# seven_seg_scan_ctrl_flat

seven_seg_scan_ctrl_flat/power_grid.png
Scale: 4 px per µm. Pins as bars on the die edge. Tap cells in gray.
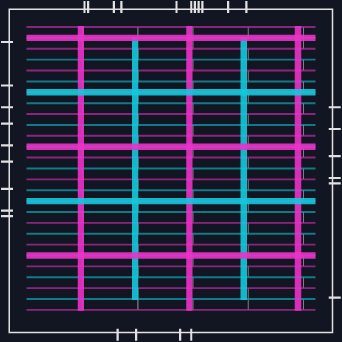

[src/rtl/seven_seg_pkg.sv]
// Shared types and constants for the seven-segment scan controller.
package seven_seg_pkg;

    localparam int unsigned BCD_W      = 4;
    localparam int unsigned BCD_MAX    = 9;
    localparam int unsigned MAX_DIGITS = 8;
    localparam int unsigned IDX_W      = 3;

    typedef enum logic [1:0] {
        StIdle,
        StBlank,
        StDrive
    } scan_state_e;

    // One-hot select for a digit index, sized for the largest supported display.
    function automatic logic [MAX_DIGITS-1:0] idx_onehot(input logic [IDX_W-1:0] idx);
        logic [MAX_DIGITS-1:0] oh;
        oh      = '0;
        oh[idx] = 1'b1;
        return oh;
    endfunction

endpackage

[src/rtl/seven_seg_scan_ctrl_if.sv]
// Load handshake carrying new display contents into the scan controller.
interface seven_seg_scan_ctrl_if
    import seven_seg_pkg::*;
#(
    parameter int unsigned NUM_DIGITS = 4
) ();

    logic                          load_valid;
    logic [BCD_W*NUM_DIGITS-1:0]   load_data;
    logic                          load_ready;

    modport master (
        output load_valid,
        output load_data,
        input  load_ready
    );

    modport slave (
        input  load_valid,
        input  load_data,
        output load_ready
    );

endinterface

[src/rtl/scan_phase_cnt.sv]
// Loadable down-counter timing the BLANK and DRIVE phases; tc marks the last cycle.
module scan_phase_cnt #(
    parameter int unsigned WIDTH = 10
) (
    input  logic             clk,
    input  logic             rst_n,
    input  logic             clear,
    input  logic             load,
    input  logic [WIDTH-1:0] load_val,
    output logic             tc
);

    logic [WIDTH-1:0] cnt_q, cnt_d;

    // Clear wins over load; otherwise count down and rest at zero.
    always_comb begin
        cnt_d = cnt_q;
        if (clear) begin
            cnt_d = '0;
        end else if (load) begin
            cnt_d = load_val;
        end else if (cnt_q != '0) begin
            cnt_d = cnt_q - WIDTH'(1);
        end
    end

    // Count register.
    always_ff @(posedge clk or negedge rst_n) begin
        if (!rst_n) begin
            cnt_q <= '0;
        end else begin
            cnt_q <= cnt_d;
        end
    end

    assign tc = (cnt_q == '0);

endmodule

[src/rtl/seven_seg_scan_ctrl.sv]
// Time-multiplexed scan controller for a common-cathode seven-segment display.
// Display contents arrive over a valid/ready handshake and are committed only at
// frame boundaries (or while idle) so a frame never shows mixed contents.
module seven_seg_scan_ctrl
    import seven_seg_pkg::*;
#(
    parameter int unsigned NUM_DIGITS   = 4,
    parameter int unsigned REFRESH_DIV  = 1000,
    parameter int unsigned BLANK_CYCLES = 2
) (
    input  logic                  clk,
    input  logic                  rst_n,
    input  logic                  enable,
    seven_seg_scan_ctrl_if.slave  ld,
    output logic [BCD_W-1:0]      bcd,
    output logic [NUM_DIGITS-1:0] digit_en,
    output logic                  frame_done
);

    localparam int unsigned MaxLen = (REFRESH_DIV > BLANK_CYCLES) ? REFRESH_DIV : BLANK_CYCLES;
    localparam int unsigned CntW   = $clog2(MaxLen) + 1;
    localparam int unsigned DataW  = BCD_W * NUM_DIGITS;
    localparam logic [IDX_W-1:0] LastIdx = IDX_W'(NUM_DIGITS - 1);

    scan_state_e            state_q, state_d;
    logic [IDX_W-1:0]       idx_q, idx_d;
    logic [DataW-1:0]       display_q, display_d;
    logic [DataW-1:0]       shadow_q, shadow_d;
    logic                   pending_q, pending_d;
    logic                   ready_q, ready_d;
    logic [BCD_W-1:0]       bcd_q, bcd_d;
    logic [NUM_DIGITS-1:0]  digit_en_q, digit_en_d;
    logic                   frame_done_q, frame_done_d;

    logic                   cnt_clear, cnt_load, cnt_tc;
    logic [CntW-1:0]        cnt_val;
    logic                   enter_frame, xfer, commit;
    logic [BCD_W-1:0]       nib;
    logic [MAX_DIGITS-1:0]  onehot_full;
    logic                   unused_onehot;

    scan_phase_cnt #(
        .WIDTH (CntW)
    ) u_phase_cnt (
        .clk      (clk),
        .rst_n    (rst_n),
        .clear    (cnt_clear),
        .load     (cnt_load),
        .load_val (cnt_val),
        .tc       (cnt_tc)
    );

    // Scan sequencing: phase transitions, digit stepping and counter control.
    always_comb begin
        state_d      = state_q;
        idx_d        = idx_q;
        cnt_clear    = 1'b0;
        cnt_load     = 1'b0;
        cnt_val      = '0;
        frame_done_d = 1'b0;
        enter_frame  = 1'b0;
        if (!enable) begin
            state_d   = StIdle;
            idx_d     = '0;
            cnt_clear = 1'b1;
        end else begin
            unique case (state_q)
                StIdle: begin
                    state_d     = StBlank;
                    idx_d       = '0;
                    cnt_load    = 1'b1;
                    cnt_val     = CntW'(BLANK_CYCLES - 1);
                    enter_frame = 1'b1;
                end
                StBlank: begin
                    if (cnt_tc) begin
                        state_d  = StDrive;
                        cnt_load = 1'b1;
                        cnt_val  = CntW'(REFRESH_DIV - 1);
                    end
                end
                StDrive: begin
                    if (cnt_tc) begin
                        state_d  = StBlank;
                        cnt_load = 1'b1;
                        cnt_val  = CntW'(BLANK_CYCLES - 1);
                        if (idx_q == LastIdx) begin
                            idx_d        = '0;
                            frame_done_d = 1'b1;
                            enter_frame  = 1'b1;
                        end else begin
                            idx_d = idx_q + IDX_W'(1);
                        end
                    end
                end
                default: state_d = StIdle;
            endcase
        end
    end

    // Load handshake: accept into the shadow, commit at frame start or while idle.
    always_comb begin
        xfer      = ld.load_valid & ready_q;
        commit    = pending_q & (enter_frame | (state_q == StIdle));
        shadow_d  = shadow_q;
        display_d = display_q;
        pending_d = pending_q;
        ready_d   = ready_q;
        if (commit) begin
            display_d = shadow_q;
            pending_d = 1'b0;
            ready_d   = 1'b1;
        end else if (xfer) begin
            shadow_d  = ld.load_data;
            pending_d = 1'b1;
            ready_d   = 1'b0;
        end
    end

    // Outputs are computed from next state so the registered copies line up with state_q.
    always_comb begin
        nib = '0;
        for (int i = 0; i < NUM_DIGITS; i++) begin
            if (idx_d == IDX_W'(i)) begin
                nib = display_d[BCD_W*i +: BCD_W];
            end
        end
        onehot_full = idx_onehot(idx_d);
        bcd_d       = (state_d == StIdle) ? '0 : nib;
        digit_en_d  = '0;
        // Codes above 9 are blanked rather than handed to the decoder.
        if ((state_d == StDrive) && (nib <= BCD_W'(BCD_MAX))) begin
            digit_en_d = onehot_full[NUM_DIGITS-1:0];
        end
    end

    assign unused_onehot = ^onehot_full;

    // State, data and output registers.
    always_ff @(posedge clk or negedge rst_n) begin
        if (!rst_n) begin
            state_q      <= StIdle;
            idx_q        <= '0;
            display_q    <= '0;
            shadow_q     <= '0;
            pending_q    <= 1'b0;
            ready_q      <= 1'b1;
            bcd_q        <= '0;
            digit_en_q   <= '0;
            frame_done_q <= 1'b0;
        end else begin
            state_q      <= state_d;
            idx_q        <= idx_d;
            display_q    <= display_d;
            shadow_q     <= shadow_d;
            pending_q    <= pending_d;
            ready_q      <= ready_d;
            bcd_q        <= bcd_d;
            digit_en_q   <= digit_en_d;
            frame_done_q <= frame_done_d;
        end
    end

    assign ld.load_ready = ready_q;
    assign bcd           = bcd_q;
    assign digit_en      = digit_en_q;
    assign frame_done    = frame_done_q;

endmodule

[src/flat_wrapper.sv]
// flat-port wrapper written by rule: the top's interface ports become plain ports
module seven_seg_scan_ctrl_flat import seven_seg_pkg::*;
#(
    parameter int unsigned NUM_DIGITS   = 4,
    parameter int unsigned REFRESH_DIV  = 1000,
    parameter int unsigned BLANK_CYCLES = 2
)
  (clk, rst_n, enable, bcd, digit_en, frame_done, ld_load_valid, ld_load_data, ld_load_ready);
  seven_seg_scan_ctrl_if #(.NUM_DIGITS(NUM_DIGITS)) ld_i ();
  input  logic clk;
  input  logic rst_n;
  input  logic enable;
  output logic [BCD_W-1:0] bcd;
  output logic [NUM_DIGITS-1:0] digit_en;
  output logic frame_done;
  input wire logic [$bits(ld_i.load_valid)-1:0] ld_load_valid;
  input wire logic [$bits(ld_i.load_data)-1:0] ld_load_data;
  output wire logic [$bits(ld_i.load_ready)-1:0] ld_load_ready;
  assign ld_i.load_valid = ld_load_valid;
  assign ld_i.load_data = ld_load_data;
  assign ld_load_ready = ld_i.load_ready;
  seven_seg_scan_ctrl #(.NUM_DIGITS(NUM_DIGITS), .REFRESH_DIV(REFRESH_DIV), .BLANK_CYCLES(BLANK_CYCLES)) u_core (.clk(clk), .rst_n(rst_n), .enable(enable), .ld(ld_i), .bcd(bcd), .digit_en(digit_en), .frame_done(frame_done));
endmodule
[config.mk]
export PLATFORM = sky130hd
export DESIGN_NAME = seven_seg_scan_ctrl_flat
export DESIGN_NICKNAME = d
export VERILOG_FILES = /design/src/rtl/seven_seg_pkg.sv /design/src/rtl/seven_seg_scan_ctrl_if.sv /design/src/rtl/scan_phase_cnt.sv /design/src/rtl/seven_seg_scan_ctrl.sv /design/src/flat_wrapper.sv
export SDC_FILE = /design/constraint.sdc
export NUM_CORES = 1
export LEC_CHECK = 0
export ABC_AREA = 1
export CAP_MARGIN = 20
export CORE_MARGIN = 4
export CORE_UTILIZATION = 56
export CTS_CLUSTER_DIAMETER = 80
export CTS_CLUSTER_SIZE = 28
export DETAILED_ROUTE_END_ITERATION = 16
export GPL_ROUTABILITY_DRIVEN = 0
export PLACE_DENSITY_LB_ADDON = 0.25
export SLEW_MARGIN = 20
export SYNTH_ARGS = -nofsm -noshare
export SYNTH_HDL_FRONTEND = slang
export SYNTH_HIERARCHICAL = 1
export SYNTH_SLANG_ARGS = --single-unit
[constraint.sdc]
create_clock -name clk -period 2.9 [get_ports clk]
set_input_delay 0.58 -clock clk [delete_from_list [all_inputs] [get_ports clk]]
set_output_delay 0.58 -clock clk [all_outputs]
set_load 0.02 [all_outputs]
# spi_flash_reader_flat

==> src/rtl/spi_flash_reader_if.sv <==
// Bundle between the serial-flash reader and its environment: pacing tick,
// transfer request/status, byte stream to the frame/audio buffer, and the SPI pins.
interface spi_flash_reader_if #(
    parameter int ADDR_WIDTH = 24,
    parameter int LEN_WIDTH  = 16
);
    logic                  SPI_clk_en;
    logic                  start;
    logic [ADDR_WIDTH-1:0] start_addr;
    logic [LEN_WIDTH-1:0]  byte_count;
    logic                  busy;
    logic                  done;
    logic [7:0]            data_out;
    logic                  data_valid;
    logic                  data_ready;
    logic                  spi_sclk;
    logic                  spi_cs_n;
    logic                  spi_mosi;
    logic                  spi_miso;

    modport master (
        input  SPI_clk_en, start, start_addr, byte_count, data_ready, spi_miso,
        output busy, done, data_out, data_valid, spi_sclk, spi_cs_n, spi_mosi
    );

    modport slave (
        output SPI_clk_en, start, start_addr, byte_count, data_ready, spi_miso,
        input  busy, done, data_out, data_valid, spi_sclk, spi_cs_n, spi_mosi
    );
endinterface

==> src/rtl/spi_flash_reader.sv <==
// SPI mode-0 flash reader: READ opcode + 24-bit address, then N bytes streamed
// out on valid/ready; SCLK is paced by SPI_clk_en and stretched on back-pressure.
module spi_flash_reader #(
    parameter logic [7:0] CMD_READ   = 8'h03,
    parameter int         ADDR_WIDTH = 24,
    parameter int         LEN_WIDTH  = 16
) (
    input logic                CLK_40,
    input logic                reset_n,
    spi_flash_reader_if.master bus
);
    localparam int SH_W = 8 + ADDR_WIDTH;
    localparam logic [LEN_WIDTH-1:0] ONE = LEN_WIDTH'(1);

    typedef enum logic [2:0] {
        IDLE, CS_SETUP, SHIFT_OUT, SHIFT_IN, STALL, CS_HOLD, FINISH
    } state_t;

    state_t               state, state_d;
    logic                 sclk, sclk_d;
    logic                 cs_n, cs_n_d;
    logic                 mosi, mosi_d;
    logic                 busy, busy_d;
    logic                 done, done_d;
    logic                 valid, valid_d;
    logic [7:0]           dout, dout_d;
    logic [7:0]           sh_in, sh_in_d;
    logic [SH_W-1:0]      sh_out, sh_out_d;
    logic [4:0]           bit_cnt, bit_cnt_d;
    logic [LEN_WIDTH-1:0] remaining, remaining_d;
    logic                 rise, fall, load;

    // SCLK level decides which half of the bit a tick belongs to
    assign rise = bus.SPI_clk_en && !sclk;
    assign fall = bus.SPI_clk_en && sclk;

    always_comb begin
        state_d     = state;
        sclk_d      = sclk;
        cs_n_d      = cs_n;
        mosi_d      = mosi;
        busy_d      = busy;
        done_d      = 1'b0;
        valid_d     = (valid && bus.data_ready) ? 1'b0 : valid;
        dout_d      = dout;
        sh_in_d     = sh_in;
        sh_out_d    = sh_out;
        bit_cnt_d   = bit_cnt;
        remaining_d = remaining;
        load        = 1'b0;

        case (state)
            IDLE: begin
                if (bus.start) begin
                    sh_out_d    = {CMD_READ, bus.start_addr};
                    remaining_d = bus.byte_count;
                    if (bus.byte_count == '0) begin
                        state_d = FINISH;
                        done_d  = 1'b1;
                    end else begin
                        state_d = CS_SETUP;
                        cs_n_d  = 1'b0;
                        busy_d  = 1'b1;
                        mosi_d  = CMD_READ[7];
                    end
                end
            end
            CS_SETUP: begin
                if (bus.SPI_clk_en) begin
                    state_d   = SHIFT_OUT;
                    bit_cnt_d = '0;
                end
            end
            SHIFT_OUT: begin
                if (rise) begin
                    sclk_d = 1'b1;
                end else if (fall) begin
                    sclk_d    = 1'b0;
                    bit_cnt_d = bit_cnt + 5'd1;
                    if (bit_cnt == 5'd31) begin
                        mosi_d    = 1'b0;
                        bit_cnt_d = '0;
                        state_d   = SHIFT_IN;
                    end else begin
                        mosi_d   = sh_out[SH_W-2];
                        sh_out_d = sh_out << 1;
                    end
                end
            end
            SHIFT_IN: begin
                if (rise) begin
                    sclk_d  = 1'b1;
                    sh_in_d = {sh_in[6:0], bus.spi_miso};
                end else if (fall) begin
                    sclk_d    = 1'b0;
                    bit_cnt_d = bit_cnt + 5'd1;
                    if (bit_cnt == 5'd7) begin
                        bit_cnt_d = '0;
                        if (!valid || bus.data_ready) load = 1'b1;
                        else                          state_d = STALL;
                    end
                end
            end
            // valid only drops after a consume, so this loads the cycle after it
            STALL: begin
                if (!valid) load = 1'b1;
            end
            CS_HOLD: begin
                if (bus.SPI_clk_en) begin
                    cs_n_d  = 1'b1;
                    busy_d  = 1'b0;
                    done_d  = 1'b1;
                    state_d = FINISH;
                end
            end
            FINISH: state_d = IDLE;
            default: state_d = IDLE;
        endcase

        if (load) begin
            dout_d      = sh_in;
            valid_d     = 1'b1;
            remaining_d = remaining - ONE;
            state_d     = (remaining == ONE) ? CS_HOLD : SHIFT_IN;
        end
    end

    always_ff @(posedge CLK_40 or negedge reset_n) begin
        if (!reset_n) begin
            state     <= IDLE;
            sclk      <= 1'b0;
            cs_n      <= 1'b1;
            mosi      <= 1'b0;
            busy      <= 1'b0;
            done      <= 1'b0;
            valid     <= 1'b0;
            dout      <= '0;
            sh_in     <= '0;
            sh_out    <= '0;
            bit_cnt   <= '0;
            remaining <= '0;
        end else begin
            state     <= state_d;
            sclk      <= sclk_d;
            cs_n      <= cs_n_d;
            mosi      <= mosi_d;
            busy      <= busy_d;
            done      <= done_d;
            valid     <= valid_d;
            dout      <= dout_d;
            sh_in     <= sh_in_d;
            sh_out    <= sh_out_d;
            bit_cnt   <= bit_cnt_d;
            remaining <= remaining_d;
        end
    end

    assign bus.spi_sclk   = sclk;
    assign bus.spi_cs_n   = cs_n;
    assign bus.spi_mosi   = mosi;
    assign bus.busy       = busy;
    assign bus.done       = done;
    assign bus.data_out   = dout;
    assign bus.data_valid = valid;
endmodule

==> src/flat_wrapper.sv <==
// flat-port wrapper written by rule: the top's interface ports become plain ports
module spi_flash_reader_flat 
#(
    parameter logic [7:0] CMD_READ   = 8'h03,
    parameter int         ADDR_WIDTH = 24,
    parameter int         LEN_WIDTH  = 16
)
  (CLK_40, reset_n, bus_SPI_clk_en, bus_start, bus_start_addr, bus_byte_count, bus_data_ready, bus_spi_miso, bus_busy, bus_done, bus_data_out, bus_data_valid, bus_spi_sclk, bus_spi_cs_n, bus_spi_mosi);
  spi_flash_reader_if #(.ADDR_WIDTH(ADDR_WIDTH), .LEN_WIDTH(LEN_WIDTH)) bus_i ();
  input logic CLK_40;
  input logic reset_n;
  input wire logic [$bits(bus_i.SPI_clk_en)-1:0] bus_SPI_clk_en;
  input wire logic [$bits(bus_i.start)-1:0] bus_start;
  input wire logic [$bits(bus_i.start_addr)-1:0] bus_start_addr;
  input wire logic [$bits(bus_i.byte_count)-1:0] bus_byte_count;
  input wire logic [$bits(bus_i.data_ready)-1:0] bus_data_ready;
  input wire logic [$bits(bus_i.spi_miso)-1:0] bus_spi_miso;
  output wire logic [$bits(bus_i.busy)-1:0] bus_busy;
  output wire logic [$bits(bus_i.done)-1:0] bus_done;
  output wire logic [$bits(bus_i.data_out)-1:0] bus_data_out;
  output wire logic [$bits(bus_i.data_valid)-1:0] bus_data_valid;
  output wire logic [$bits(bus_i.spi_sclk)-1:0] bus_spi_sclk;
  output wire logic [$bits(bus_i.spi_cs_n)-1:0] bus_spi_cs_n;
  output wire logic [$bits(bus_i.spi_mosi)-1:0] bus_spi_mosi;
  assign bus_i.SPI_clk_en = bus_SPI_clk_en;
  assign bus_i.start = bus_start;
  assign bus_i.start_addr = bus_start_addr;
  assign bus_i.byte_count = bus_byte_count;
  assign bus_i.data_ready = bus_data_ready;
  assign bus_i.spi_miso = bus_spi_miso;
  assign bus_busy = bus_i.busy;
  assign bus_done = bus_i.done;
  assign bus_data_out = bus_i.data_out;
  assign bus_data_valid = bus_i.data_valid;
  assign bus_spi_sclk = bus_i.spi_sclk;
  assign bus_spi_cs_n = bus_i.spi_cs_n;
  assign bus_spi_mosi = bus_i.spi_mosi;
  spi_flash_reader #(.CMD_READ(CMD_READ), .ADDR_WIDTH(ADDR_WIDTH), .LEN_WIDTH(LEN_WIDTH)) u_core (.CLK_40(CLK_40), .reset_n(reset_n), .bus(bus_i));
endmodule
==> config.mk <==
export PLATFORM = sky130hd
export DESIGN_NAME = spi_flash_reader_flat
export DESIGN_NICKNAME = d
export VERILOG_FILES = /design/src/rtl/spi_flash_reader_if.sv /design/src/rtl/spi_flash_reader.sv /design/src/flat_wrapper.sv
export SDC_FILE = /design/constraint.sdc
export NUM_CORES = 1
export LEC_CHECK = 0
export ABC_AREA = 1
export CORE_MARGIN = 5
export CORE_UTILIZATION = 30
export DETAILED_ROUTE_END_ITERATION = 12
export GPL_ROUTABILITY_DRIVEN = 1
export SLEW_MARGIN = 0
export SYNTH_ARGS = -nofsm -noshare
export SYNTH_HDL_FRONTEND = slang
export SYNTH_SLANG_ARGS = --single-unit
==> constraint.sdc <==
create_clock -name CLK_40 -period 3.64 [get_ports CLK_40]
set_input_delay 0.728 -clock CLK_40 [delete_from_list [all_inputs] [get_ports CLK_40]]
set_output_delay 0.728 -clock CLK_40 [all_outputs]
set_load 0.02 [all_outputs]
spi_flash_reader_flat/flops_by_reg.png
Scale: 4 px per µm.
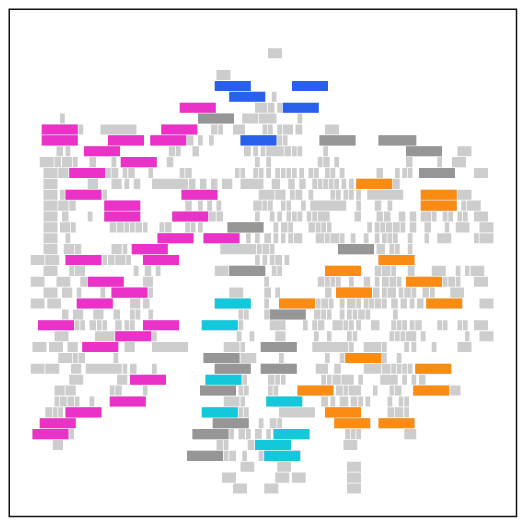
- magenta: u_core.sh_out (sequential cells 31)
- blue: u_core.bit_cnt (sequential cells 5; where top middle)
- orange: u_core.remaining (sequential cells 16)
- cyan: u_core.bus.data_out (sequential cells 8; where bottom middle)
- not colored: 17

==> impl_metrics.ini, spi_flash_reader_flat <==
; flow metrics
[final_timing]
fin_worst_hold_slack_ns = 0.4728
worstMarginPinSlew_ns = 0.9773

[power]
power_switching_mw = 1.611
power.sequential.fraction_pct = 36.4
power.ir.vdd_worst_v = 0.0003424

[yosys]
ys_area_um2 = 4066
post_synth_main_area_contributors = sky130_fd_sc_hd__dfrtp_1, sky130_fd_sc_hd__nand2_1, sky130_fd_sc_hd__inv_1
synth_top_flop_cell = sky130_fd_sc_hd__dfrtp_1
ys_top_logic_family = simple AND/OR/NAND/NOR gates
synthCells = 531
yosys.stat.seqShare_pct = 47.42

[worst_hold_path]
min-delay-start = u_core.sh_in[7]$_DFFE_PN0P_

[status]
run_status = complete, no violations

[drt]
drt_wl_total_um = 9567
wl_met2_um = 4299
drtPass1Iterations = 6

[placement]
place_hpwl_um = 6861

[critical_path]
timing.critical_path.arrival_ns = 2.64

[finish]
n_multi_input_combinational_cell = 359
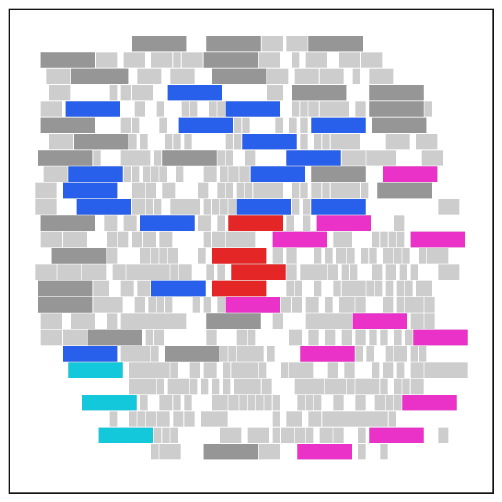
seven_seg_scan_ctrl_flat/flops_by_reg.png
Scale: 6 px per µm.
- magenta: u_core/u_phase_cnt/cnt_q (sequential cells 11)
- cyan: u_core/idx_q (sequential cells 3)
- red: u_core/digit_en (sequential cells 4; where middle)
- blue: u_core/display_q (sequential cells 16)

## Picture notes: seven_seg_scan_ctrl_flat/power_grid.png
- cyan: VDD
- magenta: VSS
- met4 straps: 5
- met1 rails: 27

==> impl_metrics.ini, seven_seg_scan_ctrl_flat <==
; flow metrics
[yosys]
cell_type_with_the_largest_total_area_after_synthesis = sky130_fd_sc_hd__dfrtp_1
synthesis.area_um2 = 2937
synth-simple-area-share_pct = 27.35
synth.top_cells.by_count = sky130_fd_sc_hd__nand2_1, sky130_fd_sc_hd__dfrtp_1, sky130_fd_sc_hd__inv_1
synth-compound-area-share_pct = 6.050
synth_top_flop_cell = sky130_fd_sc_hd__dfrtp_1
synth_dominant_cell_count = sky130_fd_sc_hd__nand2_1
edf_count = 0
synth_area_per_cell_um2 = 8.792
top_area_share_pct = 49.42

[clock_tree]
clk_pin_slew_ns = 0.06
clockBufferDepth = 2
cts-hold-fix-buffers = 0
h-tree-depth = 3
setup_fix_buffers_added_after_clock_tree_synthesis = 0

[critical_path]
critical_path.n_buffers_inverters = 3
cp_max_fo = 7
crit_path_start = u_core/u_phase_cnt/cnt_q[0]$_DFFE_PN0P_
slowest_delay_ns = 0.38
cp_cell_sequence = inv_1 > ha_1 > nand2_1 > nor2_4 > nand3_2 > inv_1 > buf_4 > nand3_1 > nand3_1 > nand3_1 > nor2_1 > nand2_1 > nand3_1 > nor2_2 > nand2_1 > nand2_1 > nand2_2 > nor2_1
cp_top_family = simple AND/OR/NAND/NOR gates
setup.reg_to_reg.worst_slack_ns = 0.26

[job]
max_cap_viols = 0

[drt]
drc = 0
wire_per_inst_um = 12.36
wl_met2_um = 2775
ant_nets = 0
detailedRoute.firstIterationViolations = 172
via_per_inst = 5.016
dr_wl_met3_um = 200

[finish]
layout.nonclk_buf_share_pct = 9.258
num_antenna_cells = 0
buffers_excl_clock = 33
combAreaFraction_pct = 35.65
numSequentialCells = 59
drive_above_1_share_pct = 18.25
seq_area_share_pct = 41.73
n_multi_input_combinational_cell = 229
num-fill-cells = 420
multiInputGateArea_um2 = 1262

[power]
seq_power_mw = 1.38
share_comb_of_total_power_pct = 41.7
power_leader = combinational logic
p_leak_nw = 1.751
power.switching_fraction_pct = 38.11
power.sequential.fraction_pct = 36.3
cellPowerDensity_nw_per_um2 = 1075

[grt]
antenna_found_initial = 0
grt_first_pass_wirelength_um = 9777
grtUsageMet1_pct = 25.68
top_usage_layer = met2
pin_count_of_the_biggest_net_entering_global_routing = 32
grt.met3_usage_pct = 4.148

[final_timing]
layout_worst_path_cycle_share_pct = 91.18
setup_violations = 0
drv_slew = 0
fin_ws_ns = 0.2557

[floorplanning]
boundaryPins = 30
design.die.area_um2 = 6467
tap_cells = 70

[worst_hold_path]
worstHoldPathType = primary input to async pin

[status]
run_status = complete, no violations

==> notes/layouts.md <==
Pictures saved along the way, in no particular order.

Wiring by layer.
(a)
Scale: 6 px per µm.
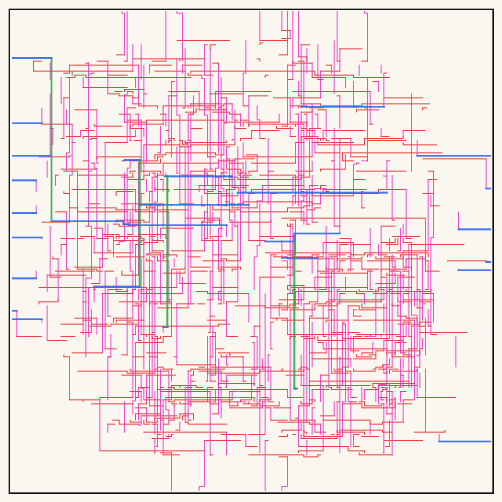
(b)
Scale: 4 px per µm.
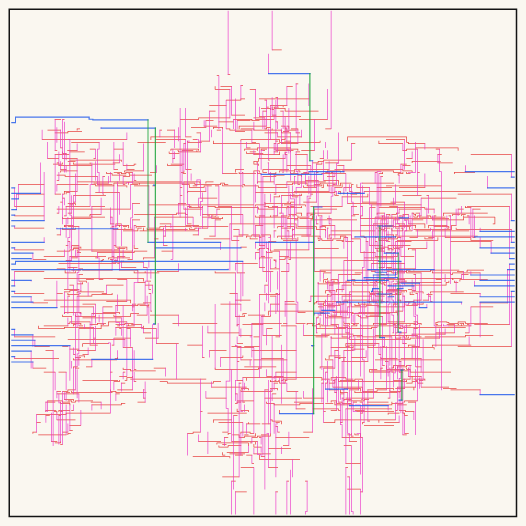
Of these, largest die: (b)
seven_seg_scan_ctrl_flat -> (a)
spi_flash_reader_flat -> (b)

Key to (b):
- magenta: metal 2 (wire length 4300 µm)
- blue: metal 3 (wire length 662 µm)
- green: metal 4 (wire length 208 µm)
- red: metal 1 (wire length 4400 µm)


# digit_capture

digit_capture/flops_by_reg.png
Scale: 6 px per µm.
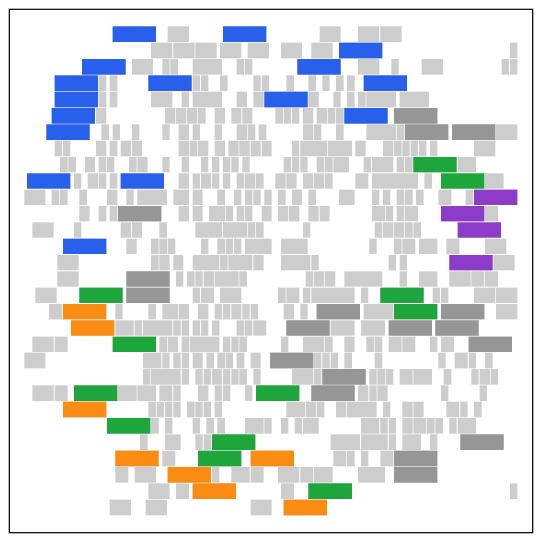

===== config.mk =====
export PLATFORM = sky130hd
export DESIGN_NAME = digit_capture
export DESIGN_NICKNAME = d
export VERILOG_FILES = /design/src/rtl/seg7_pkg.sv /design/src/rtl/seg7_pattern_decode.sv /design/src/rtl/digit_capture.sv
export SDC_FILE = /design/constraint.sdc
export NUM_CORES = 1
export LEC_CHECK = 0
export ABC_AREA = 1
export CAP_MARGIN = 20
export CORE_MARGIN = 2
export CORE_UTILIZATION = 45
export DETAILED_ROUTE_END_ITERATION = 8
export PLACE_DENSITY = 0.67
export REMOVE_ABC_BUFFERS = 1
export SYNTH_ARGS = -nofsm -noshare
export SYNTH_HDL_FRONTEND = slang
export SYNTH_SLANG_ARGS = --single-unit

===== constraint.sdc =====
create_clock -name clk -period 2.8 [get_ports clk]
set_clock_uncertainty 0.2 [all_clocks]
set_input_delay 0.56 -clock clk [delete_from_list [all_inputs] [get_ports clk]]
set_output_delay 0.56 -clock clk [all_outputs]
set_load 0.05 [all_outputs]

===== src/rtl/seg7_pkg.sv =====
// seg7_pkg
// Shared constants for seven-segment handling: the ten legal active-low
// segment patterns (bits[6:0] = g..a, also used by the segment encoder),
// the digit-capture FSM state encoding and the number of display digits.
package seg7_pkg;

    localparam int NUM_DIGITS = 4;

    localparam logic [6:0] SEG_0 = 7'h40;
    localparam logic [6:0] SEG_1 = 7'h79;
    localparam logic [6:0] SEG_2 = 7'h24;
    localparam logic [6:0] SEG_3 = 7'h30;
    localparam logic [6:0] SEG_4 = 7'h19;
    localparam logic [6:0] SEG_5 = 7'h12;
    localparam logic [6:0] SEG_6 = 7'h02;
    localparam logic [6:0] SEG_7 = 7'h78;
    localparam logic [6:0] SEG_8 = 7'h00;
    localparam logic [6:0] SEG_9 = 7'h10;

    typedef enum logic [1:0] {
        ST_IDLE     = 2'd0,
        ST_SETTLE   = 2'd1,
        ST_CAPTURED = 2'd2
    } state_e;

endpackage


===== src/rtl/seg7_pattern_decode.sv =====
// seg7_pattern_decode
// Combinational decode of an active-low seven-segment pattern into a number.
// Ports:
//   pattern_i  [6:0]  segments g..a, active-low (decimal point excluded)
//   number_o   [3:0]  decoded value 0..9 (0 when illegal)
//   legal_o           pattern is one of the ten legal digit shapes
module seg7_pattern_decode
    import seg7_pkg::*;
(
    input  logic [6:0] pattern_i,
    output logic [3:0] number_o,
    output logic       legal_o
);

    always_comb begin
        number_o = 4'd0;
        legal_o  = 1'b1;
        case (pattern_i)
            SEG_0:   number_o = 4'd0;
            SEG_1:   number_o = 4'd1;
            SEG_2:   number_o = 4'd2;
            SEG_3:   number_o = 4'd3;
            SEG_4:   number_o = 4'd4;
            SEG_5:   number_o = 4'd5;
            SEG_6:   number_o = 4'd6;
            SEG_7:   number_o = 4'd7;
            SEG_8:   number_o = 4'd8;
            SEG_9:   number_o = 4'd9;
            default: legal_o  = 1'b0;
        endcase
    end

endmodule


===== src/rtl/digit_capture.sv =====
// digit_capture
// Snoops a multiplexed 4-digit seven-segment display bus and captures each
// digit once its {anode, segments} observation has been steady for
// STABLE_CYCLES consecutive samples.
// Ports:
//   clk            rising-edge clock
//   rst_n          synchronous active-low reset
//   seven_segment  [7:0]  segment bus, active-low, bit7 = dp, bits[6:0] = g..a
//   anode          [3:0]  digit select, active-low, one-hot when driving
//   digits         [15:0] captured numbers, digit k at [4k+3:4k]
//   digit_valid    [3:0]  digit k holds a legally decoded value
//   dp             [3:0]  captured decimal points, active-high
//   update                one-cycle strobe, a digit changed or became valid
//   update_idx     [1:0]  digit reported by update
//   pattern_err           one-cycle strobe, illegal pattern captured
// Build option: define DIGIT_CAPTURE_DP_EN to store decimal points; otherwise
// dp is tied low.
//
// state       | meaning
// ST_IDLE     | no single digit driven, nothing being qualified
// ST_SETTLE   | counting consecutive identical observations
// ST_CAPTURED | current observation already captured, wait for a change
module digit_capture
    import seg7_pkg::*;
#(
    parameter int STABLE_CYCLES = 4
) (
    input  logic        clk,
    input  logic        rst_n,
    input  logic [7:0]  seven_segment,
    input  logic [3:0]  anode,
    output logic [15:0] digits,
    output logic [3:0]  digit_valid,
    output logic [3:0]  dp,
    output logic        update,
    output logic [1:0]  update_idx,
    output logic        pattern_err
);

    localparam logic [7:0] STABLE_CNT = 8'(STABLE_CYCLES);

    logic [7:0]  seg_q;
    logic [3:0]  an_q;
    logic [11:0] obs_prev_q;
    state_e      state_q;
    logic [7:0]  cnt_q;
    logic [15:0] digits_q;
    logic [3:0]  valid_q;
    logic        update_q;
    logic [1:0]  update_idx_q;
    logic        perr_q;

    logic [3:0]  an_act;
    logic        an_onehot;
    logic [1:0]  idx;
    logic [11:0] obs;
    logic        obs_same;
    logic [7:0]  cnt_inc;
    logic        stable_hit;
    logic [3:0]  dec_num;
    logic        dec_legal;
    logic [3:0]  cur_num;

    assign an_act     = ~an_q;
    // Exactly one active anode: non-zero and no second bit set.
    assign an_onehot  = (an_act != 4'd0) && ((an_act & (an_act - 4'd1)) == 4'd0);
    assign obs        = {an_q, seg_q};
    assign obs_same   = (obs == obs_prev_q);
    assign cnt_inc    = cnt_q + 8'd1;
    assign stable_hit = (cnt_inc == STABLE_CNT);
    assign cur_num    = digits_q[{idx, 2'b00} +: 4];

    always_comb begin
        idx = 2'd0;
        case (an_act)
            4'b0010: idx = 2'd1;
            4'b0100: idx = 2'd2;
            4'b1000: idx = 2'd3;
            default: idx = 2'd0;
        endcase
    end

    seg7_pattern_decode u_decode (
        .pattern_i (seg_q[6:0]),
        .number_o  (dec_num),
        .legal_o   (dec_legal)
    );

`ifdef DIGIT_CAPTURE_DP_EN
    logic [3:0] dp_q;

    always_ff @(posedge clk) begin
        if (!rst_n) begin
            dp_q <= 4'd0;
        end else if (an_onehot && state_q == ST_SETTLE && obs_same && stable_hit) begin
            dp_q[idx] <= ~seg_q[7];
        end
    end

    assign dp = dp_q;
`else
    assign dp = 4'd0;
`endif

    always_ff @(posedge clk) begin
        if (!rst_n) begin
            seg_q        <= 8'hFF;
            an_q         <= 4'hF;
            obs_prev_q   <= {4'hF, 8'hFF};
            state_q      <= ST_IDLE;
            cnt_q        <= 8'd0;
            digits_q     <= 16'd0;
            valid_q      <= 4'd0;
            update_q     <= 1'b0;
            update_idx_q <= 2'd0;
            perr_q       <= 1'b0;
        end else begin
            seg_q      <= seven_segment;
            an_q       <= anode;
            obs_prev_q <= obs;
            update_q   <= 1'b0;
            perr_q     <= 1'b0;

            if (!an_onehot) begin
                state_q <= ST_IDLE;
                cnt_q   <= 8'd0;
            end else begin
                case (state_q)
                    ST_IDLE: begin
                        state_q <= ST_SETTLE;
                        cnt_q   <= 8'd1;
                    end
                    ST_CAPTURED: begin
                        if (!obs_same) begin
                            state_q <= ST_SETTLE;
                            cnt_q   <= 8'd1;
                        end
                    end
                    ST_SETTLE: begin
                        if (!obs_same) begin
                            cnt_q <= 8'd1;
                        end else begin
                            cnt_q <= cnt_inc;
                            if (stable_hit) begin
                                state_q <= ST_CAPTURED;
                                if (dec_legal) begin
                                    digits_q[{idx, 2'b00} +: 4] <= dec_num;
                                    valid_q[idx]                <= 1'b1;
                                    // Re-capturing an unchanged valid digit stays silent.
                                    if (!valid_q[idx] || cur_num != dec_num) begin
                                        update_q     <= 1'b1;
                                        update_idx_q <= idx;
                                    end
                                end else begin
                                    valid_q[idx] <= 1'b0;
                                    perr_q       <= 1'b1;
                                end
                            end
                        end
                    end
                    default: begin
                        state_q <= ST_IDLE;
                        cnt_q   <= 8'd0;
                    end
                endcase
            end
        end
    end

    assign digits      = digits_q;
    assign digit_valid = valid_q;
    assign update      = update_q;
    assign update_idx  = update_idx_q;
    assign pattern_err = perr_q;

endmodule


# fwd_operand_unit

--- config.mk ---
export PLATFORM = sky130hd
export DESIGN_NAME = fwd_operand_unit
export DESIGN_NICKNAME = d
export VERILOG_FILES = /design/src/rtl/fwd_pkg.sv /design/src/rtl/fwd_operand_slice.sv /design/src/rtl/fwd_operand_unit.sv
export SDC_FILE = /design/constraint.sdc
export NUM_CORES = 1
export LEC_CHECK = 0
export CORE_MARGIN = 2
export CORE_UTILIZATION = 38
export CTS_BUF_LIST = sky130_fd_sc_hd__clkbuf_4 sky130_fd_sc_hd__clkbuf_8 sky130_fd_sc_hd__clkbuf_16
export DETAILED_ROUTE_END_ITERATION = 7
export MAX_ROUTING_LAYER = met4
export PLACE_DENSITY = 0.78
export REMOVE_ABC_BUFFERS = 1
export SETUP_SLACK_MARGIN = 0.4
export SYNTH_ARGS = -nofsm -noshare
export SYNTH_HDL_FRONTEND = slang
export SYNTH_SLANG_ARGS = --single-unit
--- constraint.sdc ---
create_clock -name clk -period 2.6 [get_ports clk]
set_clock_uncertainty 0.1 [all_clocks]
set_input_delay 0.52 -clock clk [delete_from_list [all_inputs] [get_ports clk]]
set_output_delay 0.52 -clock clk [all_outputs]
set_load 0.05 [all_outputs]
--- src/rtl/fwd_pkg.sv ---
// fwd_pkg: shared operand-source encodings, hold FSM states and helpers
package fwd_pkg;
  localparam logic [1:0] FWD_REG  = 2'b00;
  localparam logic [1:0] FWD_WB   = 2'b01;
  localparam logic [1:0] FWD_MEM  = 2'b10;
  localparam logic [1:0] FWD_HOLD = 2'b11;
  typedef enum logic {ST_IDLE, ST_HELD} state_t;
  function automatic logic is_fwd(logic [1:0] s);
    return s == FWD_WB || s == FWD_MEM;
  endfunction
endpackage

--- src/rtl/fwd_operand_slice.sv ---
// fwd_operand_slice: resolves one ALU operand and holds it across an EX stall
module fwd_operand_slice import fwd_pkg::*; #(
  parameter int DATA_W = 32,
  parameter int REG_AW = 5
) (
  input  logic              clk,
  input  logic              rst,
  input  logic [REG_AW-1:0] src_addr_i,
  input  logic [DATA_W-1:0] reg_data_i,
  input  logic              stall_i,
  input  logic              flush_i,
  input  logic              mem_regwrite_i,
  input  logic [REG_AW-1:0] mem_rd_addr_i,
  input  logic [DATA_W-1:0] mem_alu_out_i,
  input  logic              wb_regwrite_i,
  input  logic [REG_AW-1:0] wb_rd_addr_i,
  input  logic [DATA_W-1:0] wb_write_data_i,
  output logic [DATA_W-1:0] out_o,
  output logic [1:0]        sel_o
);
  state_t state_q, state_d;
  logic [DATA_W-1:0] hold_q, hold_d, live;
  logic [1:0] live_sel;
  logic mem_hit, wb_hit;
  assign mem_hit  = mem_regwrite_i && mem_rd_addr_i != '0 && mem_rd_addr_i == src_addr_i;
  assign wb_hit   = wb_regwrite_i && wb_rd_addr_i != '0 && wb_rd_addr_i == src_addr_i;
  assign live     = mem_hit ? mem_alu_out_i : wb_hit ? wb_write_data_i : reg_data_i;
  assign live_sel = mem_hit ? FWD_MEM : wb_hit ? FWD_WB : FWD_REG;
  assign out_o    = state_q == ST_HELD ? hold_q : live;
  assign sel_o    = state_q == ST_HELD ? FWD_HOLD : live_sel;
  // capture the live operand on the first stalled edge; drop it on release or flush
  always_comb begin
    state_d = state_q;
    hold_d  = hold_q;
    if (flush_i) state_d = ST_IDLE;
    else if (state_q == ST_IDLE && stall_i) begin
      state_d = ST_HELD;
      hold_d  = live;
    end else if (state_q == ST_HELD && !stall_i) state_d = ST_IDLE;
  end
  // hold state and captured operand registers
  always_ff @(posedge clk) begin
    if (rst) begin
      state_q <= ST_IDLE;
      hold_q  <= '0;
    end else begin
      state_q <= state_d;
      hold_q  <= hold_d;
    end
  end
endmodule

--- src/rtl/fwd_operand_unit.sv ---
// fwd_operand_unit: EX-stage operand forwarding, load-use detection and event count
module fwd_operand_unit import fwd_pkg::*; #(
  parameter int DATA_W = 32,
  parameter int REG_AW = 5,
  parameter int CNT_W  = 16
) (
  input  logic              clk,
  input  logic              rst,
  input  logic [REG_AW-1:0] ex_rs_addr,
  input  logic [REG_AW-1:0] ex_rt_addr,
  input  logic [DATA_W-1:0] ex_rs_data,
  input  logic [DATA_W-1:0] ex_rt_data,
  input  logic              ex_stall,
  input  logic              ex_flush,
  input  logic              ex_memread,
  input  logic [REG_AW-1:0] ex_rd_addr,
  input  logic [REG_AW-1:0] id_rs_addr,
  input  logic [REG_AW-1:0] id_rt_addr,
  input  logic              mem_regwrite,
  input  logic [REG_AW-1:0] mem_rd_addr,
  input  logic [DATA_W-1:0] mem_alu_out,
  input  logic              wb_regwrite,
  input  logic [REG_AW-1:0] wb_rd_addr,
  input  logic [DATA_W-1:0] wb_write_data,
  output logic [DATA_W-1:0] fa_out,
  output logic [DATA_W-1:0] fb_out,
  output logic [1:0]        fa_sel,
  output logic [1:0]        fb_sel,
  output logic              load_use_stall,
  output logic [CNT_W-1:0]  fwd_count
);
  logic [CNT_W-1:0] cnt_q, cnt_d;
  logic fwd_evt;
  fwd_operand_slice #(.DATA_W(DATA_W), .REG_AW(REG_AW)) u_a (
    .clk(clk), .rst(rst), .src_addr_i(ex_rs_addr), .reg_data_i(ex_rs_data),
    .stall_i(ex_stall), .flush_i(ex_flush),
    .mem_regwrite_i(mem_regwrite), .mem_rd_addr_i(mem_rd_addr), .mem_alu_out_i(mem_alu_out),
    .wb_regwrite_i(wb_regwrite), .wb_rd_addr_i(wb_rd_addr), .wb_write_data_i(wb_write_data),
    .out_o(fa_out), .sel_o(fa_sel)
  );
  fwd_operand_slice #(.DATA_W(DATA_W), .REG_AW(REG_AW)) u_b (
    .clk(clk), .rst(rst), .src_addr_i(ex_rt_addr), .reg_data_i(ex_rt_data),
    .stall_i(ex_stall), .flush_i(ex_flush),
    .mem_regwrite_i(mem_regwrite), .mem_rd_addr_i(mem_rd_addr), .mem_alu_out_i(mem_alu_out),
    .wb_regwrite_i(wb_regwrite), .wb_rd_addr_i(wb_rd_addr), .wb_write_data_i(wb_write_data),
    .out_o(fb_out), .sel_o(fb_sel)
  );
  assign load_use_stall = ex_memread && ex_rd_addr != '0 &&
                          (ex_rd_addr == id_rs_addr || ex_rd_addr == id_rt_addr);
  assign fwd_evt   = !ex_stall && !ex_flush && (is_fwd(fa_sel) || is_fwd(fb_sel));
  assign fwd_count = cnt_q;
  // count at most one forwarding event per advancing cycle, saturating
  always_comb begin
    cnt_d = fwd_evt && cnt_q != '1 ? cnt_q + 1'b1 : cnt_q;
  end
  // forwarding event counter register
  always_ff @(posedge clk) begin
    cnt_q <= rst ? '0 : cnt_d;
  end
endmodule
# rf_write_arbiter

### src/rtl/rf_pkg.sv
// Shared constants, write-entry type and helpers for the register-file write arbiter.
package rf_pkg;

    localparam int unsigned NREQ     = 2;
    localparam int unsigned DATA_W   = 32;
    localparam int unsigned ADDR_W   = 4;
    localparam int unsigned NUM_REGS = 15;
    localparam int unsigned IDX_W    = (NREQ > 1) ? $clog2(NREQ) : 1;

    typedef struct packed {
        logic [ADDR_W-1:0] addr;
        logic [DATA_W-1:0] data;
    } rf_wr_t;

    typedef struct packed {
        logic             valid;
        logic [IDX_W-1:0] idx;
    } rr_pick_t;

    // First set bit of req_mask, searching upward from ptr with wrap-around.
    function automatic rr_pick_t rr_pick(input logic [NREQ-1:0] req_mask,
                                         input logic [IDX_W-1:0] ptr);
        rr_pick_t    pick;
        int unsigned cand;
        pick = '0;
        for (int unsigned k = 0; k < NREQ; k++) begin
            cand = (32'(ptr) + k) % NREQ;
            if (!pick.valid && req_mask[cand]) begin
                pick.valid = 1'b1;
                pick.idx   = IDX_W'(cand);
            end
        end
        return pick;
    endfunction

    function automatic logic [NUM_REGS-1:0] reg_decode(input logic [ADDR_W-1:0] addr);
        logic [NUM_REGS-1:0] m;
        m = '0;
        for (int unsigned r = 0; r < NUM_REGS; r++) begin
            m[r] = (addr == ADDR_W'(r));
        end
        return m;
    endfunction

endpackage

### src/rtl/rf_wr_fifo.sv
// Per-requester write FIFO; exposes per-slot valid/address so the top can build the pending mask.
module rf_wr_fifo
    import rf_pkg::*;
#(
    parameter int unsigned DEPTH = 2
) (
    input  logic                         i_clk,
    input  logic                         i_rst_n,
    input  logic                         i_flush,
    input  logic                         i_push,
    input  rf_wr_t                       i_wdata,
    input  logic                         i_pop,
    output logic                         o_full,
    output logic                         o_empty,
    output rf_wr_t                       o_head,
    output logic [DEPTH-1:0]             o_ent_valid,
    output logic [DEPTH-1:0][ADDR_W-1:0] o_ent_addr
);

    localparam int unsigned AW = $clog2(DEPTH);
    localparam int unsigned PW = AW + 1;

    logic [PW-1:0] r_wp;
    logic [PW-1:0] r_rp;
    rf_wr_t        r_mem [DEPTH];
    logic [PW-1:0] w_count;
    logic          w_do_push;
    logic          w_do_pop;

    // Extra pointer MSB separates full (MSBs differ) from empty (pointers equal).
    assign w_count   = r_wp - r_rp;
    assign o_full    = (w_count == PW'(DEPTH));
    assign o_empty   = (r_wp == r_rp);
    assign w_do_push = i_push && !o_full;
    assign w_do_pop  = i_pop && !o_empty;
    assign o_head    = r_mem[r_rp[AW-1:0]];

    always_ff @(posedge i_clk or negedge i_rst_n) begin
        if (!i_rst_n) begin
            r_wp <= '0;
            r_rp <= '0;
        end else if (i_flush) begin
            r_wp <= '0;
            r_rp <= '0;
        end else begin
            if (w_do_push) r_wp <= r_wp + 1'b1;
            if (w_do_pop)  r_rp <= r_rp + 1'b1;
        end
    end

    always_ff @(posedge i_clk) begin
        if (w_do_push && !i_flush) r_mem[r_wp[AW-1:0]] <= i_wdata;
    end

    always_comb begin
        logic [AW-1:0] w_off;
        o_ent_valid = '0;
        o_ent_addr  = '0;
        for (int unsigned j = 0; j < DEPTH; j++) begin
            w_off          = AW'(j) - r_rp[AW-1:0];
            o_ent_valid[j] = ({1'b0, w_off} < w_count);
            o_ent_addr[j]  = r_mem[j].addr;
        end
    end

endmodule

### src/rtl/rf_write_arbiter.sv
// Round-robin arbiter sharing the register-file write port between queued writeback requesters,
// with a pending-write scoreboard for RAW stalls in decode.
module rf_write_arbiter
    import rf_pkg::*;
#(
    parameter int unsigned FIFO_DEPTH = 2
) (
    input  logic                            clk,
    input  logic                            rst,
    input  logic                            flush,
    input  logic [NREQ-1:0]                 req_valid,
    output logic [NREQ-1:0]                 req_ready,
    input  logic [NREQ-1:0][ADDR_W-1:0]     req_rd,
    input  logic [NREQ-1:0][DATA_W-1:0]     req_wd,
    output logic                            we_RF,
    output logic [ADDR_W-1:0]               rd,
    output logic [DATA_W-1:0]               WD3,
    output logic [NUM_REGS-1:0]             pend_mask,
    output logic [NREQ-1:0]                 err_addr,
    output logic                            busy
);

    logic                             r_we;
    logic [ADDR_W-1:0]                r_rd;
    logic [DATA_W-1:0]                r_wd;
    logic [IDX_W-1:0]                 r_rr;
    logic [NREQ-1:0]                  r_err;

    logic [NREQ-1:0]                  w_full;
    logic [NREQ-1:0]                  w_empty;
    logic [NREQ-1:0]                  w_push;
    logic [NREQ-1:0]                  w_pop;
    logic [NREQ-1:0]                  w_bad;
    rf_wr_t                           w_wdata     [NREQ];
    rf_wr_t                           w_head      [NREQ];
    logic [FIFO_DEPTH-1:0]            w_ent_valid [NREQ];
    logic [FIFO_DEPTH-1:0][ADDR_W-1:0] w_ent_addr [NREQ];
    rr_pick_t                         w_pick;
    logic                             w_grant;
    rf_wr_t                           w_gnt_head;
    logic [IDX_W-1:0]                 w_rr_next;

    for (genvar g = 0; g < NREQ; g++) begin : g_fifo
        rf_wr_fifo #(
            .DEPTH (FIFO_DEPTH)
        ) u_fifo (
            .i_clk       (clk),
            .i_rst_n     (rst),
            .i_flush     (flush),
            .i_push      (w_push[g]),
            .i_wdata     (w_wdata[g]),
            .i_pop       (w_pop[g]),
            .o_full      (w_full[g]),
            .o_empty     (w_empty[g]),
            .o_head      (w_head[g]),
            .o_ent_valid (w_ent_valid[g]),
            .o_ent_addr  (w_ent_addr[g])
        );
    end

    // Ready comes from FIFO state alone; invalid addresses are accepted but never enqueued.
    always_comb begin
        w_pick     = rr_pick(~w_empty, r_rr);
        w_grant    = w_pick.valid && !flush;
        w_gnt_head = w_head[w_pick.idx];
        w_rr_next  = (w_pick.idx == IDX_W'(NREQ - 1)) ? '0 : w_pick.idx + 1'b1;
        req_ready  = ~w_full;
        w_push     = '0;
        w_pop      = '0;
        w_bad      = '0;
        for (int unsigned i = 0; i < NREQ; i++) begin
            w_wdata[i] = '{addr: req_rd[i], data: req_wd[i]};
            w_pop[i]   = w_grant && (w_pick.idx == IDX_W'(i));
            if (req_valid[i] && !w_full[i]) begin
                if (32'(req_rd[i]) < NUM_REGS) w_push[i] = !flush;
                else                           w_bad[i]  = 1'b1;
            end
        end
    end

    always_ff @(posedge clk or negedge rst) begin
        if (!rst) begin
            r_we  <= 1'b0;
            r_rd  <= '0;
            r_wd  <= '0;
            r_rr  <= '0;
            r_err <= '0;
        end else begin
            r_err <= w_bad;
            r_we  <= w_grant;
            if (w_grant) begin
                r_rd <= w_gnt_head.addr;
                r_wd <= w_gnt_head.data;
                r_rr <= w_rr_next;
            end
        end
    end

    always_comb begin
        pend_mask = '0;
        for (int unsigned i = 0; i < NREQ; i++) begin
            for (int unsigned j = 0; j < FIFO_DEPTH; j++) begin
                if (w_ent_valid[i][j]) pend_mask = pend_mask | reg_decode(w_ent_addr[i][j]);
            end
        end
        if (r_we) pend_mask = pend_mask | reg_decode(r_rd);
    end

    assign we_RF    = r_we;
    assign rd       = r_rd;
    assign WD3      = r_wd;
    assign err_addr = r_err;
    assign busy     = (~&w_empty) | r_we;

endmodule

### config.mk
export PLATFORM = sky130hd
export DESIGN_NAME = rf_write_arbiter
export DESIGN_NICKNAME = d
export VERILOG_FILES = /design/src/rtl/rf_pkg.sv /design/src/rtl/rf_wr_fifo.sv /design/src/rtl/rf_write_arbiter.sv
export SDC_FILE = /design/constraint.sdc
export NUM_CORES = 1
export LEC_CHECK = 0
export CAP_MARGIN = 20
export CORE_UTILIZATION = 53
export DETAILED_ROUTE_END_ITERATION = 16
export HOLD_SLACK_MARGIN = 0.02
export PLACE_DENSITY = 0.79
export SLEW_MARGIN = 20
export SYNTH_ARGS = -nofsm -noshare
export SYNTH_HDL_FRONTEND = slang
export SYNTH_HIERARCHICAL = 1
export SYNTH_SLANG_ARGS = --single-unit
### constraint.sdc
create_clock -name clk -period 5.25 [get_ports clk]
set_input_delay 0.7875 -clock clk [delete_from_list [all_inputs] [get_ports clk]]
set_output_delay 0.7875 -clock clk [all_outputs]
set_load 0.05 [all_outputs]
# seq_bit_serializer

$ cat config.mk
export PLATFORM = sky130hd
export DESIGN_NAME = seq_bit_serializer
export DESIGN_NICKNAME = d
export VERILOG_FILES = /design/src/rtl/seq_bit_serializer_pkg.sv /design/src/rtl/seq_bit_serializer.sv
export SDC_FILE = /design/constraint.sdc
export NUM_CORES = 1
export LEC_CHECK = 0
export ABC_AREA = 1
export CAP_MARGIN = 10
export CORE_MARGIN = 2
export CORE_UTILIZATION = 30
export DETAILED_ROUTE_END_ITERATION = 8
export PLACE_DENSITY_LB_ADDON = 0.1
export REMOVE_ABC_BUFFERS = 1
export SYNTH_ARGS = -nofsm -noshare
export SYNTH_HDL_FRONTEND = slang
export SYNTH_SLANG_ARGS = --single-unit
$ cat constraint.sdc
create_clock -name clk -period 1.5 [get_ports clk]
set_clock_uncertainty 0.15 [all_clocks]
set_input_delay 0.3 -clock clk [delete_from_list [all_inputs] [get_ports clk]]
set_output_delay 0.3 -clock clk [all_outputs]
set_load 0.02 [all_outputs]
$ cat src/rtl/seq_bit_serializer_pkg.sv
// Shared types and helpers for the parallel-to-serial feeder of the sequence-detector stage.
package seq_pkg;

   typedef enum logic [1:0] {
      IDLE   = 2'd0,
      SHIFT  = 2'd1,
      PARITY = 2'd2,
      GAP    = 2'd3
   } ser_state_t;

   localparam logic IDLE_BIT = 1'b0;

   // Counter must hold the larger of the data-bit and gap-bit run lengths.
   function automatic int unsigned cnt_width(input int unsigned width, input int unsigned gap);
      int unsigned m;
      m = (width > gap) ? width : gap;
      return $clog2(m + 1);
   endfunction

endpackage

$ cat src/rtl/seq_bit_serializer.sv
// Parallel word to framed serial bit stream, one bit per external bit-rate strobe.
// Optional trailing even-parity bit is compiled in with SEQ_SER_PARITY_EN.
module seq_bit_serializer
   import seq_pkg::*;
#(
   parameter int unsigned WIDTH     = 8,
   parameter int unsigned GAP_BITS  = 2,
   parameter int unsigned MSB_FIRST = 1
) (
   input  logic             clk,
   input  logic             reset,
   input  logic [WIDTH-1:0] in_data,
   input  logic             in_valid,
   output logic             in_ready,
   input  logic             bit_en,
   output logic             bit_out,
   output logic             bit_valid,
   output logic             word_start,
   output logic             busy
);

   localparam int unsigned      CNT_W    = cnt_width(WIDTH, GAP_BITS);
   localparam logic [CNT_W-1:0] CNT_LAST = CNT_W'(WIDTH - 1);
   localparam logic [CNT_W-1:0] GAP_LAST = (GAP_BITS > 0) ? CNT_W'(GAP_BITS - 1) : '0;
   localparam ser_state_t       AFTER_WORD = ser_state_t'((GAP_BITS > 0) ? GAP : IDLE);
`ifdef SEQ_SER_PARITY_EN
   localparam ser_state_t       AFTER_DATA = PARITY;
`else
   localparam ser_state_t       AFTER_DATA = AFTER_WORD;
`endif

   ser_state_t       state_q, state_d;
   logic [CNT_W-1:0] cnt_q, cnt_d;
   logic [WIDTH-1:0] sr_q, sr_d;
   logic             bit_out_q, bit_out_d;
   logic             bit_valid_q, bit_valid_d;
   logic             word_start_q, word_start_d;
   logic             busy_q, busy_d;
   logic             in_ready_q, in_ready_d;
   logic             head;
   logic [WIDTH-1:0] sr_shifted;
`ifdef SEQ_SER_PARITY_EN
   logic             par_q, par_d;
`endif

   // Head bit and post-shift register value for the configured bit order.
   always_comb begin
      if (MSB_FIRST != 0) begin
         head       = sr_q[WIDTH-1];
         sr_shifted = {sr_q[WIDTH-2:0], 1'b0};
      end else begin
         head       = sr_q[0];
         sr_shifted = {1'b0, sr_q[WIDTH-1:1]};
      end
   end

   always_ff @(posedge clk or posedge reset) begin
      if (reset) begin
         state_q      <= IDLE;
         cnt_q        <= '0;
         sr_q         <= '0;
         bit_out_q    <= 1'b0;
         bit_valid_q  <= 1'b0;
         word_start_q <= 1'b0;
         busy_q       <= 1'b0;
         in_ready_q   <= 1'b0;
`ifdef SEQ_SER_PARITY_EN
         par_q        <= 1'b0;
`endif
      end else begin
         state_q      <= state_d;
         cnt_q        <= cnt_d;
         sr_q         <= sr_d;
         bit_out_q    <= bit_out_d;
         bit_valid_q  <= bit_valid_d;
         word_start_q <= word_start_d;
         busy_q       <= busy_d;
         in_ready_q   <= in_ready_d;
`ifdef SEQ_SER_PARITY_EN
         par_q        <= par_d;
`endif
      end
   end

   always_comb begin
      state_d      = state_q;
      cnt_d        = cnt_q;
      sr_d         = sr_q;
      bit_out_d    = bit_out_q;
      bit_valid_d  = 1'b0;
      word_start_d = 1'b0;
`ifdef SEQ_SER_PARITY_EN
      par_d        = par_q;
`endif
      case (state_q)
         IDLE: begin
            if (in_valid && in_ready_q) begin
               sr_d    = in_data;
               cnt_d   = CNT_LAST;
               state_d = SHIFT;
`ifdef SEQ_SER_PARITY_EN
               par_d   = ^in_data;
`endif
            end
         end
         SHIFT: begin
            if (bit_en) begin
               bit_out_d    = head;
               bit_valid_d  = 1'b1;
               word_start_d = (cnt_q == CNT_LAST);
               sr_d         = sr_shifted;
               if (cnt_q == '0) begin
                  state_d = AFTER_DATA;
                  cnt_d   = (AFTER_DATA == GAP) ? GAP_LAST : '0;
               end else begin
                  cnt_d = cnt_q - CNT_W'(1);
               end
            end
         end
`ifdef SEQ_SER_PARITY_EN
         PARITY: begin
            if (bit_en) begin
               bit_out_d   = par_q;
               bit_valid_d = 1'b1;
               state_d     = AFTER_WORD;
               cnt_d       = (AFTER_WORD == GAP) ? GAP_LAST : '0;
            end
         end
`endif
         GAP: begin
            if (bit_en) begin
               bit_out_d   = IDLE_BIT;
               bit_valid_d = 1'b1;
               if (cnt_q == '0) begin
                  state_d = IDLE;
               end else begin
                  cnt_d = cnt_q - CNT_W'(1);
               end
            end
         end
         default: begin
            state_d = IDLE;
            cnt_d   = '0;
         end
      endcase
      // Handshake and busy flags track the state being entered so they are registered.
      busy_d     = (state_d != IDLE);
      in_ready_d = (state_d == IDLE);
   end

   assign in_ready   = in_ready_q;
   assign bit_out    = bit_out_q;
   assign bit_valid  = bit_valid_q;
   assign word_start = word_start_q;
   assign busy       = busy_q;

endmodule

seq_bit_serializer/power_grid.png
Scale: 6 px per µm. Pins as bars on the die edge. Tap cells in gray.
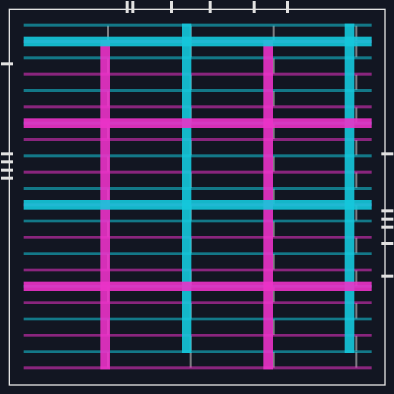
- cyan: VDD
- magenta: VSS
- signal pins: 17
- met5 straps: 4
- met1 rails: 22

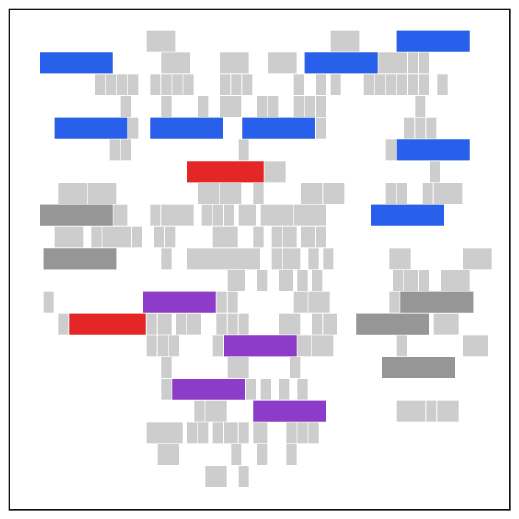
seq_bit_serializer/flops_by_reg.png
Scale: 8 px per µm.
- red: state_q (sequential cells 2)
- purple: cnt_q (sequential cells 4; where bottom middle)
- blue: sr_q (sequential cells 8)
- not colored: 5

==> impl_metrics.ini, seq_bit_serializer <==
; flow metrics
[status]
run_status = complete, no violations

[finish]
num_antenna_cells = 0
multiInputGateArea_um2 = 478.0
post-route-util_pct = 40.70
n_all_inverters = 18
regArea_um2 = 478.0
n_multi_input_combinational_cell = 105
seq_area_share_pct = 35.47
layout.nonclk_buf_share_pct = 17.83
layout_top_cells_excl_fill_tap = sky130_fd_sc_hd__nand2_1, sky130_fd_sc_hd__dfrtp_1, sky130_fd_sc_hd__inv_1

[clock_tree]
clock_sinks = 19
h-tree-depth = 1
clk_pin_slew_ns = 0.11
clock.latency.late_pin_ns = 0.30
root_cell_of_the_clock_tree = sky130_fd_sc_hd__clkbuf_4

[grt]
gr-total-overflow = 0
grtUsageMet1_pct = 17.22
grt_util_all_layers_pct = 12.68
grt.met3_usage_pct = 2.883
grt_first_pass_wirelength_um = 3891

[critical_path]
worstReg2RegStart = cnt_q[0]$_DFFE_PP0P_
worst_path_max_delay_cell = sky130_fd_sc_hd__dfrtp_1
worstReg2RegEnd = busy$_DFF_PP0_
cp_cell_sequence = clkdlybuf4s15_1
timing.critical_path.arrival_ns = 0.98
worstSetupEndpointType = output pin
crit_path_start = in_ready$_DFF_PP0_
critical_path_depth = 1
endpoint = in_ready

[yosys]
async_reset_ff_share_pct = 100.0
ys_top_logic_family = simple AND/OR/NAND/NOR gates
postSynthRegisterBits = 19
yosysWarnings = 0
top_area_share_pct = 46.51
synth.cellmix.xorXnorShare_pct = 0
yosys-stat-cells = 144
post_synth_mux_area_share_pct = 0

[final_timing]
grt_setup_unrepaired = false
worstMarginPinSlew_ns = 0.2530
fin_ws_ns = 0.06973
layout_worst_path_cycle_share_pct = 95.35

[placement]
pre_cts_slack_ns = -0.1574
place.gp.congestion = 0.7798
place_hpwl_um = 1704
port-buffer-count = 16

[power]
power_leader = combinational logic
comb_power_mw = 1.61
power.switching_fraction_pct = 46.25
power.ir.vdd_worst_v = 0.0007583
internal_power_mw = 1.479
pg_clk_uw = 268
power_after_layout_mw = 2.751
seq_power_uw = 870

[floorplanning]
die-height_um = 62.38

[drt]
via_per_inst = 4.365
drt_wl_total_um = 2313
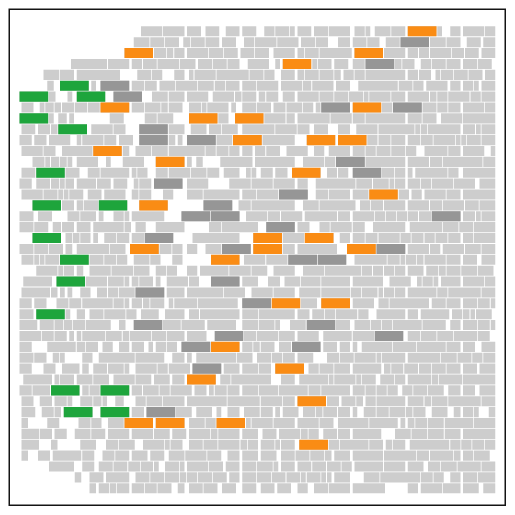
fwd_operand_unit/flops_by_reg.png
Scale: 4 px per µm.
- green: fwd_count (sequential cells 16)
- orange: u_a.hold_q (sequential cells 32)
- not colored: 34

==> impl_metrics.ini, fwd_operand_unit <==
; flow metrics
[critical_path]
worstSetupEndpointType = output pin
cp_top_family = buffers and inverters
crit_path_start = wb_rd_addr[1]
timing.critical_path.arrival_ns = 3.07
worstReg2RegEnd = fwd_count[1]$_SDFFE_PP0P_
setup.reg_to_reg.worst_slack_ns = 0.08
worstSetupPathType = primary input to output pin

[yosys]
postSynthRegisterBits = 82
synth.cellmix.xorXnorShare_pct = 5.957
edf_count = 0
ys_top_logic_family = multiplexers
synth_dominant_cell_count = sky130_fd_sc_hd__dfxtp_1
ys_area_um2 = 5440
top_area_share_pct = 30.17
synth.top_cells.by_count = sky130_fd_sc_hd__dfxtp_1, sky130_fd_sc_hd__nand2_1, sky130_fd_sc_hd__o21ai_1

[power]
power_leader = combinational logic
power_after_layout_mw = 4.963
power.ir.vdd_worst_v = 0.0004828
seq_power_mw = 1.36
power.sequential.fraction_pct = 27.4
power.switching_fraction_pct = 34.18
cellPowerDensity_nw_per_um2 = 403.6

[finish]
final_cell_count_no_fill = 1246
final_design_area_no_fill_um2 = 12290
layout.clock.cell_area_share_pct = 2.666
numSequentialCells = 82
dominant-cell-class = non-clock buffers
layout.nonclk_buf_share_pct = 44.85
num_antenna_cells = 0
n_multi_input_combinational_cell = 463
regArea_um2 = 1642

[grt]
top_usage_layer = met2
gr-total-overflow = 0
grtUsageMet1_pct = 40.51
antenna_found_initial = 0
gr-usage-met2_pct = 60.99

[final_timing]
min_period_ns = 3.692
grt_setup_unrepaired = true
setup_violations = 114
max_freq_ghz = 0.2708
finalHoldViolations = 0
worstMarginPinSlew_ns = 0.9223
fin_ws_ns = -1.092

[clock_tree]
clock.latency.late_pin_ns = 0.35
h-tree-depth = 3
root_cell_of_the_clock_tree = sky130_fd_sc_hd__clkbuf_16

[drt]
wire_per_inst_um = 29.88
ant_nets = 0
drt_wl_total_um = 37230
drtPass1Iterations = 5

[floorplanning]
initCoreUtil_pct = 39.04
die-height_um = 123.7
design.die.area_um2 = 15290

[placement]
dpl_cell_area_um2 = 8786
dp.cells = 1083

[job]
openroad.warnings = 27
max_cap_viols = 0

[status]
violated_checks = negative setup slack
run_status = finished, violations left
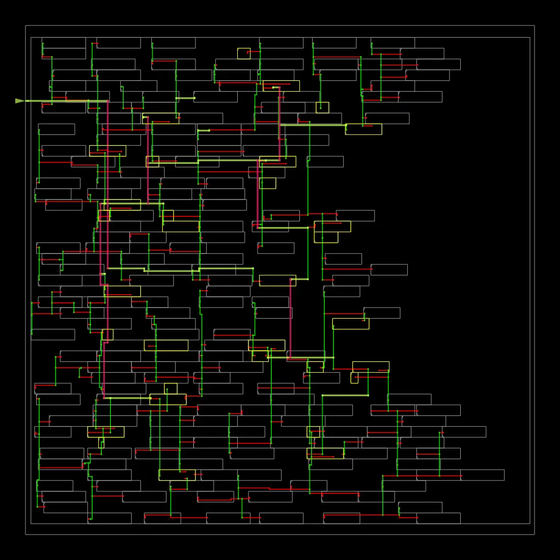
rf_write_arbiter/clocks.png
TritonCTS sink count: 192
final clock skew: 0.009026 ns
number of buffers created by CTS: 17
power consumed by the clock network: 1.26 mW
clock latency of the later-clocked register in the worst-skew pair: 0.44 ns

==> impl_metrics.ini, rf_write_arbiter <==
; flow metrics
[power]
comb_power_mw = 2.04
internal_power_mw = 3.306
power_switching_mw = 1.974
power.ir.vdd_worst_v = 0.0003825
cellPowerDensity_nw_per_um2 = 504.4
power_leader = combinational logic

[yosys]
synthesis.area_um2 = 8431
number_of_distinct_library_cell_variants_in_the_gate_level_netlist_after_synthesis = 46
postSynthRegisterBits = 192
synth.cellmix.xorXnorShare_pct = 0.3859
synth.top_cells.by_count = sky130_fd_sc_hd__edfxtp_1, sky130_fd_sc_hd__mux2_2, sky130_fd_sc_hd__dfrtp_1
synth-compound-area-share_pct = 7.703
synth-simple-area-share_pct = 11.26
synthCells = 569

[finish]
combAreaFraction_pct = 24.77
lay_top_count = sky130_fd_sc_hd__edfxtp_1
layout.nonclk_buf_share_pct = 13.67
multiInputGateArea_um2 = 2592
layout_top_cells_excl_fill_tap = sky130_fd_sc_hd__edfxtp_1, sky130_fd_sc_hd__clkdlybuf4s50_1, sky130_fd_sc_hd__mux2_2
n_all_inverters = 19

[grt]
top_usage_layer = met2
grt.met3_usage_pct = 5.008

[status]
run_status = complete, no violations

[critical_path]
cp_max_fo = 40
cp_top_family = buffers and inverters
type_of_element_launching_the_critical_path = flop
worst_path_max_delay_cell = sky130_fd_sc_hd__clkdlybuf4s50_1
cp_data_required_time_ns = 4.46

[drt]
wire_per_inst_um = 22.01
ant_nets = 0
top_layer_used = met4
wl_met2_um = 10460
dr_wl_met3_um = 1087

[clock_tree]
cts-hold-fix-buffers = 0
setup_fix_buffers_added_after_clock_tree_synthesis = 0
cts_tree = done

[final_timing]
min_period_ns = 4.205
finalSetupTns_ns = 0

[placement]
dpl_cell_area_um2 = 9887
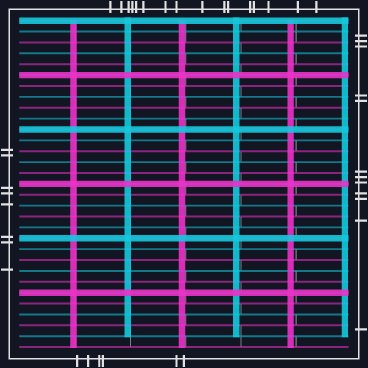
digit_capture/power_grid.png
Scale: 4 px per µm. Pins as bars on the die edge. Tap cells in gray.
- cyan: VDD
- magenta: VSS
- met4 straps: 6
- signal pins: 42
- rows: 30
- tap cells: 80
- met1 rails: 31

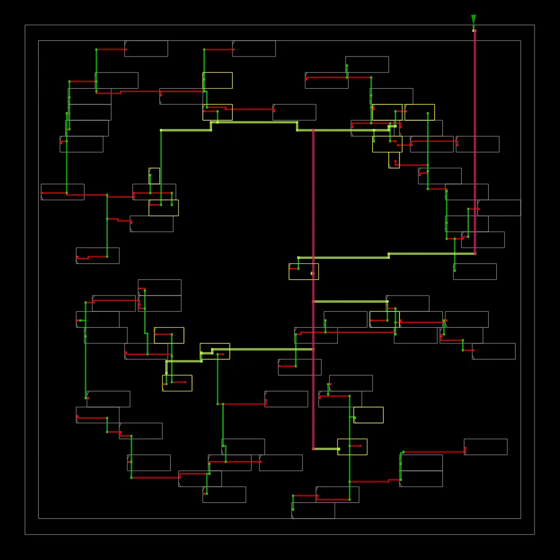
digit_capture/clocks.png
clock buffer instance count of the final layout: 13
TritonCTS sink count: 58
clock latency of the later-clocked register in the worst-skew pair: 0.34 ns

## Picture notes: digit_capture/flops_by_reg.png
- orange: seg_q (sequential cells 8)
- purple: an_q (sequential cells 4; where right middle)
- green: obs_prev_q (sequential cells 12)
- blue: digits (sequential cells 16)

==> impl_metrics.ini, digit_capture <==
; flow metrics
[status]
run_status = complete, no violations

[yosys]
async_reset_ff_share_pct = 0
synthCells = 449
top_area_share_pct = 37.46
synth_dominant_cell_count = sky130_fd_sc_hd__nand2_1
synth_top_flop_cell = sky130_fd_sc_hd__dfxtp_1
synth.top_cells.by_count = sky130_fd_sc_hd__nand2_1, sky130_fd_sc_hd__nor2_1, sky130_fd_sc_hd__dfxtp_1
synth_area_per_cell_um2 = 6.902
synth-simple-area-share_pct = 38.68
postSynthRegisterBits = 58

[worst_hold_path]
min-delay-start = seg_q[7]$_SDFF_PN1_

[finish]
regArea_um2 = 1161
num-fill-cells = 663
dominant-cell-class = combinational gates
multiInputGateArea_um2 = 1643
drive_above_1_share_pct = 13.31
lay_top_count = sky130_fd_sc_hd__nand2_1

[final_timing]
grt_setup_unrepaired = false
max_freq_ghz = 0.4153
slew_headroom_pct = 66.23

[floorplanning]
coreArea_um2 = 6719

[drt]
wl_met2_um = 3028
route.layer.met1.wl_um = 3376
top_layer_used = met4
drtPass1Iterations = 4

[critical_path]
endpoint = digits[0]$_SDFFE_PN0P_
cp_data_required_time_ns = 2.87
worst_path_max_delay_cell = sky130_fd_sc_hd__dfxtp_1
crit_path_start = an_q[0]$_SDFF_PN1_
worstSetupPathType = flop to flop
cp_max_fo = 10
worstReg2RegEnd = digits[0]$_SDFFE_PN0P_
cp_top_family = simple AND/OR/NAND/NOR gates

[placement]
dpl_cell_area_um2 = 3537
place_hpwl_um = 5259

[grt]
grt_util_all_layers_pct = 19.23

[clock_tree]
clockBufferDepth = 2
clk_pin_slew_ns = 0.06

[power]
power_after_layout_mw = 1.793

==> screenshots <==
Placement density heat map.
panel A
Scale: 3 px per µm. 13 x 13 tiles, from white (low) to dark blue (high), 0 to 100% covered.
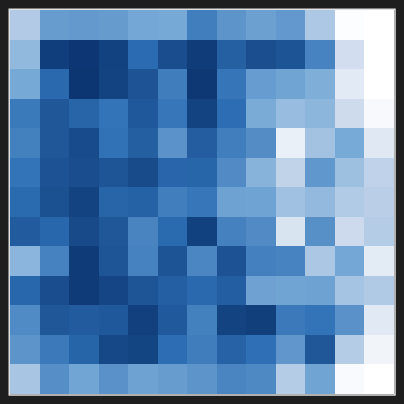
panel B
Scale: 3 px per µm. 12 x 12 tiles, from white (low) to dark blue (high), 0 to 100% covered.
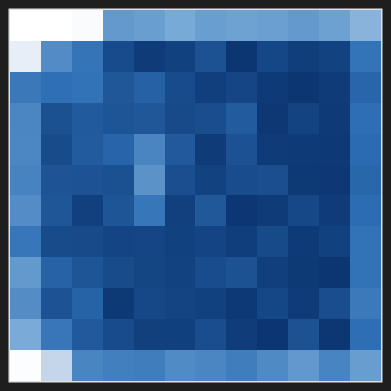
panel C
Scale: 4 px per µm. 9 x 9 tiles, from white (low) to dark blue (high), 0 to 100% covered.
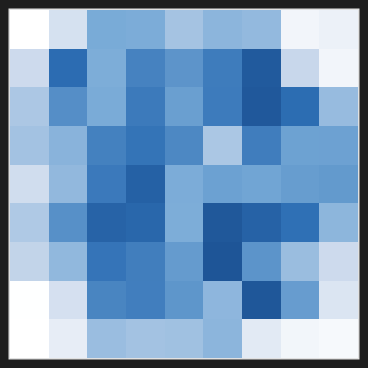
panel D
Scale: 6 px per µm. 6 x 6 tiles, from white (low) to dark blue (high), 0 to 100% covered.
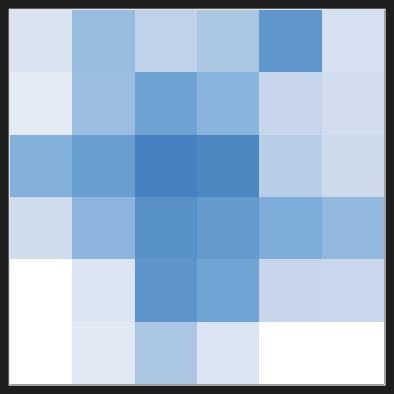
panel A: rf_write_arbiter
panel B: fwd_operand_unit
panel C: digit_capture
panel D: seq_bit_serializer
- lowest utilization: panel D

Key to panel C:
- nearly empty tiles: 3.7%
- mean over tiles: 48%
- tiles over 75% full: 14%
- fullest tile: 85%


# rvx_wb_bridge

rvx_wb_bridge/layer_met4.png
Scale: 4 px per µm. Supply wires on this layer in gray. Cells faint in the background.
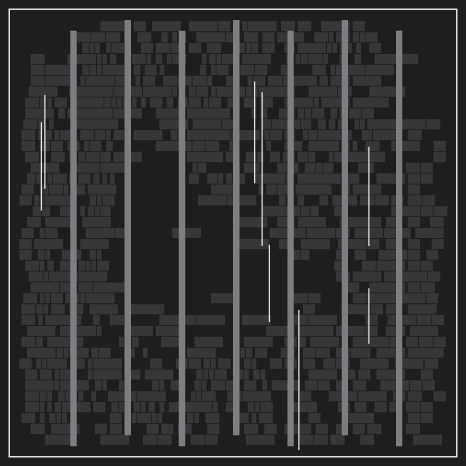

[src/rtl/rvx_wb_pkg.sv]
// Shared types and constants for the rvx core to Wishbone classic bridge.
package rvx_wb_pkg;

   typedef enum logic [1:0] {
      IDLE = 2'd0,
      BUS  = 2'd1,
      RESP = 2'd2
   } bridge_state_t;

   localparam logic [31:0] READ_ERROR_DATA = 32'h0;

endpackage

[src/rtl/rvx_wb_bridge.sv]
// Registered bridge: one Wishbone classic cycle per core request, one-cycle
// response pulse, and a timeout abort that reports bus_error.
module rvx_wb_bridge
   import rvx_wb_pkg::*;
#(
   parameter int ADDR_WIDTH     = 32,
   parameter int DATA_WIDTH     = 32,
   parameter int TIMEOUT_CYCLES = 255
) (
   input  logic                    clk,
   input  logic                    rst,
   input  logic [ADDR_WIDTH-1:0]   rw_address,
   input  logic [DATA_WIDTH-1:0]   write_data,
   input  logic [DATA_WIDTH/8-1:0] write_strobe,
   input  logic                    read_request,
   input  logic                    write_request,
   output logic [DATA_WIDTH-1:0]   read_data,
   output logic                    read_response,
   output logic                    write_response,
   output logic                    bus_error,
   output logic                    wb_cyc_o,
   output logic                    wb_stb_o,
   output logic                    wb_we_o,
   output logic [ADDR_WIDTH-1:0]   wb_adr_o,
   output logic [DATA_WIDTH-1:0]   wb_dat_o,
   output logic [DATA_WIDTH/8-1:0] wb_sel_o,
   input  logic [DATA_WIDTH-1:0]   wb_dat_i,
   input  logic                    wb_ack_i
);

   localparam int SEL_W = DATA_WIDTH / 8;
   localparam int CNT_W = (TIMEOUT_CYCLES > 0) ? $clog2(TIMEOUT_CYCLES + 1) : 1;
   localparam bit TO_EN = (TIMEOUT_CYCLES != 0);
   localparam logic [CNT_W-1:0] CNT_LAST = (TIMEOUT_CYCLES > 0) ? CNT_W'(TIMEOUT_CYCLES - 1) : '0;

   bridge_state_t           r_state;
   bridge_state_t           w_next;
   logic [CNT_W-1:0]        r_cnt;
   logic                    r_cyc;
   logic                    r_we;
   logic [ADDR_WIDTH-1:0]   r_adr;
   logic [DATA_WIDTH-1:0]   r_dat;
   logic [SEL_W-1:0]        r_sel;
   logic [DATA_WIDTH-1:0]   r_rdata;
   logic                    r_rd_resp;
   logic                    r_wr_resp;
   logic                    r_err;

   logic                    w_timeout;
   logic                    w_done;
   logic                    w_cyc_d;
   logic                    w_rd_resp_d;
   logic                    w_wr_resp_d;
   logic                    w_err_d;

   // An ack in the last allowed cycle wins over the timeout.
   assign w_timeout = TO_EN && (r_state == BUS) && !wb_ack_i && (r_cnt == CNT_LAST);
   assign w_done    = (r_state == BUS) && (wb_ack_i || w_timeout);

   always_comb begin
      w_next = r_state;
      case (r_state)
         IDLE:    if (write_request || read_request) w_next = BUS;
         BUS:     if (wb_ack_i || w_timeout) w_next = RESP;
         RESP:    w_next = IDLE;
         default: w_next = IDLE;
      endcase
   end

   always_comb begin
      w_cyc_d     = (w_next == BUS);
      w_rd_resp_d = w_done && !r_we;
      w_wr_resp_d = w_done && r_we;
      w_err_d     = w_timeout;
   end

   always_ff @(posedge clk) begin
      if (rst) begin
         r_state   <= IDLE;
         r_cnt     <= '0;
         r_cyc     <= 1'b0;
         r_we      <= 1'b0;
         r_adr     <= '0;
         r_dat     <= '0;
         r_sel     <= '0;
         r_rdata   <= '0;
         r_rd_resp <= 1'b0;
         r_wr_resp <= 1'b0;
         r_err     <= 1'b0;
      end else begin
         r_state   <= w_next;
         r_cyc     <= w_cyc_d;
         r_rd_resp <= w_rd_resp_d;
         r_wr_resp <= w_wr_resp_d;
         r_err     <= w_err_d;
         case (r_state)
            IDLE: begin
               r_cnt <= '0;
               if (write_request) begin
                  r_we  <= 1'b1;
                  r_adr <= rw_address;
                  r_dat <= write_data;
                  r_sel <= write_strobe;
               end else if (read_request) begin
                  r_we  <= 1'b0;
                  r_adr <= rw_address;
                  r_sel <= '1;
               end
            end
            BUS: begin
               if (wb_ack_i) begin
                  if (!r_we) r_rdata <= wb_dat_i;
               end else if (w_timeout) begin
                  r_rdata <= DATA_WIDTH'(READ_ERROR_DATA);
               end else begin
                  r_cnt <= r_cnt + 1'b1;
               end
            end
            default: ;
         endcase
      end
   end

   assign wb_cyc_o       = r_cyc;
   assign wb_stb_o       = r_cyc;
   assign wb_we_o        = r_we;
   assign wb_adr_o       = r_adr;
   assign wb_dat_o       = r_dat;
   assign wb_sel_o       = r_sel;
   assign read_data      = r_rdata;
   assign read_response  = r_rd_resp;
   assign write_response = r_wr_resp;
   assign bus_error      = r_err;

endmodule

[config.mk]
export PLATFORM = sky130hd
export DESIGN_NAME = rvx_wb_bridge
export DESIGN_NICKNAME = d
export VERILOG_FILES = /design/src/rtl/rvx_wb_pkg.sv /design/src/rtl/rvx_wb_bridge.sv
export SDC_FILE = /design/constraint.sdc
export NUM_CORES = 1
export LEC_CHECK = 0
export CAP_MARGIN = 10
export CORE_MARGIN = 2
export CORE_UTILIZATION = 35
export DETAILED_ROUTE_END_ITERATION = 8
export PLACE_DENSITY = 0.73
export SLEW_MARGIN = 20
export SYNTH_ARGS = -nofsm -noshare
export SYNTH_HDL_FRONTEND = slang
export SYNTH_SLANG_ARGS = --single-unit
[constraint.sdc]
create_clock -name clk -period 1.5 [get_ports clk]
set_input_delay 0.3 -clock clk [delete_from_list [all_inputs] [get_ports clk]]
set_output_delay 0.3 -clock clk [all_outputs]
set_load 0.01 [all_outputs]
# adc_avg

**config.mk**
```make
export PLATFORM = sky130hd
export DESIGN_NAME = adc_avg
export DESIGN_NICKNAME = d
export VERILOG_FILES = /design/src/rtl/adc_pkg.sv /design/src/rtl/adc_avg_lane.sv /design/src/rtl/adc_avg.sv
export SDC_FILE = /design/constraint.sdc
export NUM_CORES = 2
export LEC_CHECK = 0
export CAP_MARGIN = 20
export CORE_ASPECT_RATIO = 0.6
export CORE_MARGIN = 8
export CORE_UTILIZATION = 66
export DETAILED_ROUTE_END_ITERATION = 12
export DONT_BUFFER_PORTS = 1
export PLACE_DENSITY = 0.82
export SETUP_SLACK_MARGIN = 0.2
export SYNTH_ARGS = -nofsm -noshare
export SYNTH_HDL_FRONTEND = slang
export SYNTH_SLANG_ARGS = --single-unit
```
**constraint.sdc**
```tcl
create_clock -name clk -period 4.35 [get_ports clk]
set_clock_uncertainty 0.05 [all_clocks]
set_input_delay 0.87 -clock clk [delete_from_list [all_inputs] [get_ports clk]]
set_output_delay 0.87 -clock clk [all_outputs]
set_load 0.01 [all_outputs]
```
**src/rtl/adc_pkg.sv**
```systemverilog
// Shared constants and helpers for the 8-channel ADC averager.
// Imported by adc_avg and adc_avg_lane.
package adc_pkg;

  localparam int NCH      = 8;
  localparam int DW       = 16;
  localparam int LOG2_MAX = 7;
  localparam int ACCW     = 23;
  localparam int LOG2_RST = 3;

  // Count value of the final sample of a block: N-1 = 2^log2 - 1.
  function automatic logic [LOG2_MAX-1:0] last_cnt(
    input logic [2:0] log2
  );
    logic [LOG2_MAX-1:0] ones;
    ones = '1;
    return ~(ones << log2);
  endfunction

endpackage

```
**src/rtl/adc_avg_lane.sv**
```systemverilog
// One averaging channel: accumulator, sample counter, result, flags.
// Ports: clk, rst, clr (flush partial block), log2 (depth), hit/din
// (sample for this lane), rd_hit (read of this lane), clr_ovr;
// outputs result, new_flag, ovr_flag.
module adc_avg_lane
  import adc_pkg::*;
(
  input  logic                 clk,
  input  logic                 rst,
  input  logic                 clr,
  input  logic [2:0]           log2,
  input  logic                 hit,
  input  logic signed [DW-1:0] din,
  input  logic                 rd_hit,
  input  logic                 clr_ovr,
  output logic [DW-1:0]        result,
  output logic                 new_flag,
  output logic                 ovr_flag
);

  logic signed [ACCW-1:0] acc;
  logic signed [ACCW-1:0] sum;
  logic signed [ACCW-1:0] shf;
  logic [LOG2_MAX-1:0]    cnt;
  logic                   upd;

  assign sum = acc + {{(ACCW-DW){din[DW-1]}}, din};
  assign shf = sum >>> log2;
  assign upd = hit && (cnt == last_cnt(log2));

  always_ff @(posedge clk) begin
    if (rst || clr) begin
      acc <= '0;
      cnt <= '0;
    end else if (upd) begin
      acc <= '0;
      cnt <= '0;
    end else if (hit) begin
      acc <= sum;
      cnt <= cnt + 1'b1;
    end
  end

  always_ff @(posedge clk) begin
    if (rst) begin
      result <= '0;
    end else if (upd) begin
      result <= shf[DW-1:0];
    end
  end

  // A read colliding with an update returns the old value, so the
  // fresh result stays unread and the collision is not an overrun.
  always_ff @(posedge clk) begin
    if (rst) begin
      new_flag <= 1'b0;
      ovr_flag <= 1'b0;
    end else begin
      if (upd) begin
        new_flag <= 1'b1;
      end else if (rd_hit) begin
        new_flag <= 1'b0;
      end
      if (upd && new_flag && !rd_hit) begin
        ovr_flag <= 1'b1;
      end else if (clr_ovr) begin
        ovr_flag <= 1'b0;
      end
    end
  end

endmodule

```
**src/rtl/adc_avg.sv**
```systemverilog
// 8-channel block averager of 2^log2 ADC samples with read-back port.
// Ports: clk, rst, s_valid/s_ch/s_data, cfg_wr/cfg_log2, rd_en/rd_addr,
// rd_data, new_flags, ovr_flags, clr_ovr.
module adc_avg
  import adc_pkg::*;
(
  input  logic           clk,
  input  logic           rst,
  input  logic           s_valid,
  input  logic [2:0]     s_ch,
  input  logic [DW-1:0]  s_data,
  input  logic           cfg_wr,
  input  logic [2:0]     cfg_log2,
  input  logic           rd_en,
  input  logic [2:0]     rd_addr,
  output logic [DW-1:0]  rd_data,
  output logic [NCH-1:0] new_flags,
  output logic [NCH-1:0] ovr_flags,
  input  logic           clr_ovr
);

  logic [2:0]    log2_q;
  logic [DW-1:0] res [NCH];

  always_ff @(posedge clk) begin
    if (rst) begin
      log2_q <= 3'(LOG2_RST);
    end else if (cfg_wr) begin
      log2_q <= cfg_log2;
    end
  end

  for (genvar i = 0; i < NCH; i++) begin : g_lane
    adc_avg_lane u_lane (
      .clk      (clk),
      .rst      (rst),
      .clr      (cfg_wr),
      .log2     (log2_q),
      .hit      (s_valid && !cfg_wr && (s_ch == 3'(i))),
      .din      (s_data),
      .rd_hit   (rd_en && (rd_addr == 3'(i))),
      .clr_ovr  (clr_ovr),
      .result   (res[i]),
      .new_flag (new_flags[i]),
      .ovr_flag (ovr_flags[i])
    );
  end

  always_ff @(posedge clk) begin
    if (rst) begin
      rd_data <= '0;
    end else if (rd_en) begin
      rd_data <= res[rd_addr];
    end
  end

endmodule

```
# max7219_frame_sender

### config.mk
export PLATFORM = sky130hd
export DESIGN_NAME = max7219_frame_sender
export DESIGN_NICKNAME = d
export VERILOG_FILES = /design/src/rtl/max7219_frame_sender.sv
export SDC_FILE = /design/constraint.sdc
export NUM_CORES = 1
export LEC_CHECK = 0
export ABC_AREA = 1
export ABC_CLOCK_PERIOD_IN_PS = 2300
export CAP_MARGIN = 30
export CORE_ASPECT_RATIO = 1.2
export CORE_UTILIZATION = 50
export CTS_CLUSTER_DIAMETER = 120
export CTS_CLUSTER_SIZE = 14
export DETAILED_ROUTE_END_ITERATION = 16
export GPL_TIMING_DRIVEN = 0
export PLACE_DENSITY_LB_ADDON = 0.12
export SETUP_SLACK_MARGIN = 0.15
export SLEW_MARGIN = 10
export SYNTH_ARGS = -nofsm -noshare
export SYNTH_HDL_FRONTEND = slang
export SYNTH_SLANG_ARGS = --single-unit
### constraint.sdc
create_clock -name clk -period 2.3 [get_ports clk]
set_input_delay 0.46 -clock clk [delete_from_list [all_inputs] [get_ports clk]]
set_output_delay 0.46 -clock clk [all_outputs]
set_load 0.02 [all_outputs]
### src/rtl/max7219_frame_sender.sv
// max7219_frame_sender: SPI master that configures a MAX7219 after reset/reinit and streams one register write per digit on each frame request.
module max7219_frame_sender #(
  parameter int         NUM_DIGITS  = 6,
  parameter int         CLK_DIV     = 4,
  parameter logic [3:0] INTENSITY   = 4'h8,
  parameter logic [7:0] DECODE_MASK = 8'hFF
) (
  input  logic                    clk,
  input  logic                    res,
  input  logic                    ena,
  input  logic                    frame_req,
  input  logic                    reinit,
  input  logic [4*NUM_DIGITS-1:0] digits,
  output logic                    busy,
  output logic                    init_done,
  output logic                    frame_done,
  output logic                    MOSI,
  output logic                    CS,
  output logic                    clk_SPI
);
  localparam int DW = CLK_DIV > 1 ? $clog2(CLK_DIV) : 1;
  localparam logic [DW-1:0] DIV_MAX = DW'(CLK_DIV - 1);
  localparam logic [2:0] LAST_DIG = 3'(NUM_DIGITS - 1);

  typedef enum logic [1:0] {INIT_WAIT, INIT_SEND, IDLE, FRAME_SEND} state_t;

  state_t                  state_q, state_d;
  logic [DW-1:0]           div_q, div_d;
  logic [5:0]              slot_q, slot_d;
  logic [2:0]              word_q, word_d;
  logic                    frame_pend_q, frame_pend_d;
  logic                    reinit_pend_q, reinit_pend_d;
  logic                    init_done_q, init_done_d;
  logic                    frame_done_q, frame_done_d;
  logic [4*NUM_DIGITS-1:0] shadow_q, shadow_d;
  logic [3:0]              nib [8];
  logic [15:0]             word_w;
  logic [3:0]              bi;
  logic                    sending, word_end, seq_end, init_start, frame_start;

  for (genvar k = 0; k < 8; k++) begin : g_nib
    if (k < NUM_DIGITS) begin : g_on
      assign nib[k] = shadow_q[4*k +: 4];
    end else begin : g_off
      assign nib[k] = 4'h0;
    end
  end

  assign word_w = state_q == FRAME_SEND ? {4'h0, {1'b0, word_q} + 4'h1, 4'h0, nib[word_q]}
                : word_q == 3'd0 ? 16'h0C01
                : word_q == 3'd1 ? 16'h0F00
                : word_q == 3'd2 ? {8'h0B, 5'h00, LAST_DIG}
                : word_q == 3'd3 ? {8'h09, DECODE_MASK}
                : {8'h0A, 4'h0, INTENSITY};

  // slot 0 = setup, odd slots 1..31 = SCK high, even 2..32 = SCK low, 33 = gap
  assign sending     = state_q == INIT_SEND || state_q == FRAME_SEND;
  assign word_end    = sending && slot_q == 6'd33 && div_q == DIV_MAX;
  assign seq_end     = word_end && word_q == (state_q == INIT_SEND ? 3'd4 : LAST_DIG);
  assign init_start  = ena && (state_q == INIT_WAIT || (state_q == IDLE && reinit_pend_q));
  assign frame_start = ena && state_q == IDLE && !reinit_pend_q && frame_pend_q && init_done_q;
  assign bi          = slot_q[5] ? 4'hF : slot_q[4:1];

  assign CS         = !sending || slot_q == 6'd33;
  assign clk_SPI    = sending && slot_q[0] && slot_q != 6'd33;
  assign MOSI       = !CS && word_w[~bi];
  assign busy       = !res && (sending || frame_pend_q || reinit_pend_q || (state_q == INIT_WAIT && ena));
  assign init_done  = init_done_q;
  assign frame_done = frame_done_q;

  always_comb begin
    state_d       = state_q;
    div_d         = div_q;
    slot_d        = slot_q;
    word_d        = word_q;
    shadow_d      = shadow_q;
    frame_pend_d  = frame_req || (frame_pend_q && !frame_start);
    reinit_pend_d = reinit || (reinit_pend_q && !init_start);
    init_done_d   = init_start ? 1'b0 : init_done_q;
    frame_done_d  = 1'b0;
    if (init_start || frame_start) begin
      state_d  = init_start ? INIT_SEND : FRAME_SEND;
      div_d    = '0;
      slot_d   = '0;
      word_d   = '0;
      shadow_d = frame_start ? digits : shadow_q;
    end else if (sending) begin
      div_d  = div_q == DIV_MAX ? '0 : div_q + DW'(1);
      slot_d = div_q == DIV_MAX ? (slot_q == 6'd33 ? 6'd0 : slot_q + 6'd1) : slot_q;
      word_d = word_end ? word_q + 3'd1 : word_q;
      if (seq_end) begin
        state_d      = IDLE;
        init_done_d  = state_q == INIT_SEND ? 1'b1 : init_done_q;
        frame_done_d = state_q == FRAME_SEND;
      end
    end
  end

  always_ff @(posedge clk) begin
    if (res) begin
      state_q       <= INIT_WAIT;
      div_q         <= '0;
      slot_q        <= '0;
      word_q        <= '0;
      shadow_q      <= '0;
      frame_pend_q  <= 1'b0;
      reinit_pend_q <= 1'b0;
      init_done_q   <= 1'b0;
      frame_done_q  <= 1'b0;
    end else begin
      state_q       <= state_d;
      div_q         <= div_d;
      slot_q        <= slot_d;
      word_q        <= word_d;
      shadow_q      <= shadow_d;
      frame_pend_q  <= frame_pend_d;
      reinit_pend_q <= reinit_pend_d;
      init_done_q   <= init_done_d;
      frame_done_q  <= frame_done_d;
    end
  end
endmodule

# peaks_sched

`config.mk`:
```
export PLATFORM = sky130hd
export DESIGN_NAME = peaks_sched
export DESIGN_NICKNAME = d
export VERILOG_FILES = /design/src/rtl/peaks_pkg.sv /design/src/rtl/peaks_result_fifo.sv /design/src/rtl/peaks_sched.sv
export SDC_FILE = /design/constraint.sdc
export NUM_CORES = 1
export LEC_CHECK = 0
export ABC_AREA = 1
export CAP_MARGIN = 20
export CORE_MARGIN = 2
export CORE_UTILIZATION = 30
export DETAILED_ROUTE_END_ITERATION = 8
export PLACE_DENSITY_LB_ADDON = 0.2
export SLEW_MARGIN = 20
export SYNTH_ARGS = -nofsm -noshare
export SYNTH_HDL_FRONTEND = slang
export SYNTH_SLANG_ARGS = --single-unit
```
`constraint.sdc`:
```
create_clock -name CLOCK_50 -period 4.44 [get_ports CLOCK_50]
set_input_delay 1.11 -clock CLOCK_50 [delete_from_list [all_inputs] [get_ports CLOCK_50]]
set_output_delay 1.11 -clock CLOCK_50 [all_outputs]
set_load 0.05 [all_outputs]
```
`src/rtl/peaks_pkg.sv`:
```
`default_nettype none
// ============================================================================
// peaks_pkg : shared widths, scheduler state encoding and result-entry layout
// Revision 1.0 - initial release
// ============================================================================
package peaks_pkg;

    localparam int FREQS            = 16;
    localparam int PEAKS            = 2;
    localparam int INPUT_AMPL_WIDTH = 16;
    localparam int FINAL_AMPL_WIDTH = 18;
    localparam int FREQ_WIDTH       = 4;
    // Time stamps are stored at this width; the scheduler exposes the low TIME_WIDTH bits
    localparam int TIME_WIDTH_MAX   = 32;

    typedef logic signed [INPUT_AMPL_WIDTH-1:0] in_ampl_t;
    typedef logic signed [FINAL_AMPL_WIDTH-1:0] final_ampl_t;
    typedef logic        [FREQ_WIDTH-1:0]       freq_t;

    typedef in_ampl_t    [FREQS-1:0] frame_t;
    typedef final_ampl_t [PEAKS-1:0] ampl_vec_t;
    typedef freq_t       [PEAKS-1:0] freq_vec_t;

    typedef enum logic [2:0] {
        S_IDLE    = 3'd0,
        S_CLEAR   = 3'd1,
        S_ISSUE   = 3'd2,
        S_WAIT    = 3'd3,
        S_CAPTURE = 3'd4
    } sched_state_t;

    typedef struct packed {
        logic [TIME_WIDTH_MAX-1:0] tstamp;
        ampl_vec_t                 ampl;
        freq_vec_t                 freq;
    } result_entry_t;

endpackage
`default_nettype wire

```
`src/rtl/peaks_result_fifo.sv`:
```
`default_nettype none
// ============================================================================
// peaks_result_fifo : show-ahead result FIFO with full/empty/level flags
// Revision 1.0 - initial release
// ============================================================================
module peaks_result_fifo
    import peaks_pkg::*;
#(
    parameter int DEPTH = 4
) (
    input  logic                     clk,
    input  logic                     rst_n,
    input  logic                     push,
    input  result_entry_t            push_data,
    input  logic                     pop,
    output result_entry_t            head,
    output logic                     empty,
    output logic                     full,
    output logic [$clog2(DEPTH):0]   level
);

    localparam int ADDR_WIDTH = $clog2(DEPTH);

    result_entry_t          r_mem [DEPTH];
    logic [ADDR_WIDTH-1:0]  r_wr_ptr;
    logic [ADDR_WIDTH-1:0]  r_rd_ptr;
    logic [ADDR_WIDTH:0]    r_level;
    logic                   w_do_push;
    logic                   w_do_pop;

    // Full is judged on pre-pop occupancy, so a push into a full FIFO is lost even with a pop
    assign empty     = (r_level == '0);
    assign full      = (r_level == (ADDR_WIDTH+1)'(DEPTH));
    assign w_do_push = push && !full;
    assign w_do_pop  = pop && !empty;
    assign level     = r_level;
    assign head      = empty ? '0 : r_mem[r_rd_ptr];

    always_ff @(posedge clk or negedge rst_n) begin
        if (!rst_n) begin
            r_wr_ptr <= '0;
            r_rd_ptr <= '0;
            r_level  <= '0;
        end else begin
            if (w_do_push) begin
                r_wr_ptr <= r_wr_ptr + ADDR_WIDTH'(1);
            end
            if (w_do_pop) begin
                r_rd_ptr <= r_rd_ptr + ADDR_WIDTH'(1);
            end
            case ({w_do_push, w_do_pop})
                2'b10:   r_level <= r_level + (ADDR_WIDTH+1)'(1);
                2'b01:   r_level <= r_level - (ADDR_WIDTH+1)'(1);
                default: r_level <= r_level;
            endcase
        end
    end

    always_ff @(posedge clk) begin
        if (w_do_push) begin
            r_mem[r_wr_ptr] <= push_data;
        end
    end

endmodule
`default_nettype wire

```
`src/rtl/peaks_sched.sv`:
```
`default_nettype none
// ============================================================================
// peaks_sched : frame scheduler for the peaks core plus time-stamped result FIFO
// Revision 1.0 - initial release
// ============================================================================
module peaks_sched
    import peaks_pkg::*;
#(
    parameter int PEAKS_LATENCY = 4,
    parameter int FIFO_DEPTH    = 4,
    parameter int TIME_WIDTH    = 16,
    parameter int DROP_WIDTH    = 8
) (
    input  logic                          CLOCK_50,
    input  logic                          reset,
    input  logic                          enable,
    input  logic                          fft_valid,
    output logic                          fft_ready,
    input  frame_t                        fft_frame,
    output logic                          pk_clear,
    output logic                          pk_valid_in,
    output frame_t                        pk_fft_in,
    input  ampl_vec_t                     pk_ampl,
    input  freq_vec_t                     pk_freq,
    input  logic                          rd_req,
    output logic                          rd_valid,
    output logic [TIME_WIDTH-1:0]         rd_time,
    output ampl_vec_t                     rd_ampl,
    output freq_vec_t                     rd_freq,
    output logic [$clog2(FIFO_DEPTH):0]   fifo_level,
    output logic [DROP_WIDTH-1:0]         drop_count
);

    localparam int WAIT_WIDTH = $clog2(PEAKS_LATENCY + 1);

    sched_state_t            r_state;
    logic                    r_armed;
    logic [TIME_WIDTH-1:0]   r_time_idx;
    logic [DROP_WIDTH-1:0]   r_drop_count;
    logic [WAIT_WIDTH-1:0]   r_wait_cnt;
    logic                    r_pk_clear;
    logic                    r_pk_valid_in;
    frame_t                  r_pk_fft_in;

    logic                    w_fft_ready;
    logic                    w_push;
    logic                    w_fifo_empty;
    logic                    w_fifo_full;
    result_entry_t           w_push_entry;
    result_entry_t           w_head;

    // A pending clear (armed) always wins over accepting a frame
    assign w_fft_ready = (r_state == S_IDLE) && enable && !r_armed;
    assign w_push      = (r_state == S_CAPTURE);

    assign w_push_entry.tstamp = TIME_WIDTH_MAX'(r_time_idx);
    assign w_push_entry.ampl   = pk_ampl;
    assign w_push_entry.freq   = pk_freq;

    always_ff @(posedge CLOCK_50 or negedge reset) begin
        if (!reset) begin
            r_state       <= S_IDLE;
            r_armed       <= 1'b1;
            r_time_idx    <= '0;
            r_drop_count  <= '0;
            r_wait_cnt    <= '0;
            r_pk_clear    <= 1'b0;
            r_pk_valid_in <= 1'b0;
            r_pk_fft_in   <= '0;
        end else begin
            r_pk_clear    <= 1'b0;
            r_pk_valid_in <= 1'b0;
            case (r_state)
                S_IDLE: begin
                    if (!enable) begin
                        r_armed <= 1'b1;
                    end
                    if (enable && r_armed) begin
                        r_pk_clear <= 1'b1;
                        r_state    <= S_CLEAR;
                    end else if (fft_valid && w_fft_ready) begin
                        r_pk_fft_in   <= fft_frame;
                        r_pk_valid_in <= 1'b1;
                        r_state       <= S_ISSUE;
                    end
                end
                S_CLEAR: begin
                    r_time_idx <= '0;
                    r_armed    <= 1'b0;
                    r_state    <= S_IDLE;
                end
                S_ISSUE: begin
                    r_wait_cnt <= WAIT_WIDTH'(PEAKS_LATENCY - 1);
                    r_state    <= S_WAIT;
                end
                S_WAIT: begin
                    if (r_wait_cnt == '0) begin
                        r_state <= S_CAPTURE;
                    end else begin
                        r_wait_cnt <= r_wait_cnt - WAIT_WIDTH'(1);
                    end
                end
                S_CAPTURE: begin
                    if (w_fifo_full && (r_drop_count != '1)) begin
                        r_drop_count <= r_drop_count + DROP_WIDTH'(1);
                    end
                    r_time_idx <= r_time_idx + TIME_WIDTH'(1);
                    r_state    <= S_IDLE;
                end
                default: begin
                    r_state <= S_IDLE;
                end
            endcase
        end
    end

    peaks_result_fifo #(
        .DEPTH (FIFO_DEPTH)
    ) u_fifo (
        .clk       (CLOCK_50),
        .rst_n     (reset),
        .push      (w_push),
        .push_data (w_push_entry),
        .pop       (rd_req),
        .head      (w_head),
        .empty     (w_fifo_empty),
        .full      (w_fifo_full),
        .level     (fifo_level)
    );

    assign fft_ready   = w_fft_ready;
    assign pk_clear    = r_pk_clear;
    assign pk_valid_in = r_pk_valid_in;
    assign pk_fft_in   = r_pk_fft_in;
    assign drop_count  = r_drop_count;
    assign rd_valid    = !w_fifo_empty;
    assign rd_time     = w_head.tstamp[TIME_WIDTH-1:0];
    assign rd_ampl     = w_head.ampl;
    assign rd_freq     = w_head.freq;

endmodule
`default_nettype wire
```
rvx_wb_bridge/clocks.png
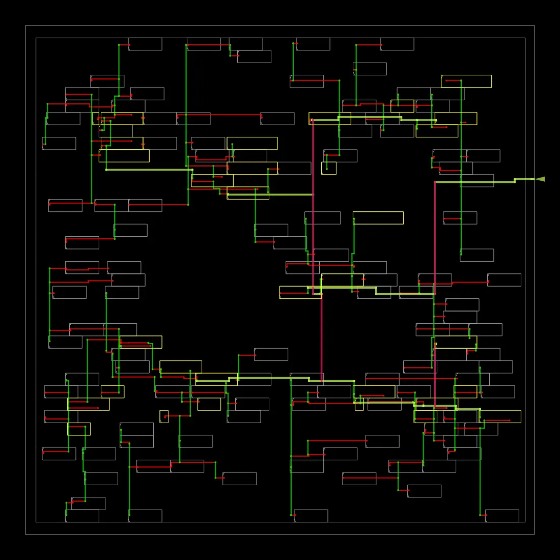
number of flip-flops and latches: 115
power consumed by the clock network: 4.57 mW
final clock skew: 0.008816 ns
TritonCTS sink count: 115

Notes on rvx_wb_bridge/layer_met4.png above:
- share of all routed wire: 1.7%
- nets with wire on the layer: 6
- main direction: vertical

==> impl_metrics.ini, rvx_wb_bridge <==
; flow metrics
[finish]
combAreaFraction_pct = 22.89
layout.nonclk_buf_share_pct = 31.81

[yosys]
synth_area_per_cell_um2 = 9.093
cell_type_with_the_largest_total_area_after_synthesis = sky130_fd_sc_hd__dfxtp_1
post_synth_main_area_contributors = sky130_fd_sc_hd__dfxtp_1, sky130_fd_sc_hd__nand2_1, sky130_fd_sc_hd__a21oi_1

[final_timing]
setup_violations = 17
finalHoldViolations = 0
fin_ws_ns = -0.02675

[drt]
drtPass1Iterations = 4
top_layer_used = met4
detailedRoute.firstIterationViolations = 231
drc = 0

[clock_tree]
cts_made_buffers = 17

[critical_path]
setup.reg_to_reg.worst_slack_ns = -0.03
critical_path_depth = 7

[grt]
top_usage_layer = met2

[status]
run_status = finished, violations left
violated_checks = negative setup slack

[power]
comb_power_mw = 1.24

[job]
max_cap_viols = 0
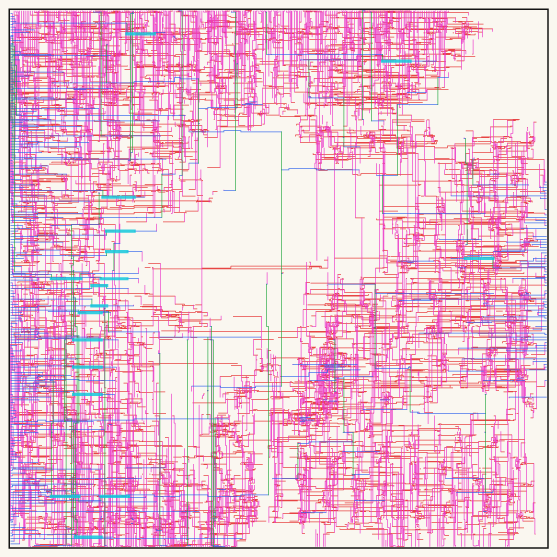
peaks_sched/wires.png
Scale: 2 px per µm.
- green: metal 4 (wire length 2740 µm)
- magenta: metal 2 (wire length 35.3 mm)
- red: metal 1 (wire length 26.9 mm)
- cyan: metal 5 (wire length 216 µm)
- blue: metal 3 (wire length 5600 µm)

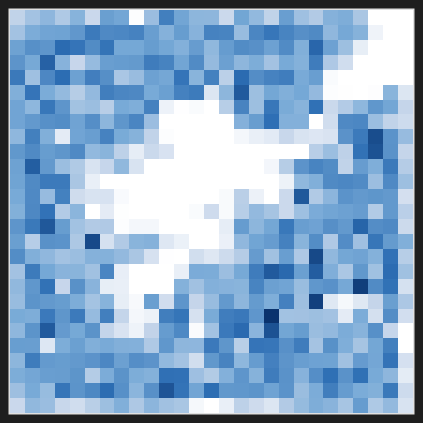
peaks_sched/cell_density.png
Scale: 1.5 px per µm. 27 x 27 tiles, from white (low) to dark blue (high), 0 to 100% covered.
- mean over tiles: 41%
- fullest tile: 99%
- tiles over 75% full: 3.7%
- emptiest ninth of the die: middle

==> impl_metrics.ini, peaks_sched <==
; flow metrics
[floorplanning]
coreArea_um2 = 69660
placement_rows = 97
design.die.area_um2 = 72180
boundaryPins = 636

[power]
power_switching_mw = 12.78
seq_power_mw = 7.43
power_leader = combinational logic

[grt]
grt.met3_usage_pct = 6.612
grt_util_all_layers_pct = 18.94
gr-usage-met2_pct = 32.15

[placement]
place_hpwl_um = 48840
dp.cells = 3566

[drt]
ant_nets = 0
drt_wl_total_um = 70770
route.layer.met1.wl_um = 26900
via_per_inst = 4.456
wire_per_inst_um = 19.22

[finish]
buffers_excl_clock = 659
n_multi_input_combinational_cell = 1386
layout_top_cells_excl_fill_tap = sky130_fd_sc_hd__nand2_1, sky130_fd_sc_hd__clkdlybuf4s50_1, sky130_fd_sc_hd__dfrtp_1
multiInputGateArea_um2 = 5723
drive_above_1_share_pct = 6.950
final_design_area_no_fill_um2 = 30900
combAreaFraction_pct = 18.52
n_all_inverters = 45
layout.nonclk_buf_share_pct = 23.35
syn2layout_area_growth_pct = 47.05
final_nets = 3002

[yosys]
synth_area_per_cell_um2 = 10.15
synth.top_cells.by_count = sky130_fd_sc_hd__nand2_1, sky130_fd_sc_hd__dfrtp_1, sky130_fd_sc_hd__nor2_1
post_synth_main_area_contributors = sky130_fd_sc_hd__dfrtp_1, sky130_fd_sc_hd__edfxtp_1, sky130_fd_sc_hd__nand2_1
synthCells = 2071
number_of_distinct_library_cell_variants_in_the_gate_level_netlist_after_synthesis = 31
yosys-stat-cells = 2071
ys_area_um2 = 21020
synth-simple-area-share_pct = 20.98

[critical_path]
worstReg2RegStart = r_state[0]$_DFFE_PN0P_
critical_path_depth = 6
type_of_element_launching_the_critical_path = flop
cp_data_required_time_ns = 3.33

[final_timing]
layout_worst_path_cycle_share_pct = 86.41
grt_setup_unrepaired = false
worstMarginPinSlew_ns = 1.019
finalHoldViolations = 0
fin_skew_ns = 0.02729

[clock_tree]
cts_made_buffers = 59
cts_tree = done

[status]
run_status = complete, no violations
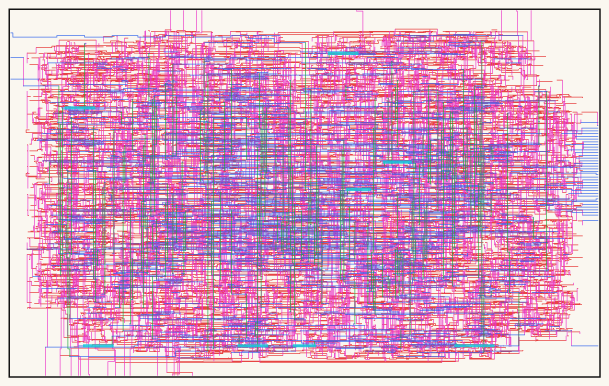
adc_avg/wires.png
Scale: 2 px per µm.
- magenta: metal 2 (wire length 39.1 mm)
- cyan: metal 5 (wire length 108 µm)
- green: metal 4 (wire length 5730 µm)
- red: metal 1 (wire length 44.0 mm)
- blue: metal 3 (wire length 17800 µm)

==> impl_metrics.ini, adc_avg <==
; flow metrics
[finish]
num_antenna_cells = 8
max_flop_register = g_lane.u_lane.acc
post-route-util_pct = 71.43
numSequentialCells = 403
final_cell_count_no_fill = 4470
syn2layout_area_growth_pct = 7.289

[worst_hold_path]
hold_path_end = rd_data[0]$_SDFFE_PP0P_
holdPathStages = 1
min-delay-start = rd_en
worstHoldPathType = primary input to flop

[floorplanning]
initCoreUtil_pct = 66.58
coreArea_um2 = 46180
tap_cells = 630

[critical_path]
endpoint = g_lane[5].u_lane.acc[1]$_SDFFE_PP0P_
setup.reg_to_reg.worst_slack_ns = 0.40
type_of_element_launching_the_critical_path = flop
critical_path.n_buffers_inverters = 2
worstSetupEndpointType = flop

[drt]
route.vias.total = 30830
route.layer.met1.wl_um = 43980
wire_per_inst_um = 23.87

[yosys]
edf_count = 0
top_area_share_pct = 26.24
synth_dominant_cell_count = sky130_fd_sc_hd__nand2_1
synth-adder-area-share_pct = 8.009
synth.cellmix.xorXnorShare_pct = 6.654
synthCells = 3921
number_of_distinct_library_cell_variants_in_the_gate_level_netlist_after_synthesis = 99
synth_area_per_cell_um2 = 7.841

[power]
power_leader = the clock network
power_after_layout_mw = 9.680
power.switching_fraction_pct = 27.86

[grt]
via_count_of_the_first_global_routing_pass = 26810
top_usage_layer = met1
grt.met3_usage_pct = 14.48

[placement]
pre_cts_slack_ns = 0.04403
dpl_cell_area_um2 = 31300

[clock_tree]
setup_fix_buffers_added_after_clock_tree_synthesis = 0
clockBufferDepth = 3
root_cell_of_the_clock_tree = sky130_fd_sc_hd__clkbuf_16
h-tree-depth = 2
clock_sinks = 403

[job]
openroad.warnings = 29
max_cap_viols = 0

[final_timing]
fin_ws_ns = 0.3988
layout_worst_path_cycle_share_pct = 90.83

[status]
run_status = complete, no violations
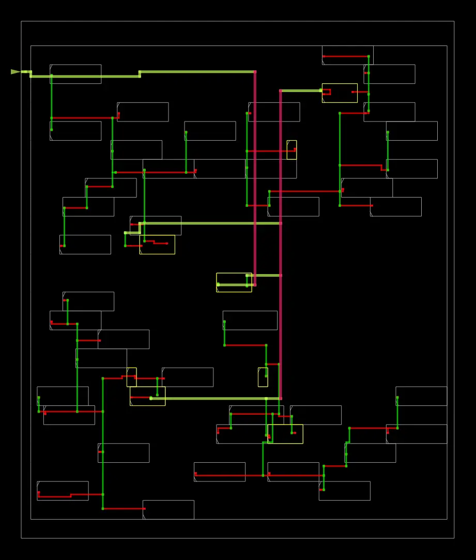
max7219_frame_sender/clocks.png
number of buffers created by CTS: 5
final clock skew: 0.003769 ns
number of flip-flops and latches: 41
TritonCTS sink count: 41
power consumed by the clock network: 455 µW

==> impl_metrics.ini, max7219_frame_sender <==
; flow metrics
[status]
run_status = finished, violations left
violated_checks = negative setup slack

[job]
openroad.warnings = 32

[critical_path]
timing.critical_path.arrival_ns = 1.97
timing.critical_path.mode_cell = sky130_fd_sc_hd__nand2_1
worstReg2RegStart = slot_q[1]$_SDFFE_PP0P_
cp_max_fo = 9
setup.reg_to_reg.worst_slack_ns = 0.78
worst-r2r-cell-count = 8
type_of_element_launching_the_critical_path = flop

[floorplanning]
die-height_um = 74.24
placement_rows = 25
boundaryPins = 35

[final_timing]
fin_ws_ns = -0.1303
fin_worst_hold_slack_ns = 0.4636
drv_slew = 0
setup_violations = 1

[yosys]
synthCells = 314
post_synth_mux_area_share_pct = 0
async_reset_ff_share_pct = 0
synth.top_cells.by_count = sky130_fd_sc_hd__nor2_1, sky130_fd_sc_hd__nand2_1, sky130_fd_sc_hd__dfxtp_1
synth.cellmix.xorXnorShare_pct = 1.208
synthesis.area_um2 = 2175

[finish]
buffers_excl_clock = 50
n_multi_input_combinational_cell = 230
regArea_um2 = 827.0
number_of_flip_flops_under_the_largest_register_name = 24
syn2layout_area_growth_pct = 28.25
layout_top_cells_excl_fill_tap = sky130_fd_sc_hd__nor2_1, sky130_fd_sc_hd__nand2_1, sky130_fd_sc_hd__dfxtp_1
final_nets = 396
lay_top_count = sky130_fd_sc_hd__nor2_1
num_antenna_cells = 0
clock_buffer_instance_count_of_the_final_layout = 8
layout.clock.cell_area_share_pct = 2.871
max_flop_register = shadow_q
combAreaFraction_pct = 42.75

[clock_tree]
setup_fix_buffers_added_after_clock_tree_synthesis = 3
h-tree-depth = 2

[power]
power.switching_fraction_pct = 22.56
power_after_layout_mw = 1.277
cellPowerDensity_nw_per_um2 = 457.9
power.ir.vdd_worst_v = 0.0003650
power_switching_uw = 288.2

[grt]
antenna_found_initial = 0
pin_count_of_the_biggest_net_entering_global_routing = 12
gr-usage-met2_pct = 44.44

[placement]
dp.cells = 402
place.gp.congestion = 0.9022

[drt]
drc = 0
ant_nets = 0


==> gallery <==
Wiring by layer.
picture 1
Scale: 6 px per µm.
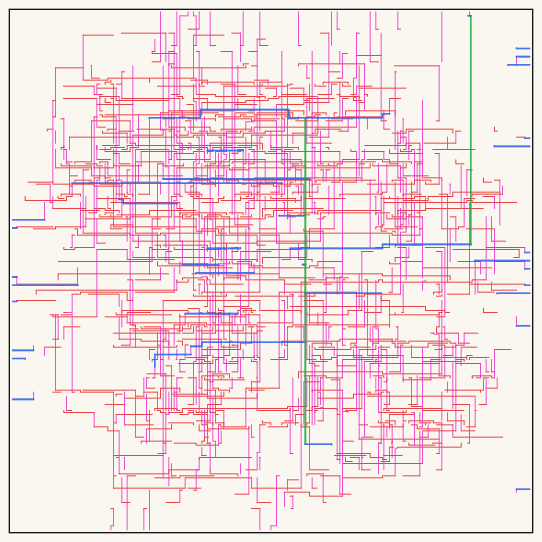
picture 2
Scale: 4 px per µm.
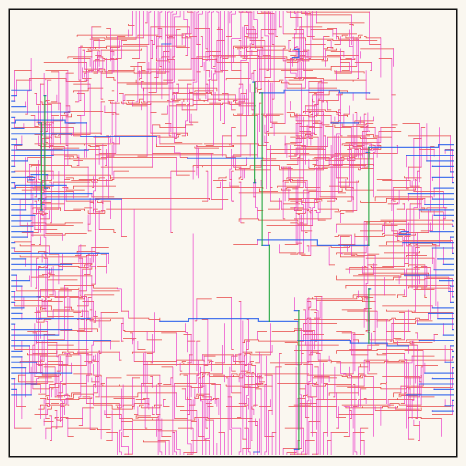
picture 3
Scale: 6 px per µm.
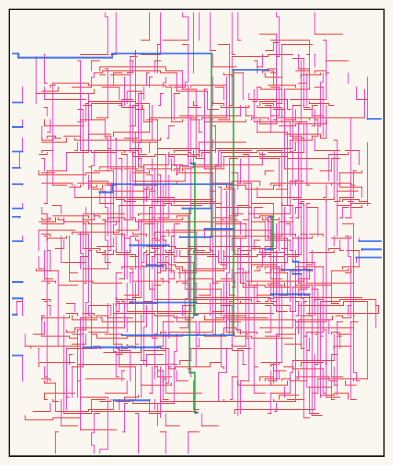
picture 4
Scale: 8 px per µm.
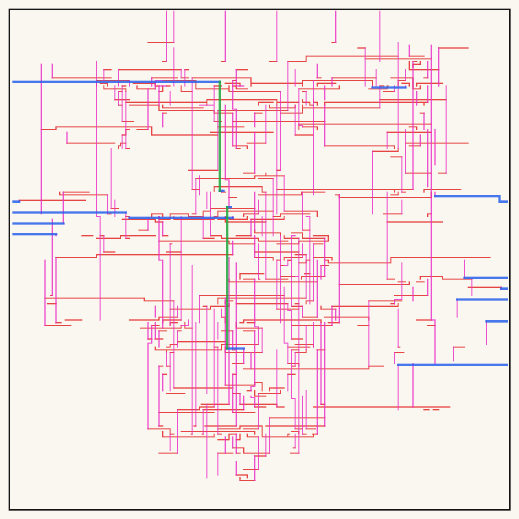
picture 5
Scale: 4 px per µm.
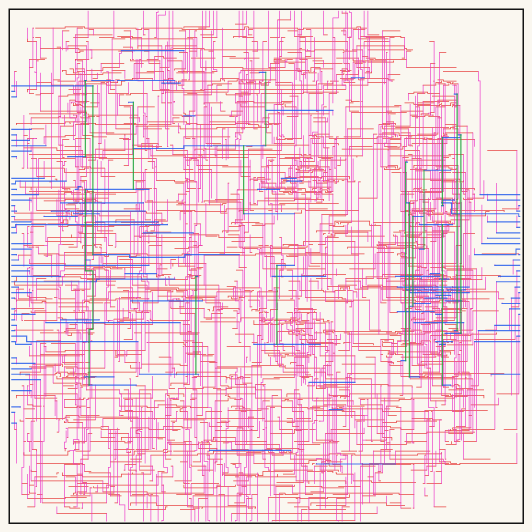
picture 6
Scale: 4 px per µm.
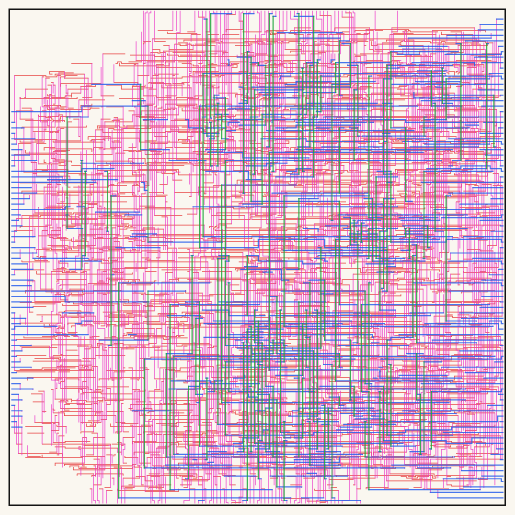
| picture | from |
|---|---|
| picture 3 | max7219_frame_sender |
| picture 1 | digit_capture |
| picture 5 | rf_write_arbiter |
| picture 4 | seq_bit_serializer |
| picture 6 | fwd_operand_unit |
| picture 2 | rvx_wb_bridge |
- smallest die: picture 4
- least wire: picture 4

Key to picture 4:
- red: metal 1 (wire length 1090 µm)
- blue: metal 3 (wire length 110 µm)
- green: metal 4 (wire length 31.3 µm)
- magenta: metal 2 (wire length 1080 µm)


==> screenshots <==
The metal 4 layer.
image #1
Scale: 2 px per µm. Supply wires on this layer in gray. Cells faint in the background.
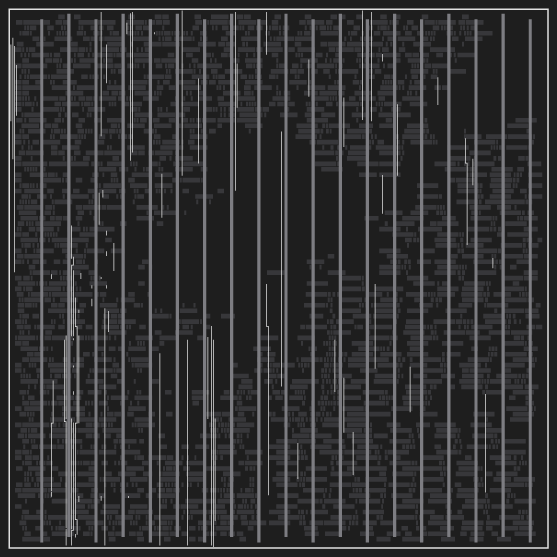
image #2
Scale: 4 px per µm. Supply wires on this layer in gray. Cells faint in the background.
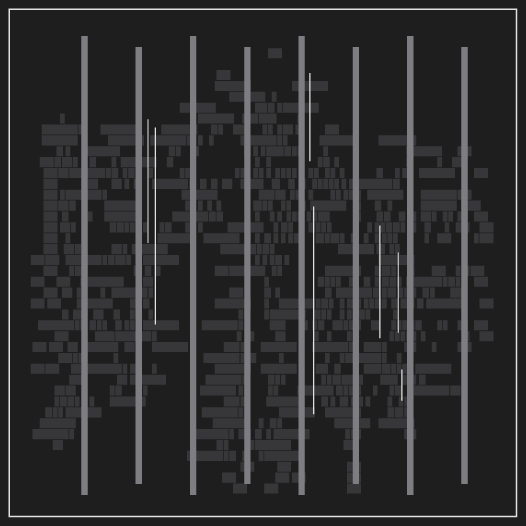
image #3
Scale: 4 px per µm. Supply wires on this layer in gray. Cells faint in the background.
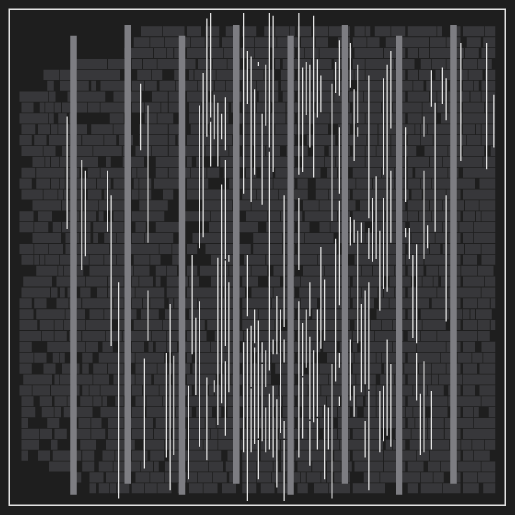
image #4
Scale: 4 px per µm. Supply wires on this layer in gray. Cells faint in the background.
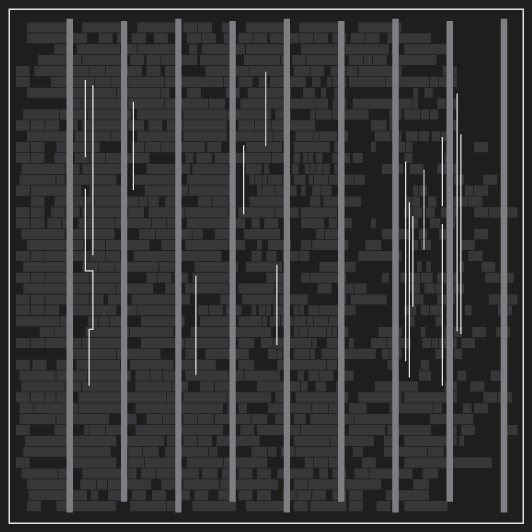
image #5
Scale: 2 px per µm. Supply wires on this layer in gray. Cells faint in the background.
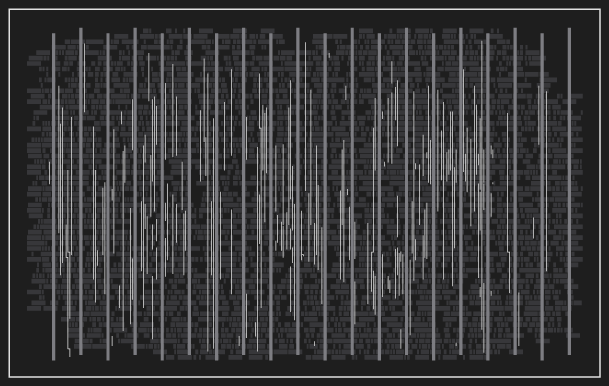
image #6
Scale: 8 px per µm. Supply wires on this layer in gray. Cells faint in the background.
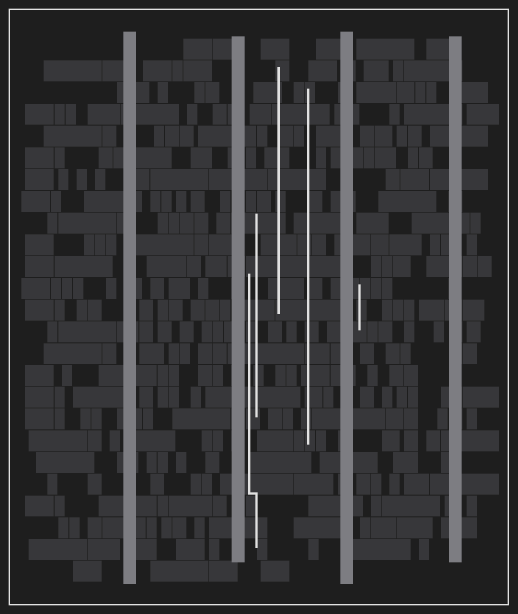
max7219_frame_sender: image #6
spi_flash_reader_flat: image #2
fwd_operand_unit: image #3
adc_avg: image #5
rf_write_arbiter: image #4
peaks_sched: image #1
Of these, smallest die: image #6
Of these, largest die: image #1

No activity file was given, so power comes from the tool's default toggle rates.
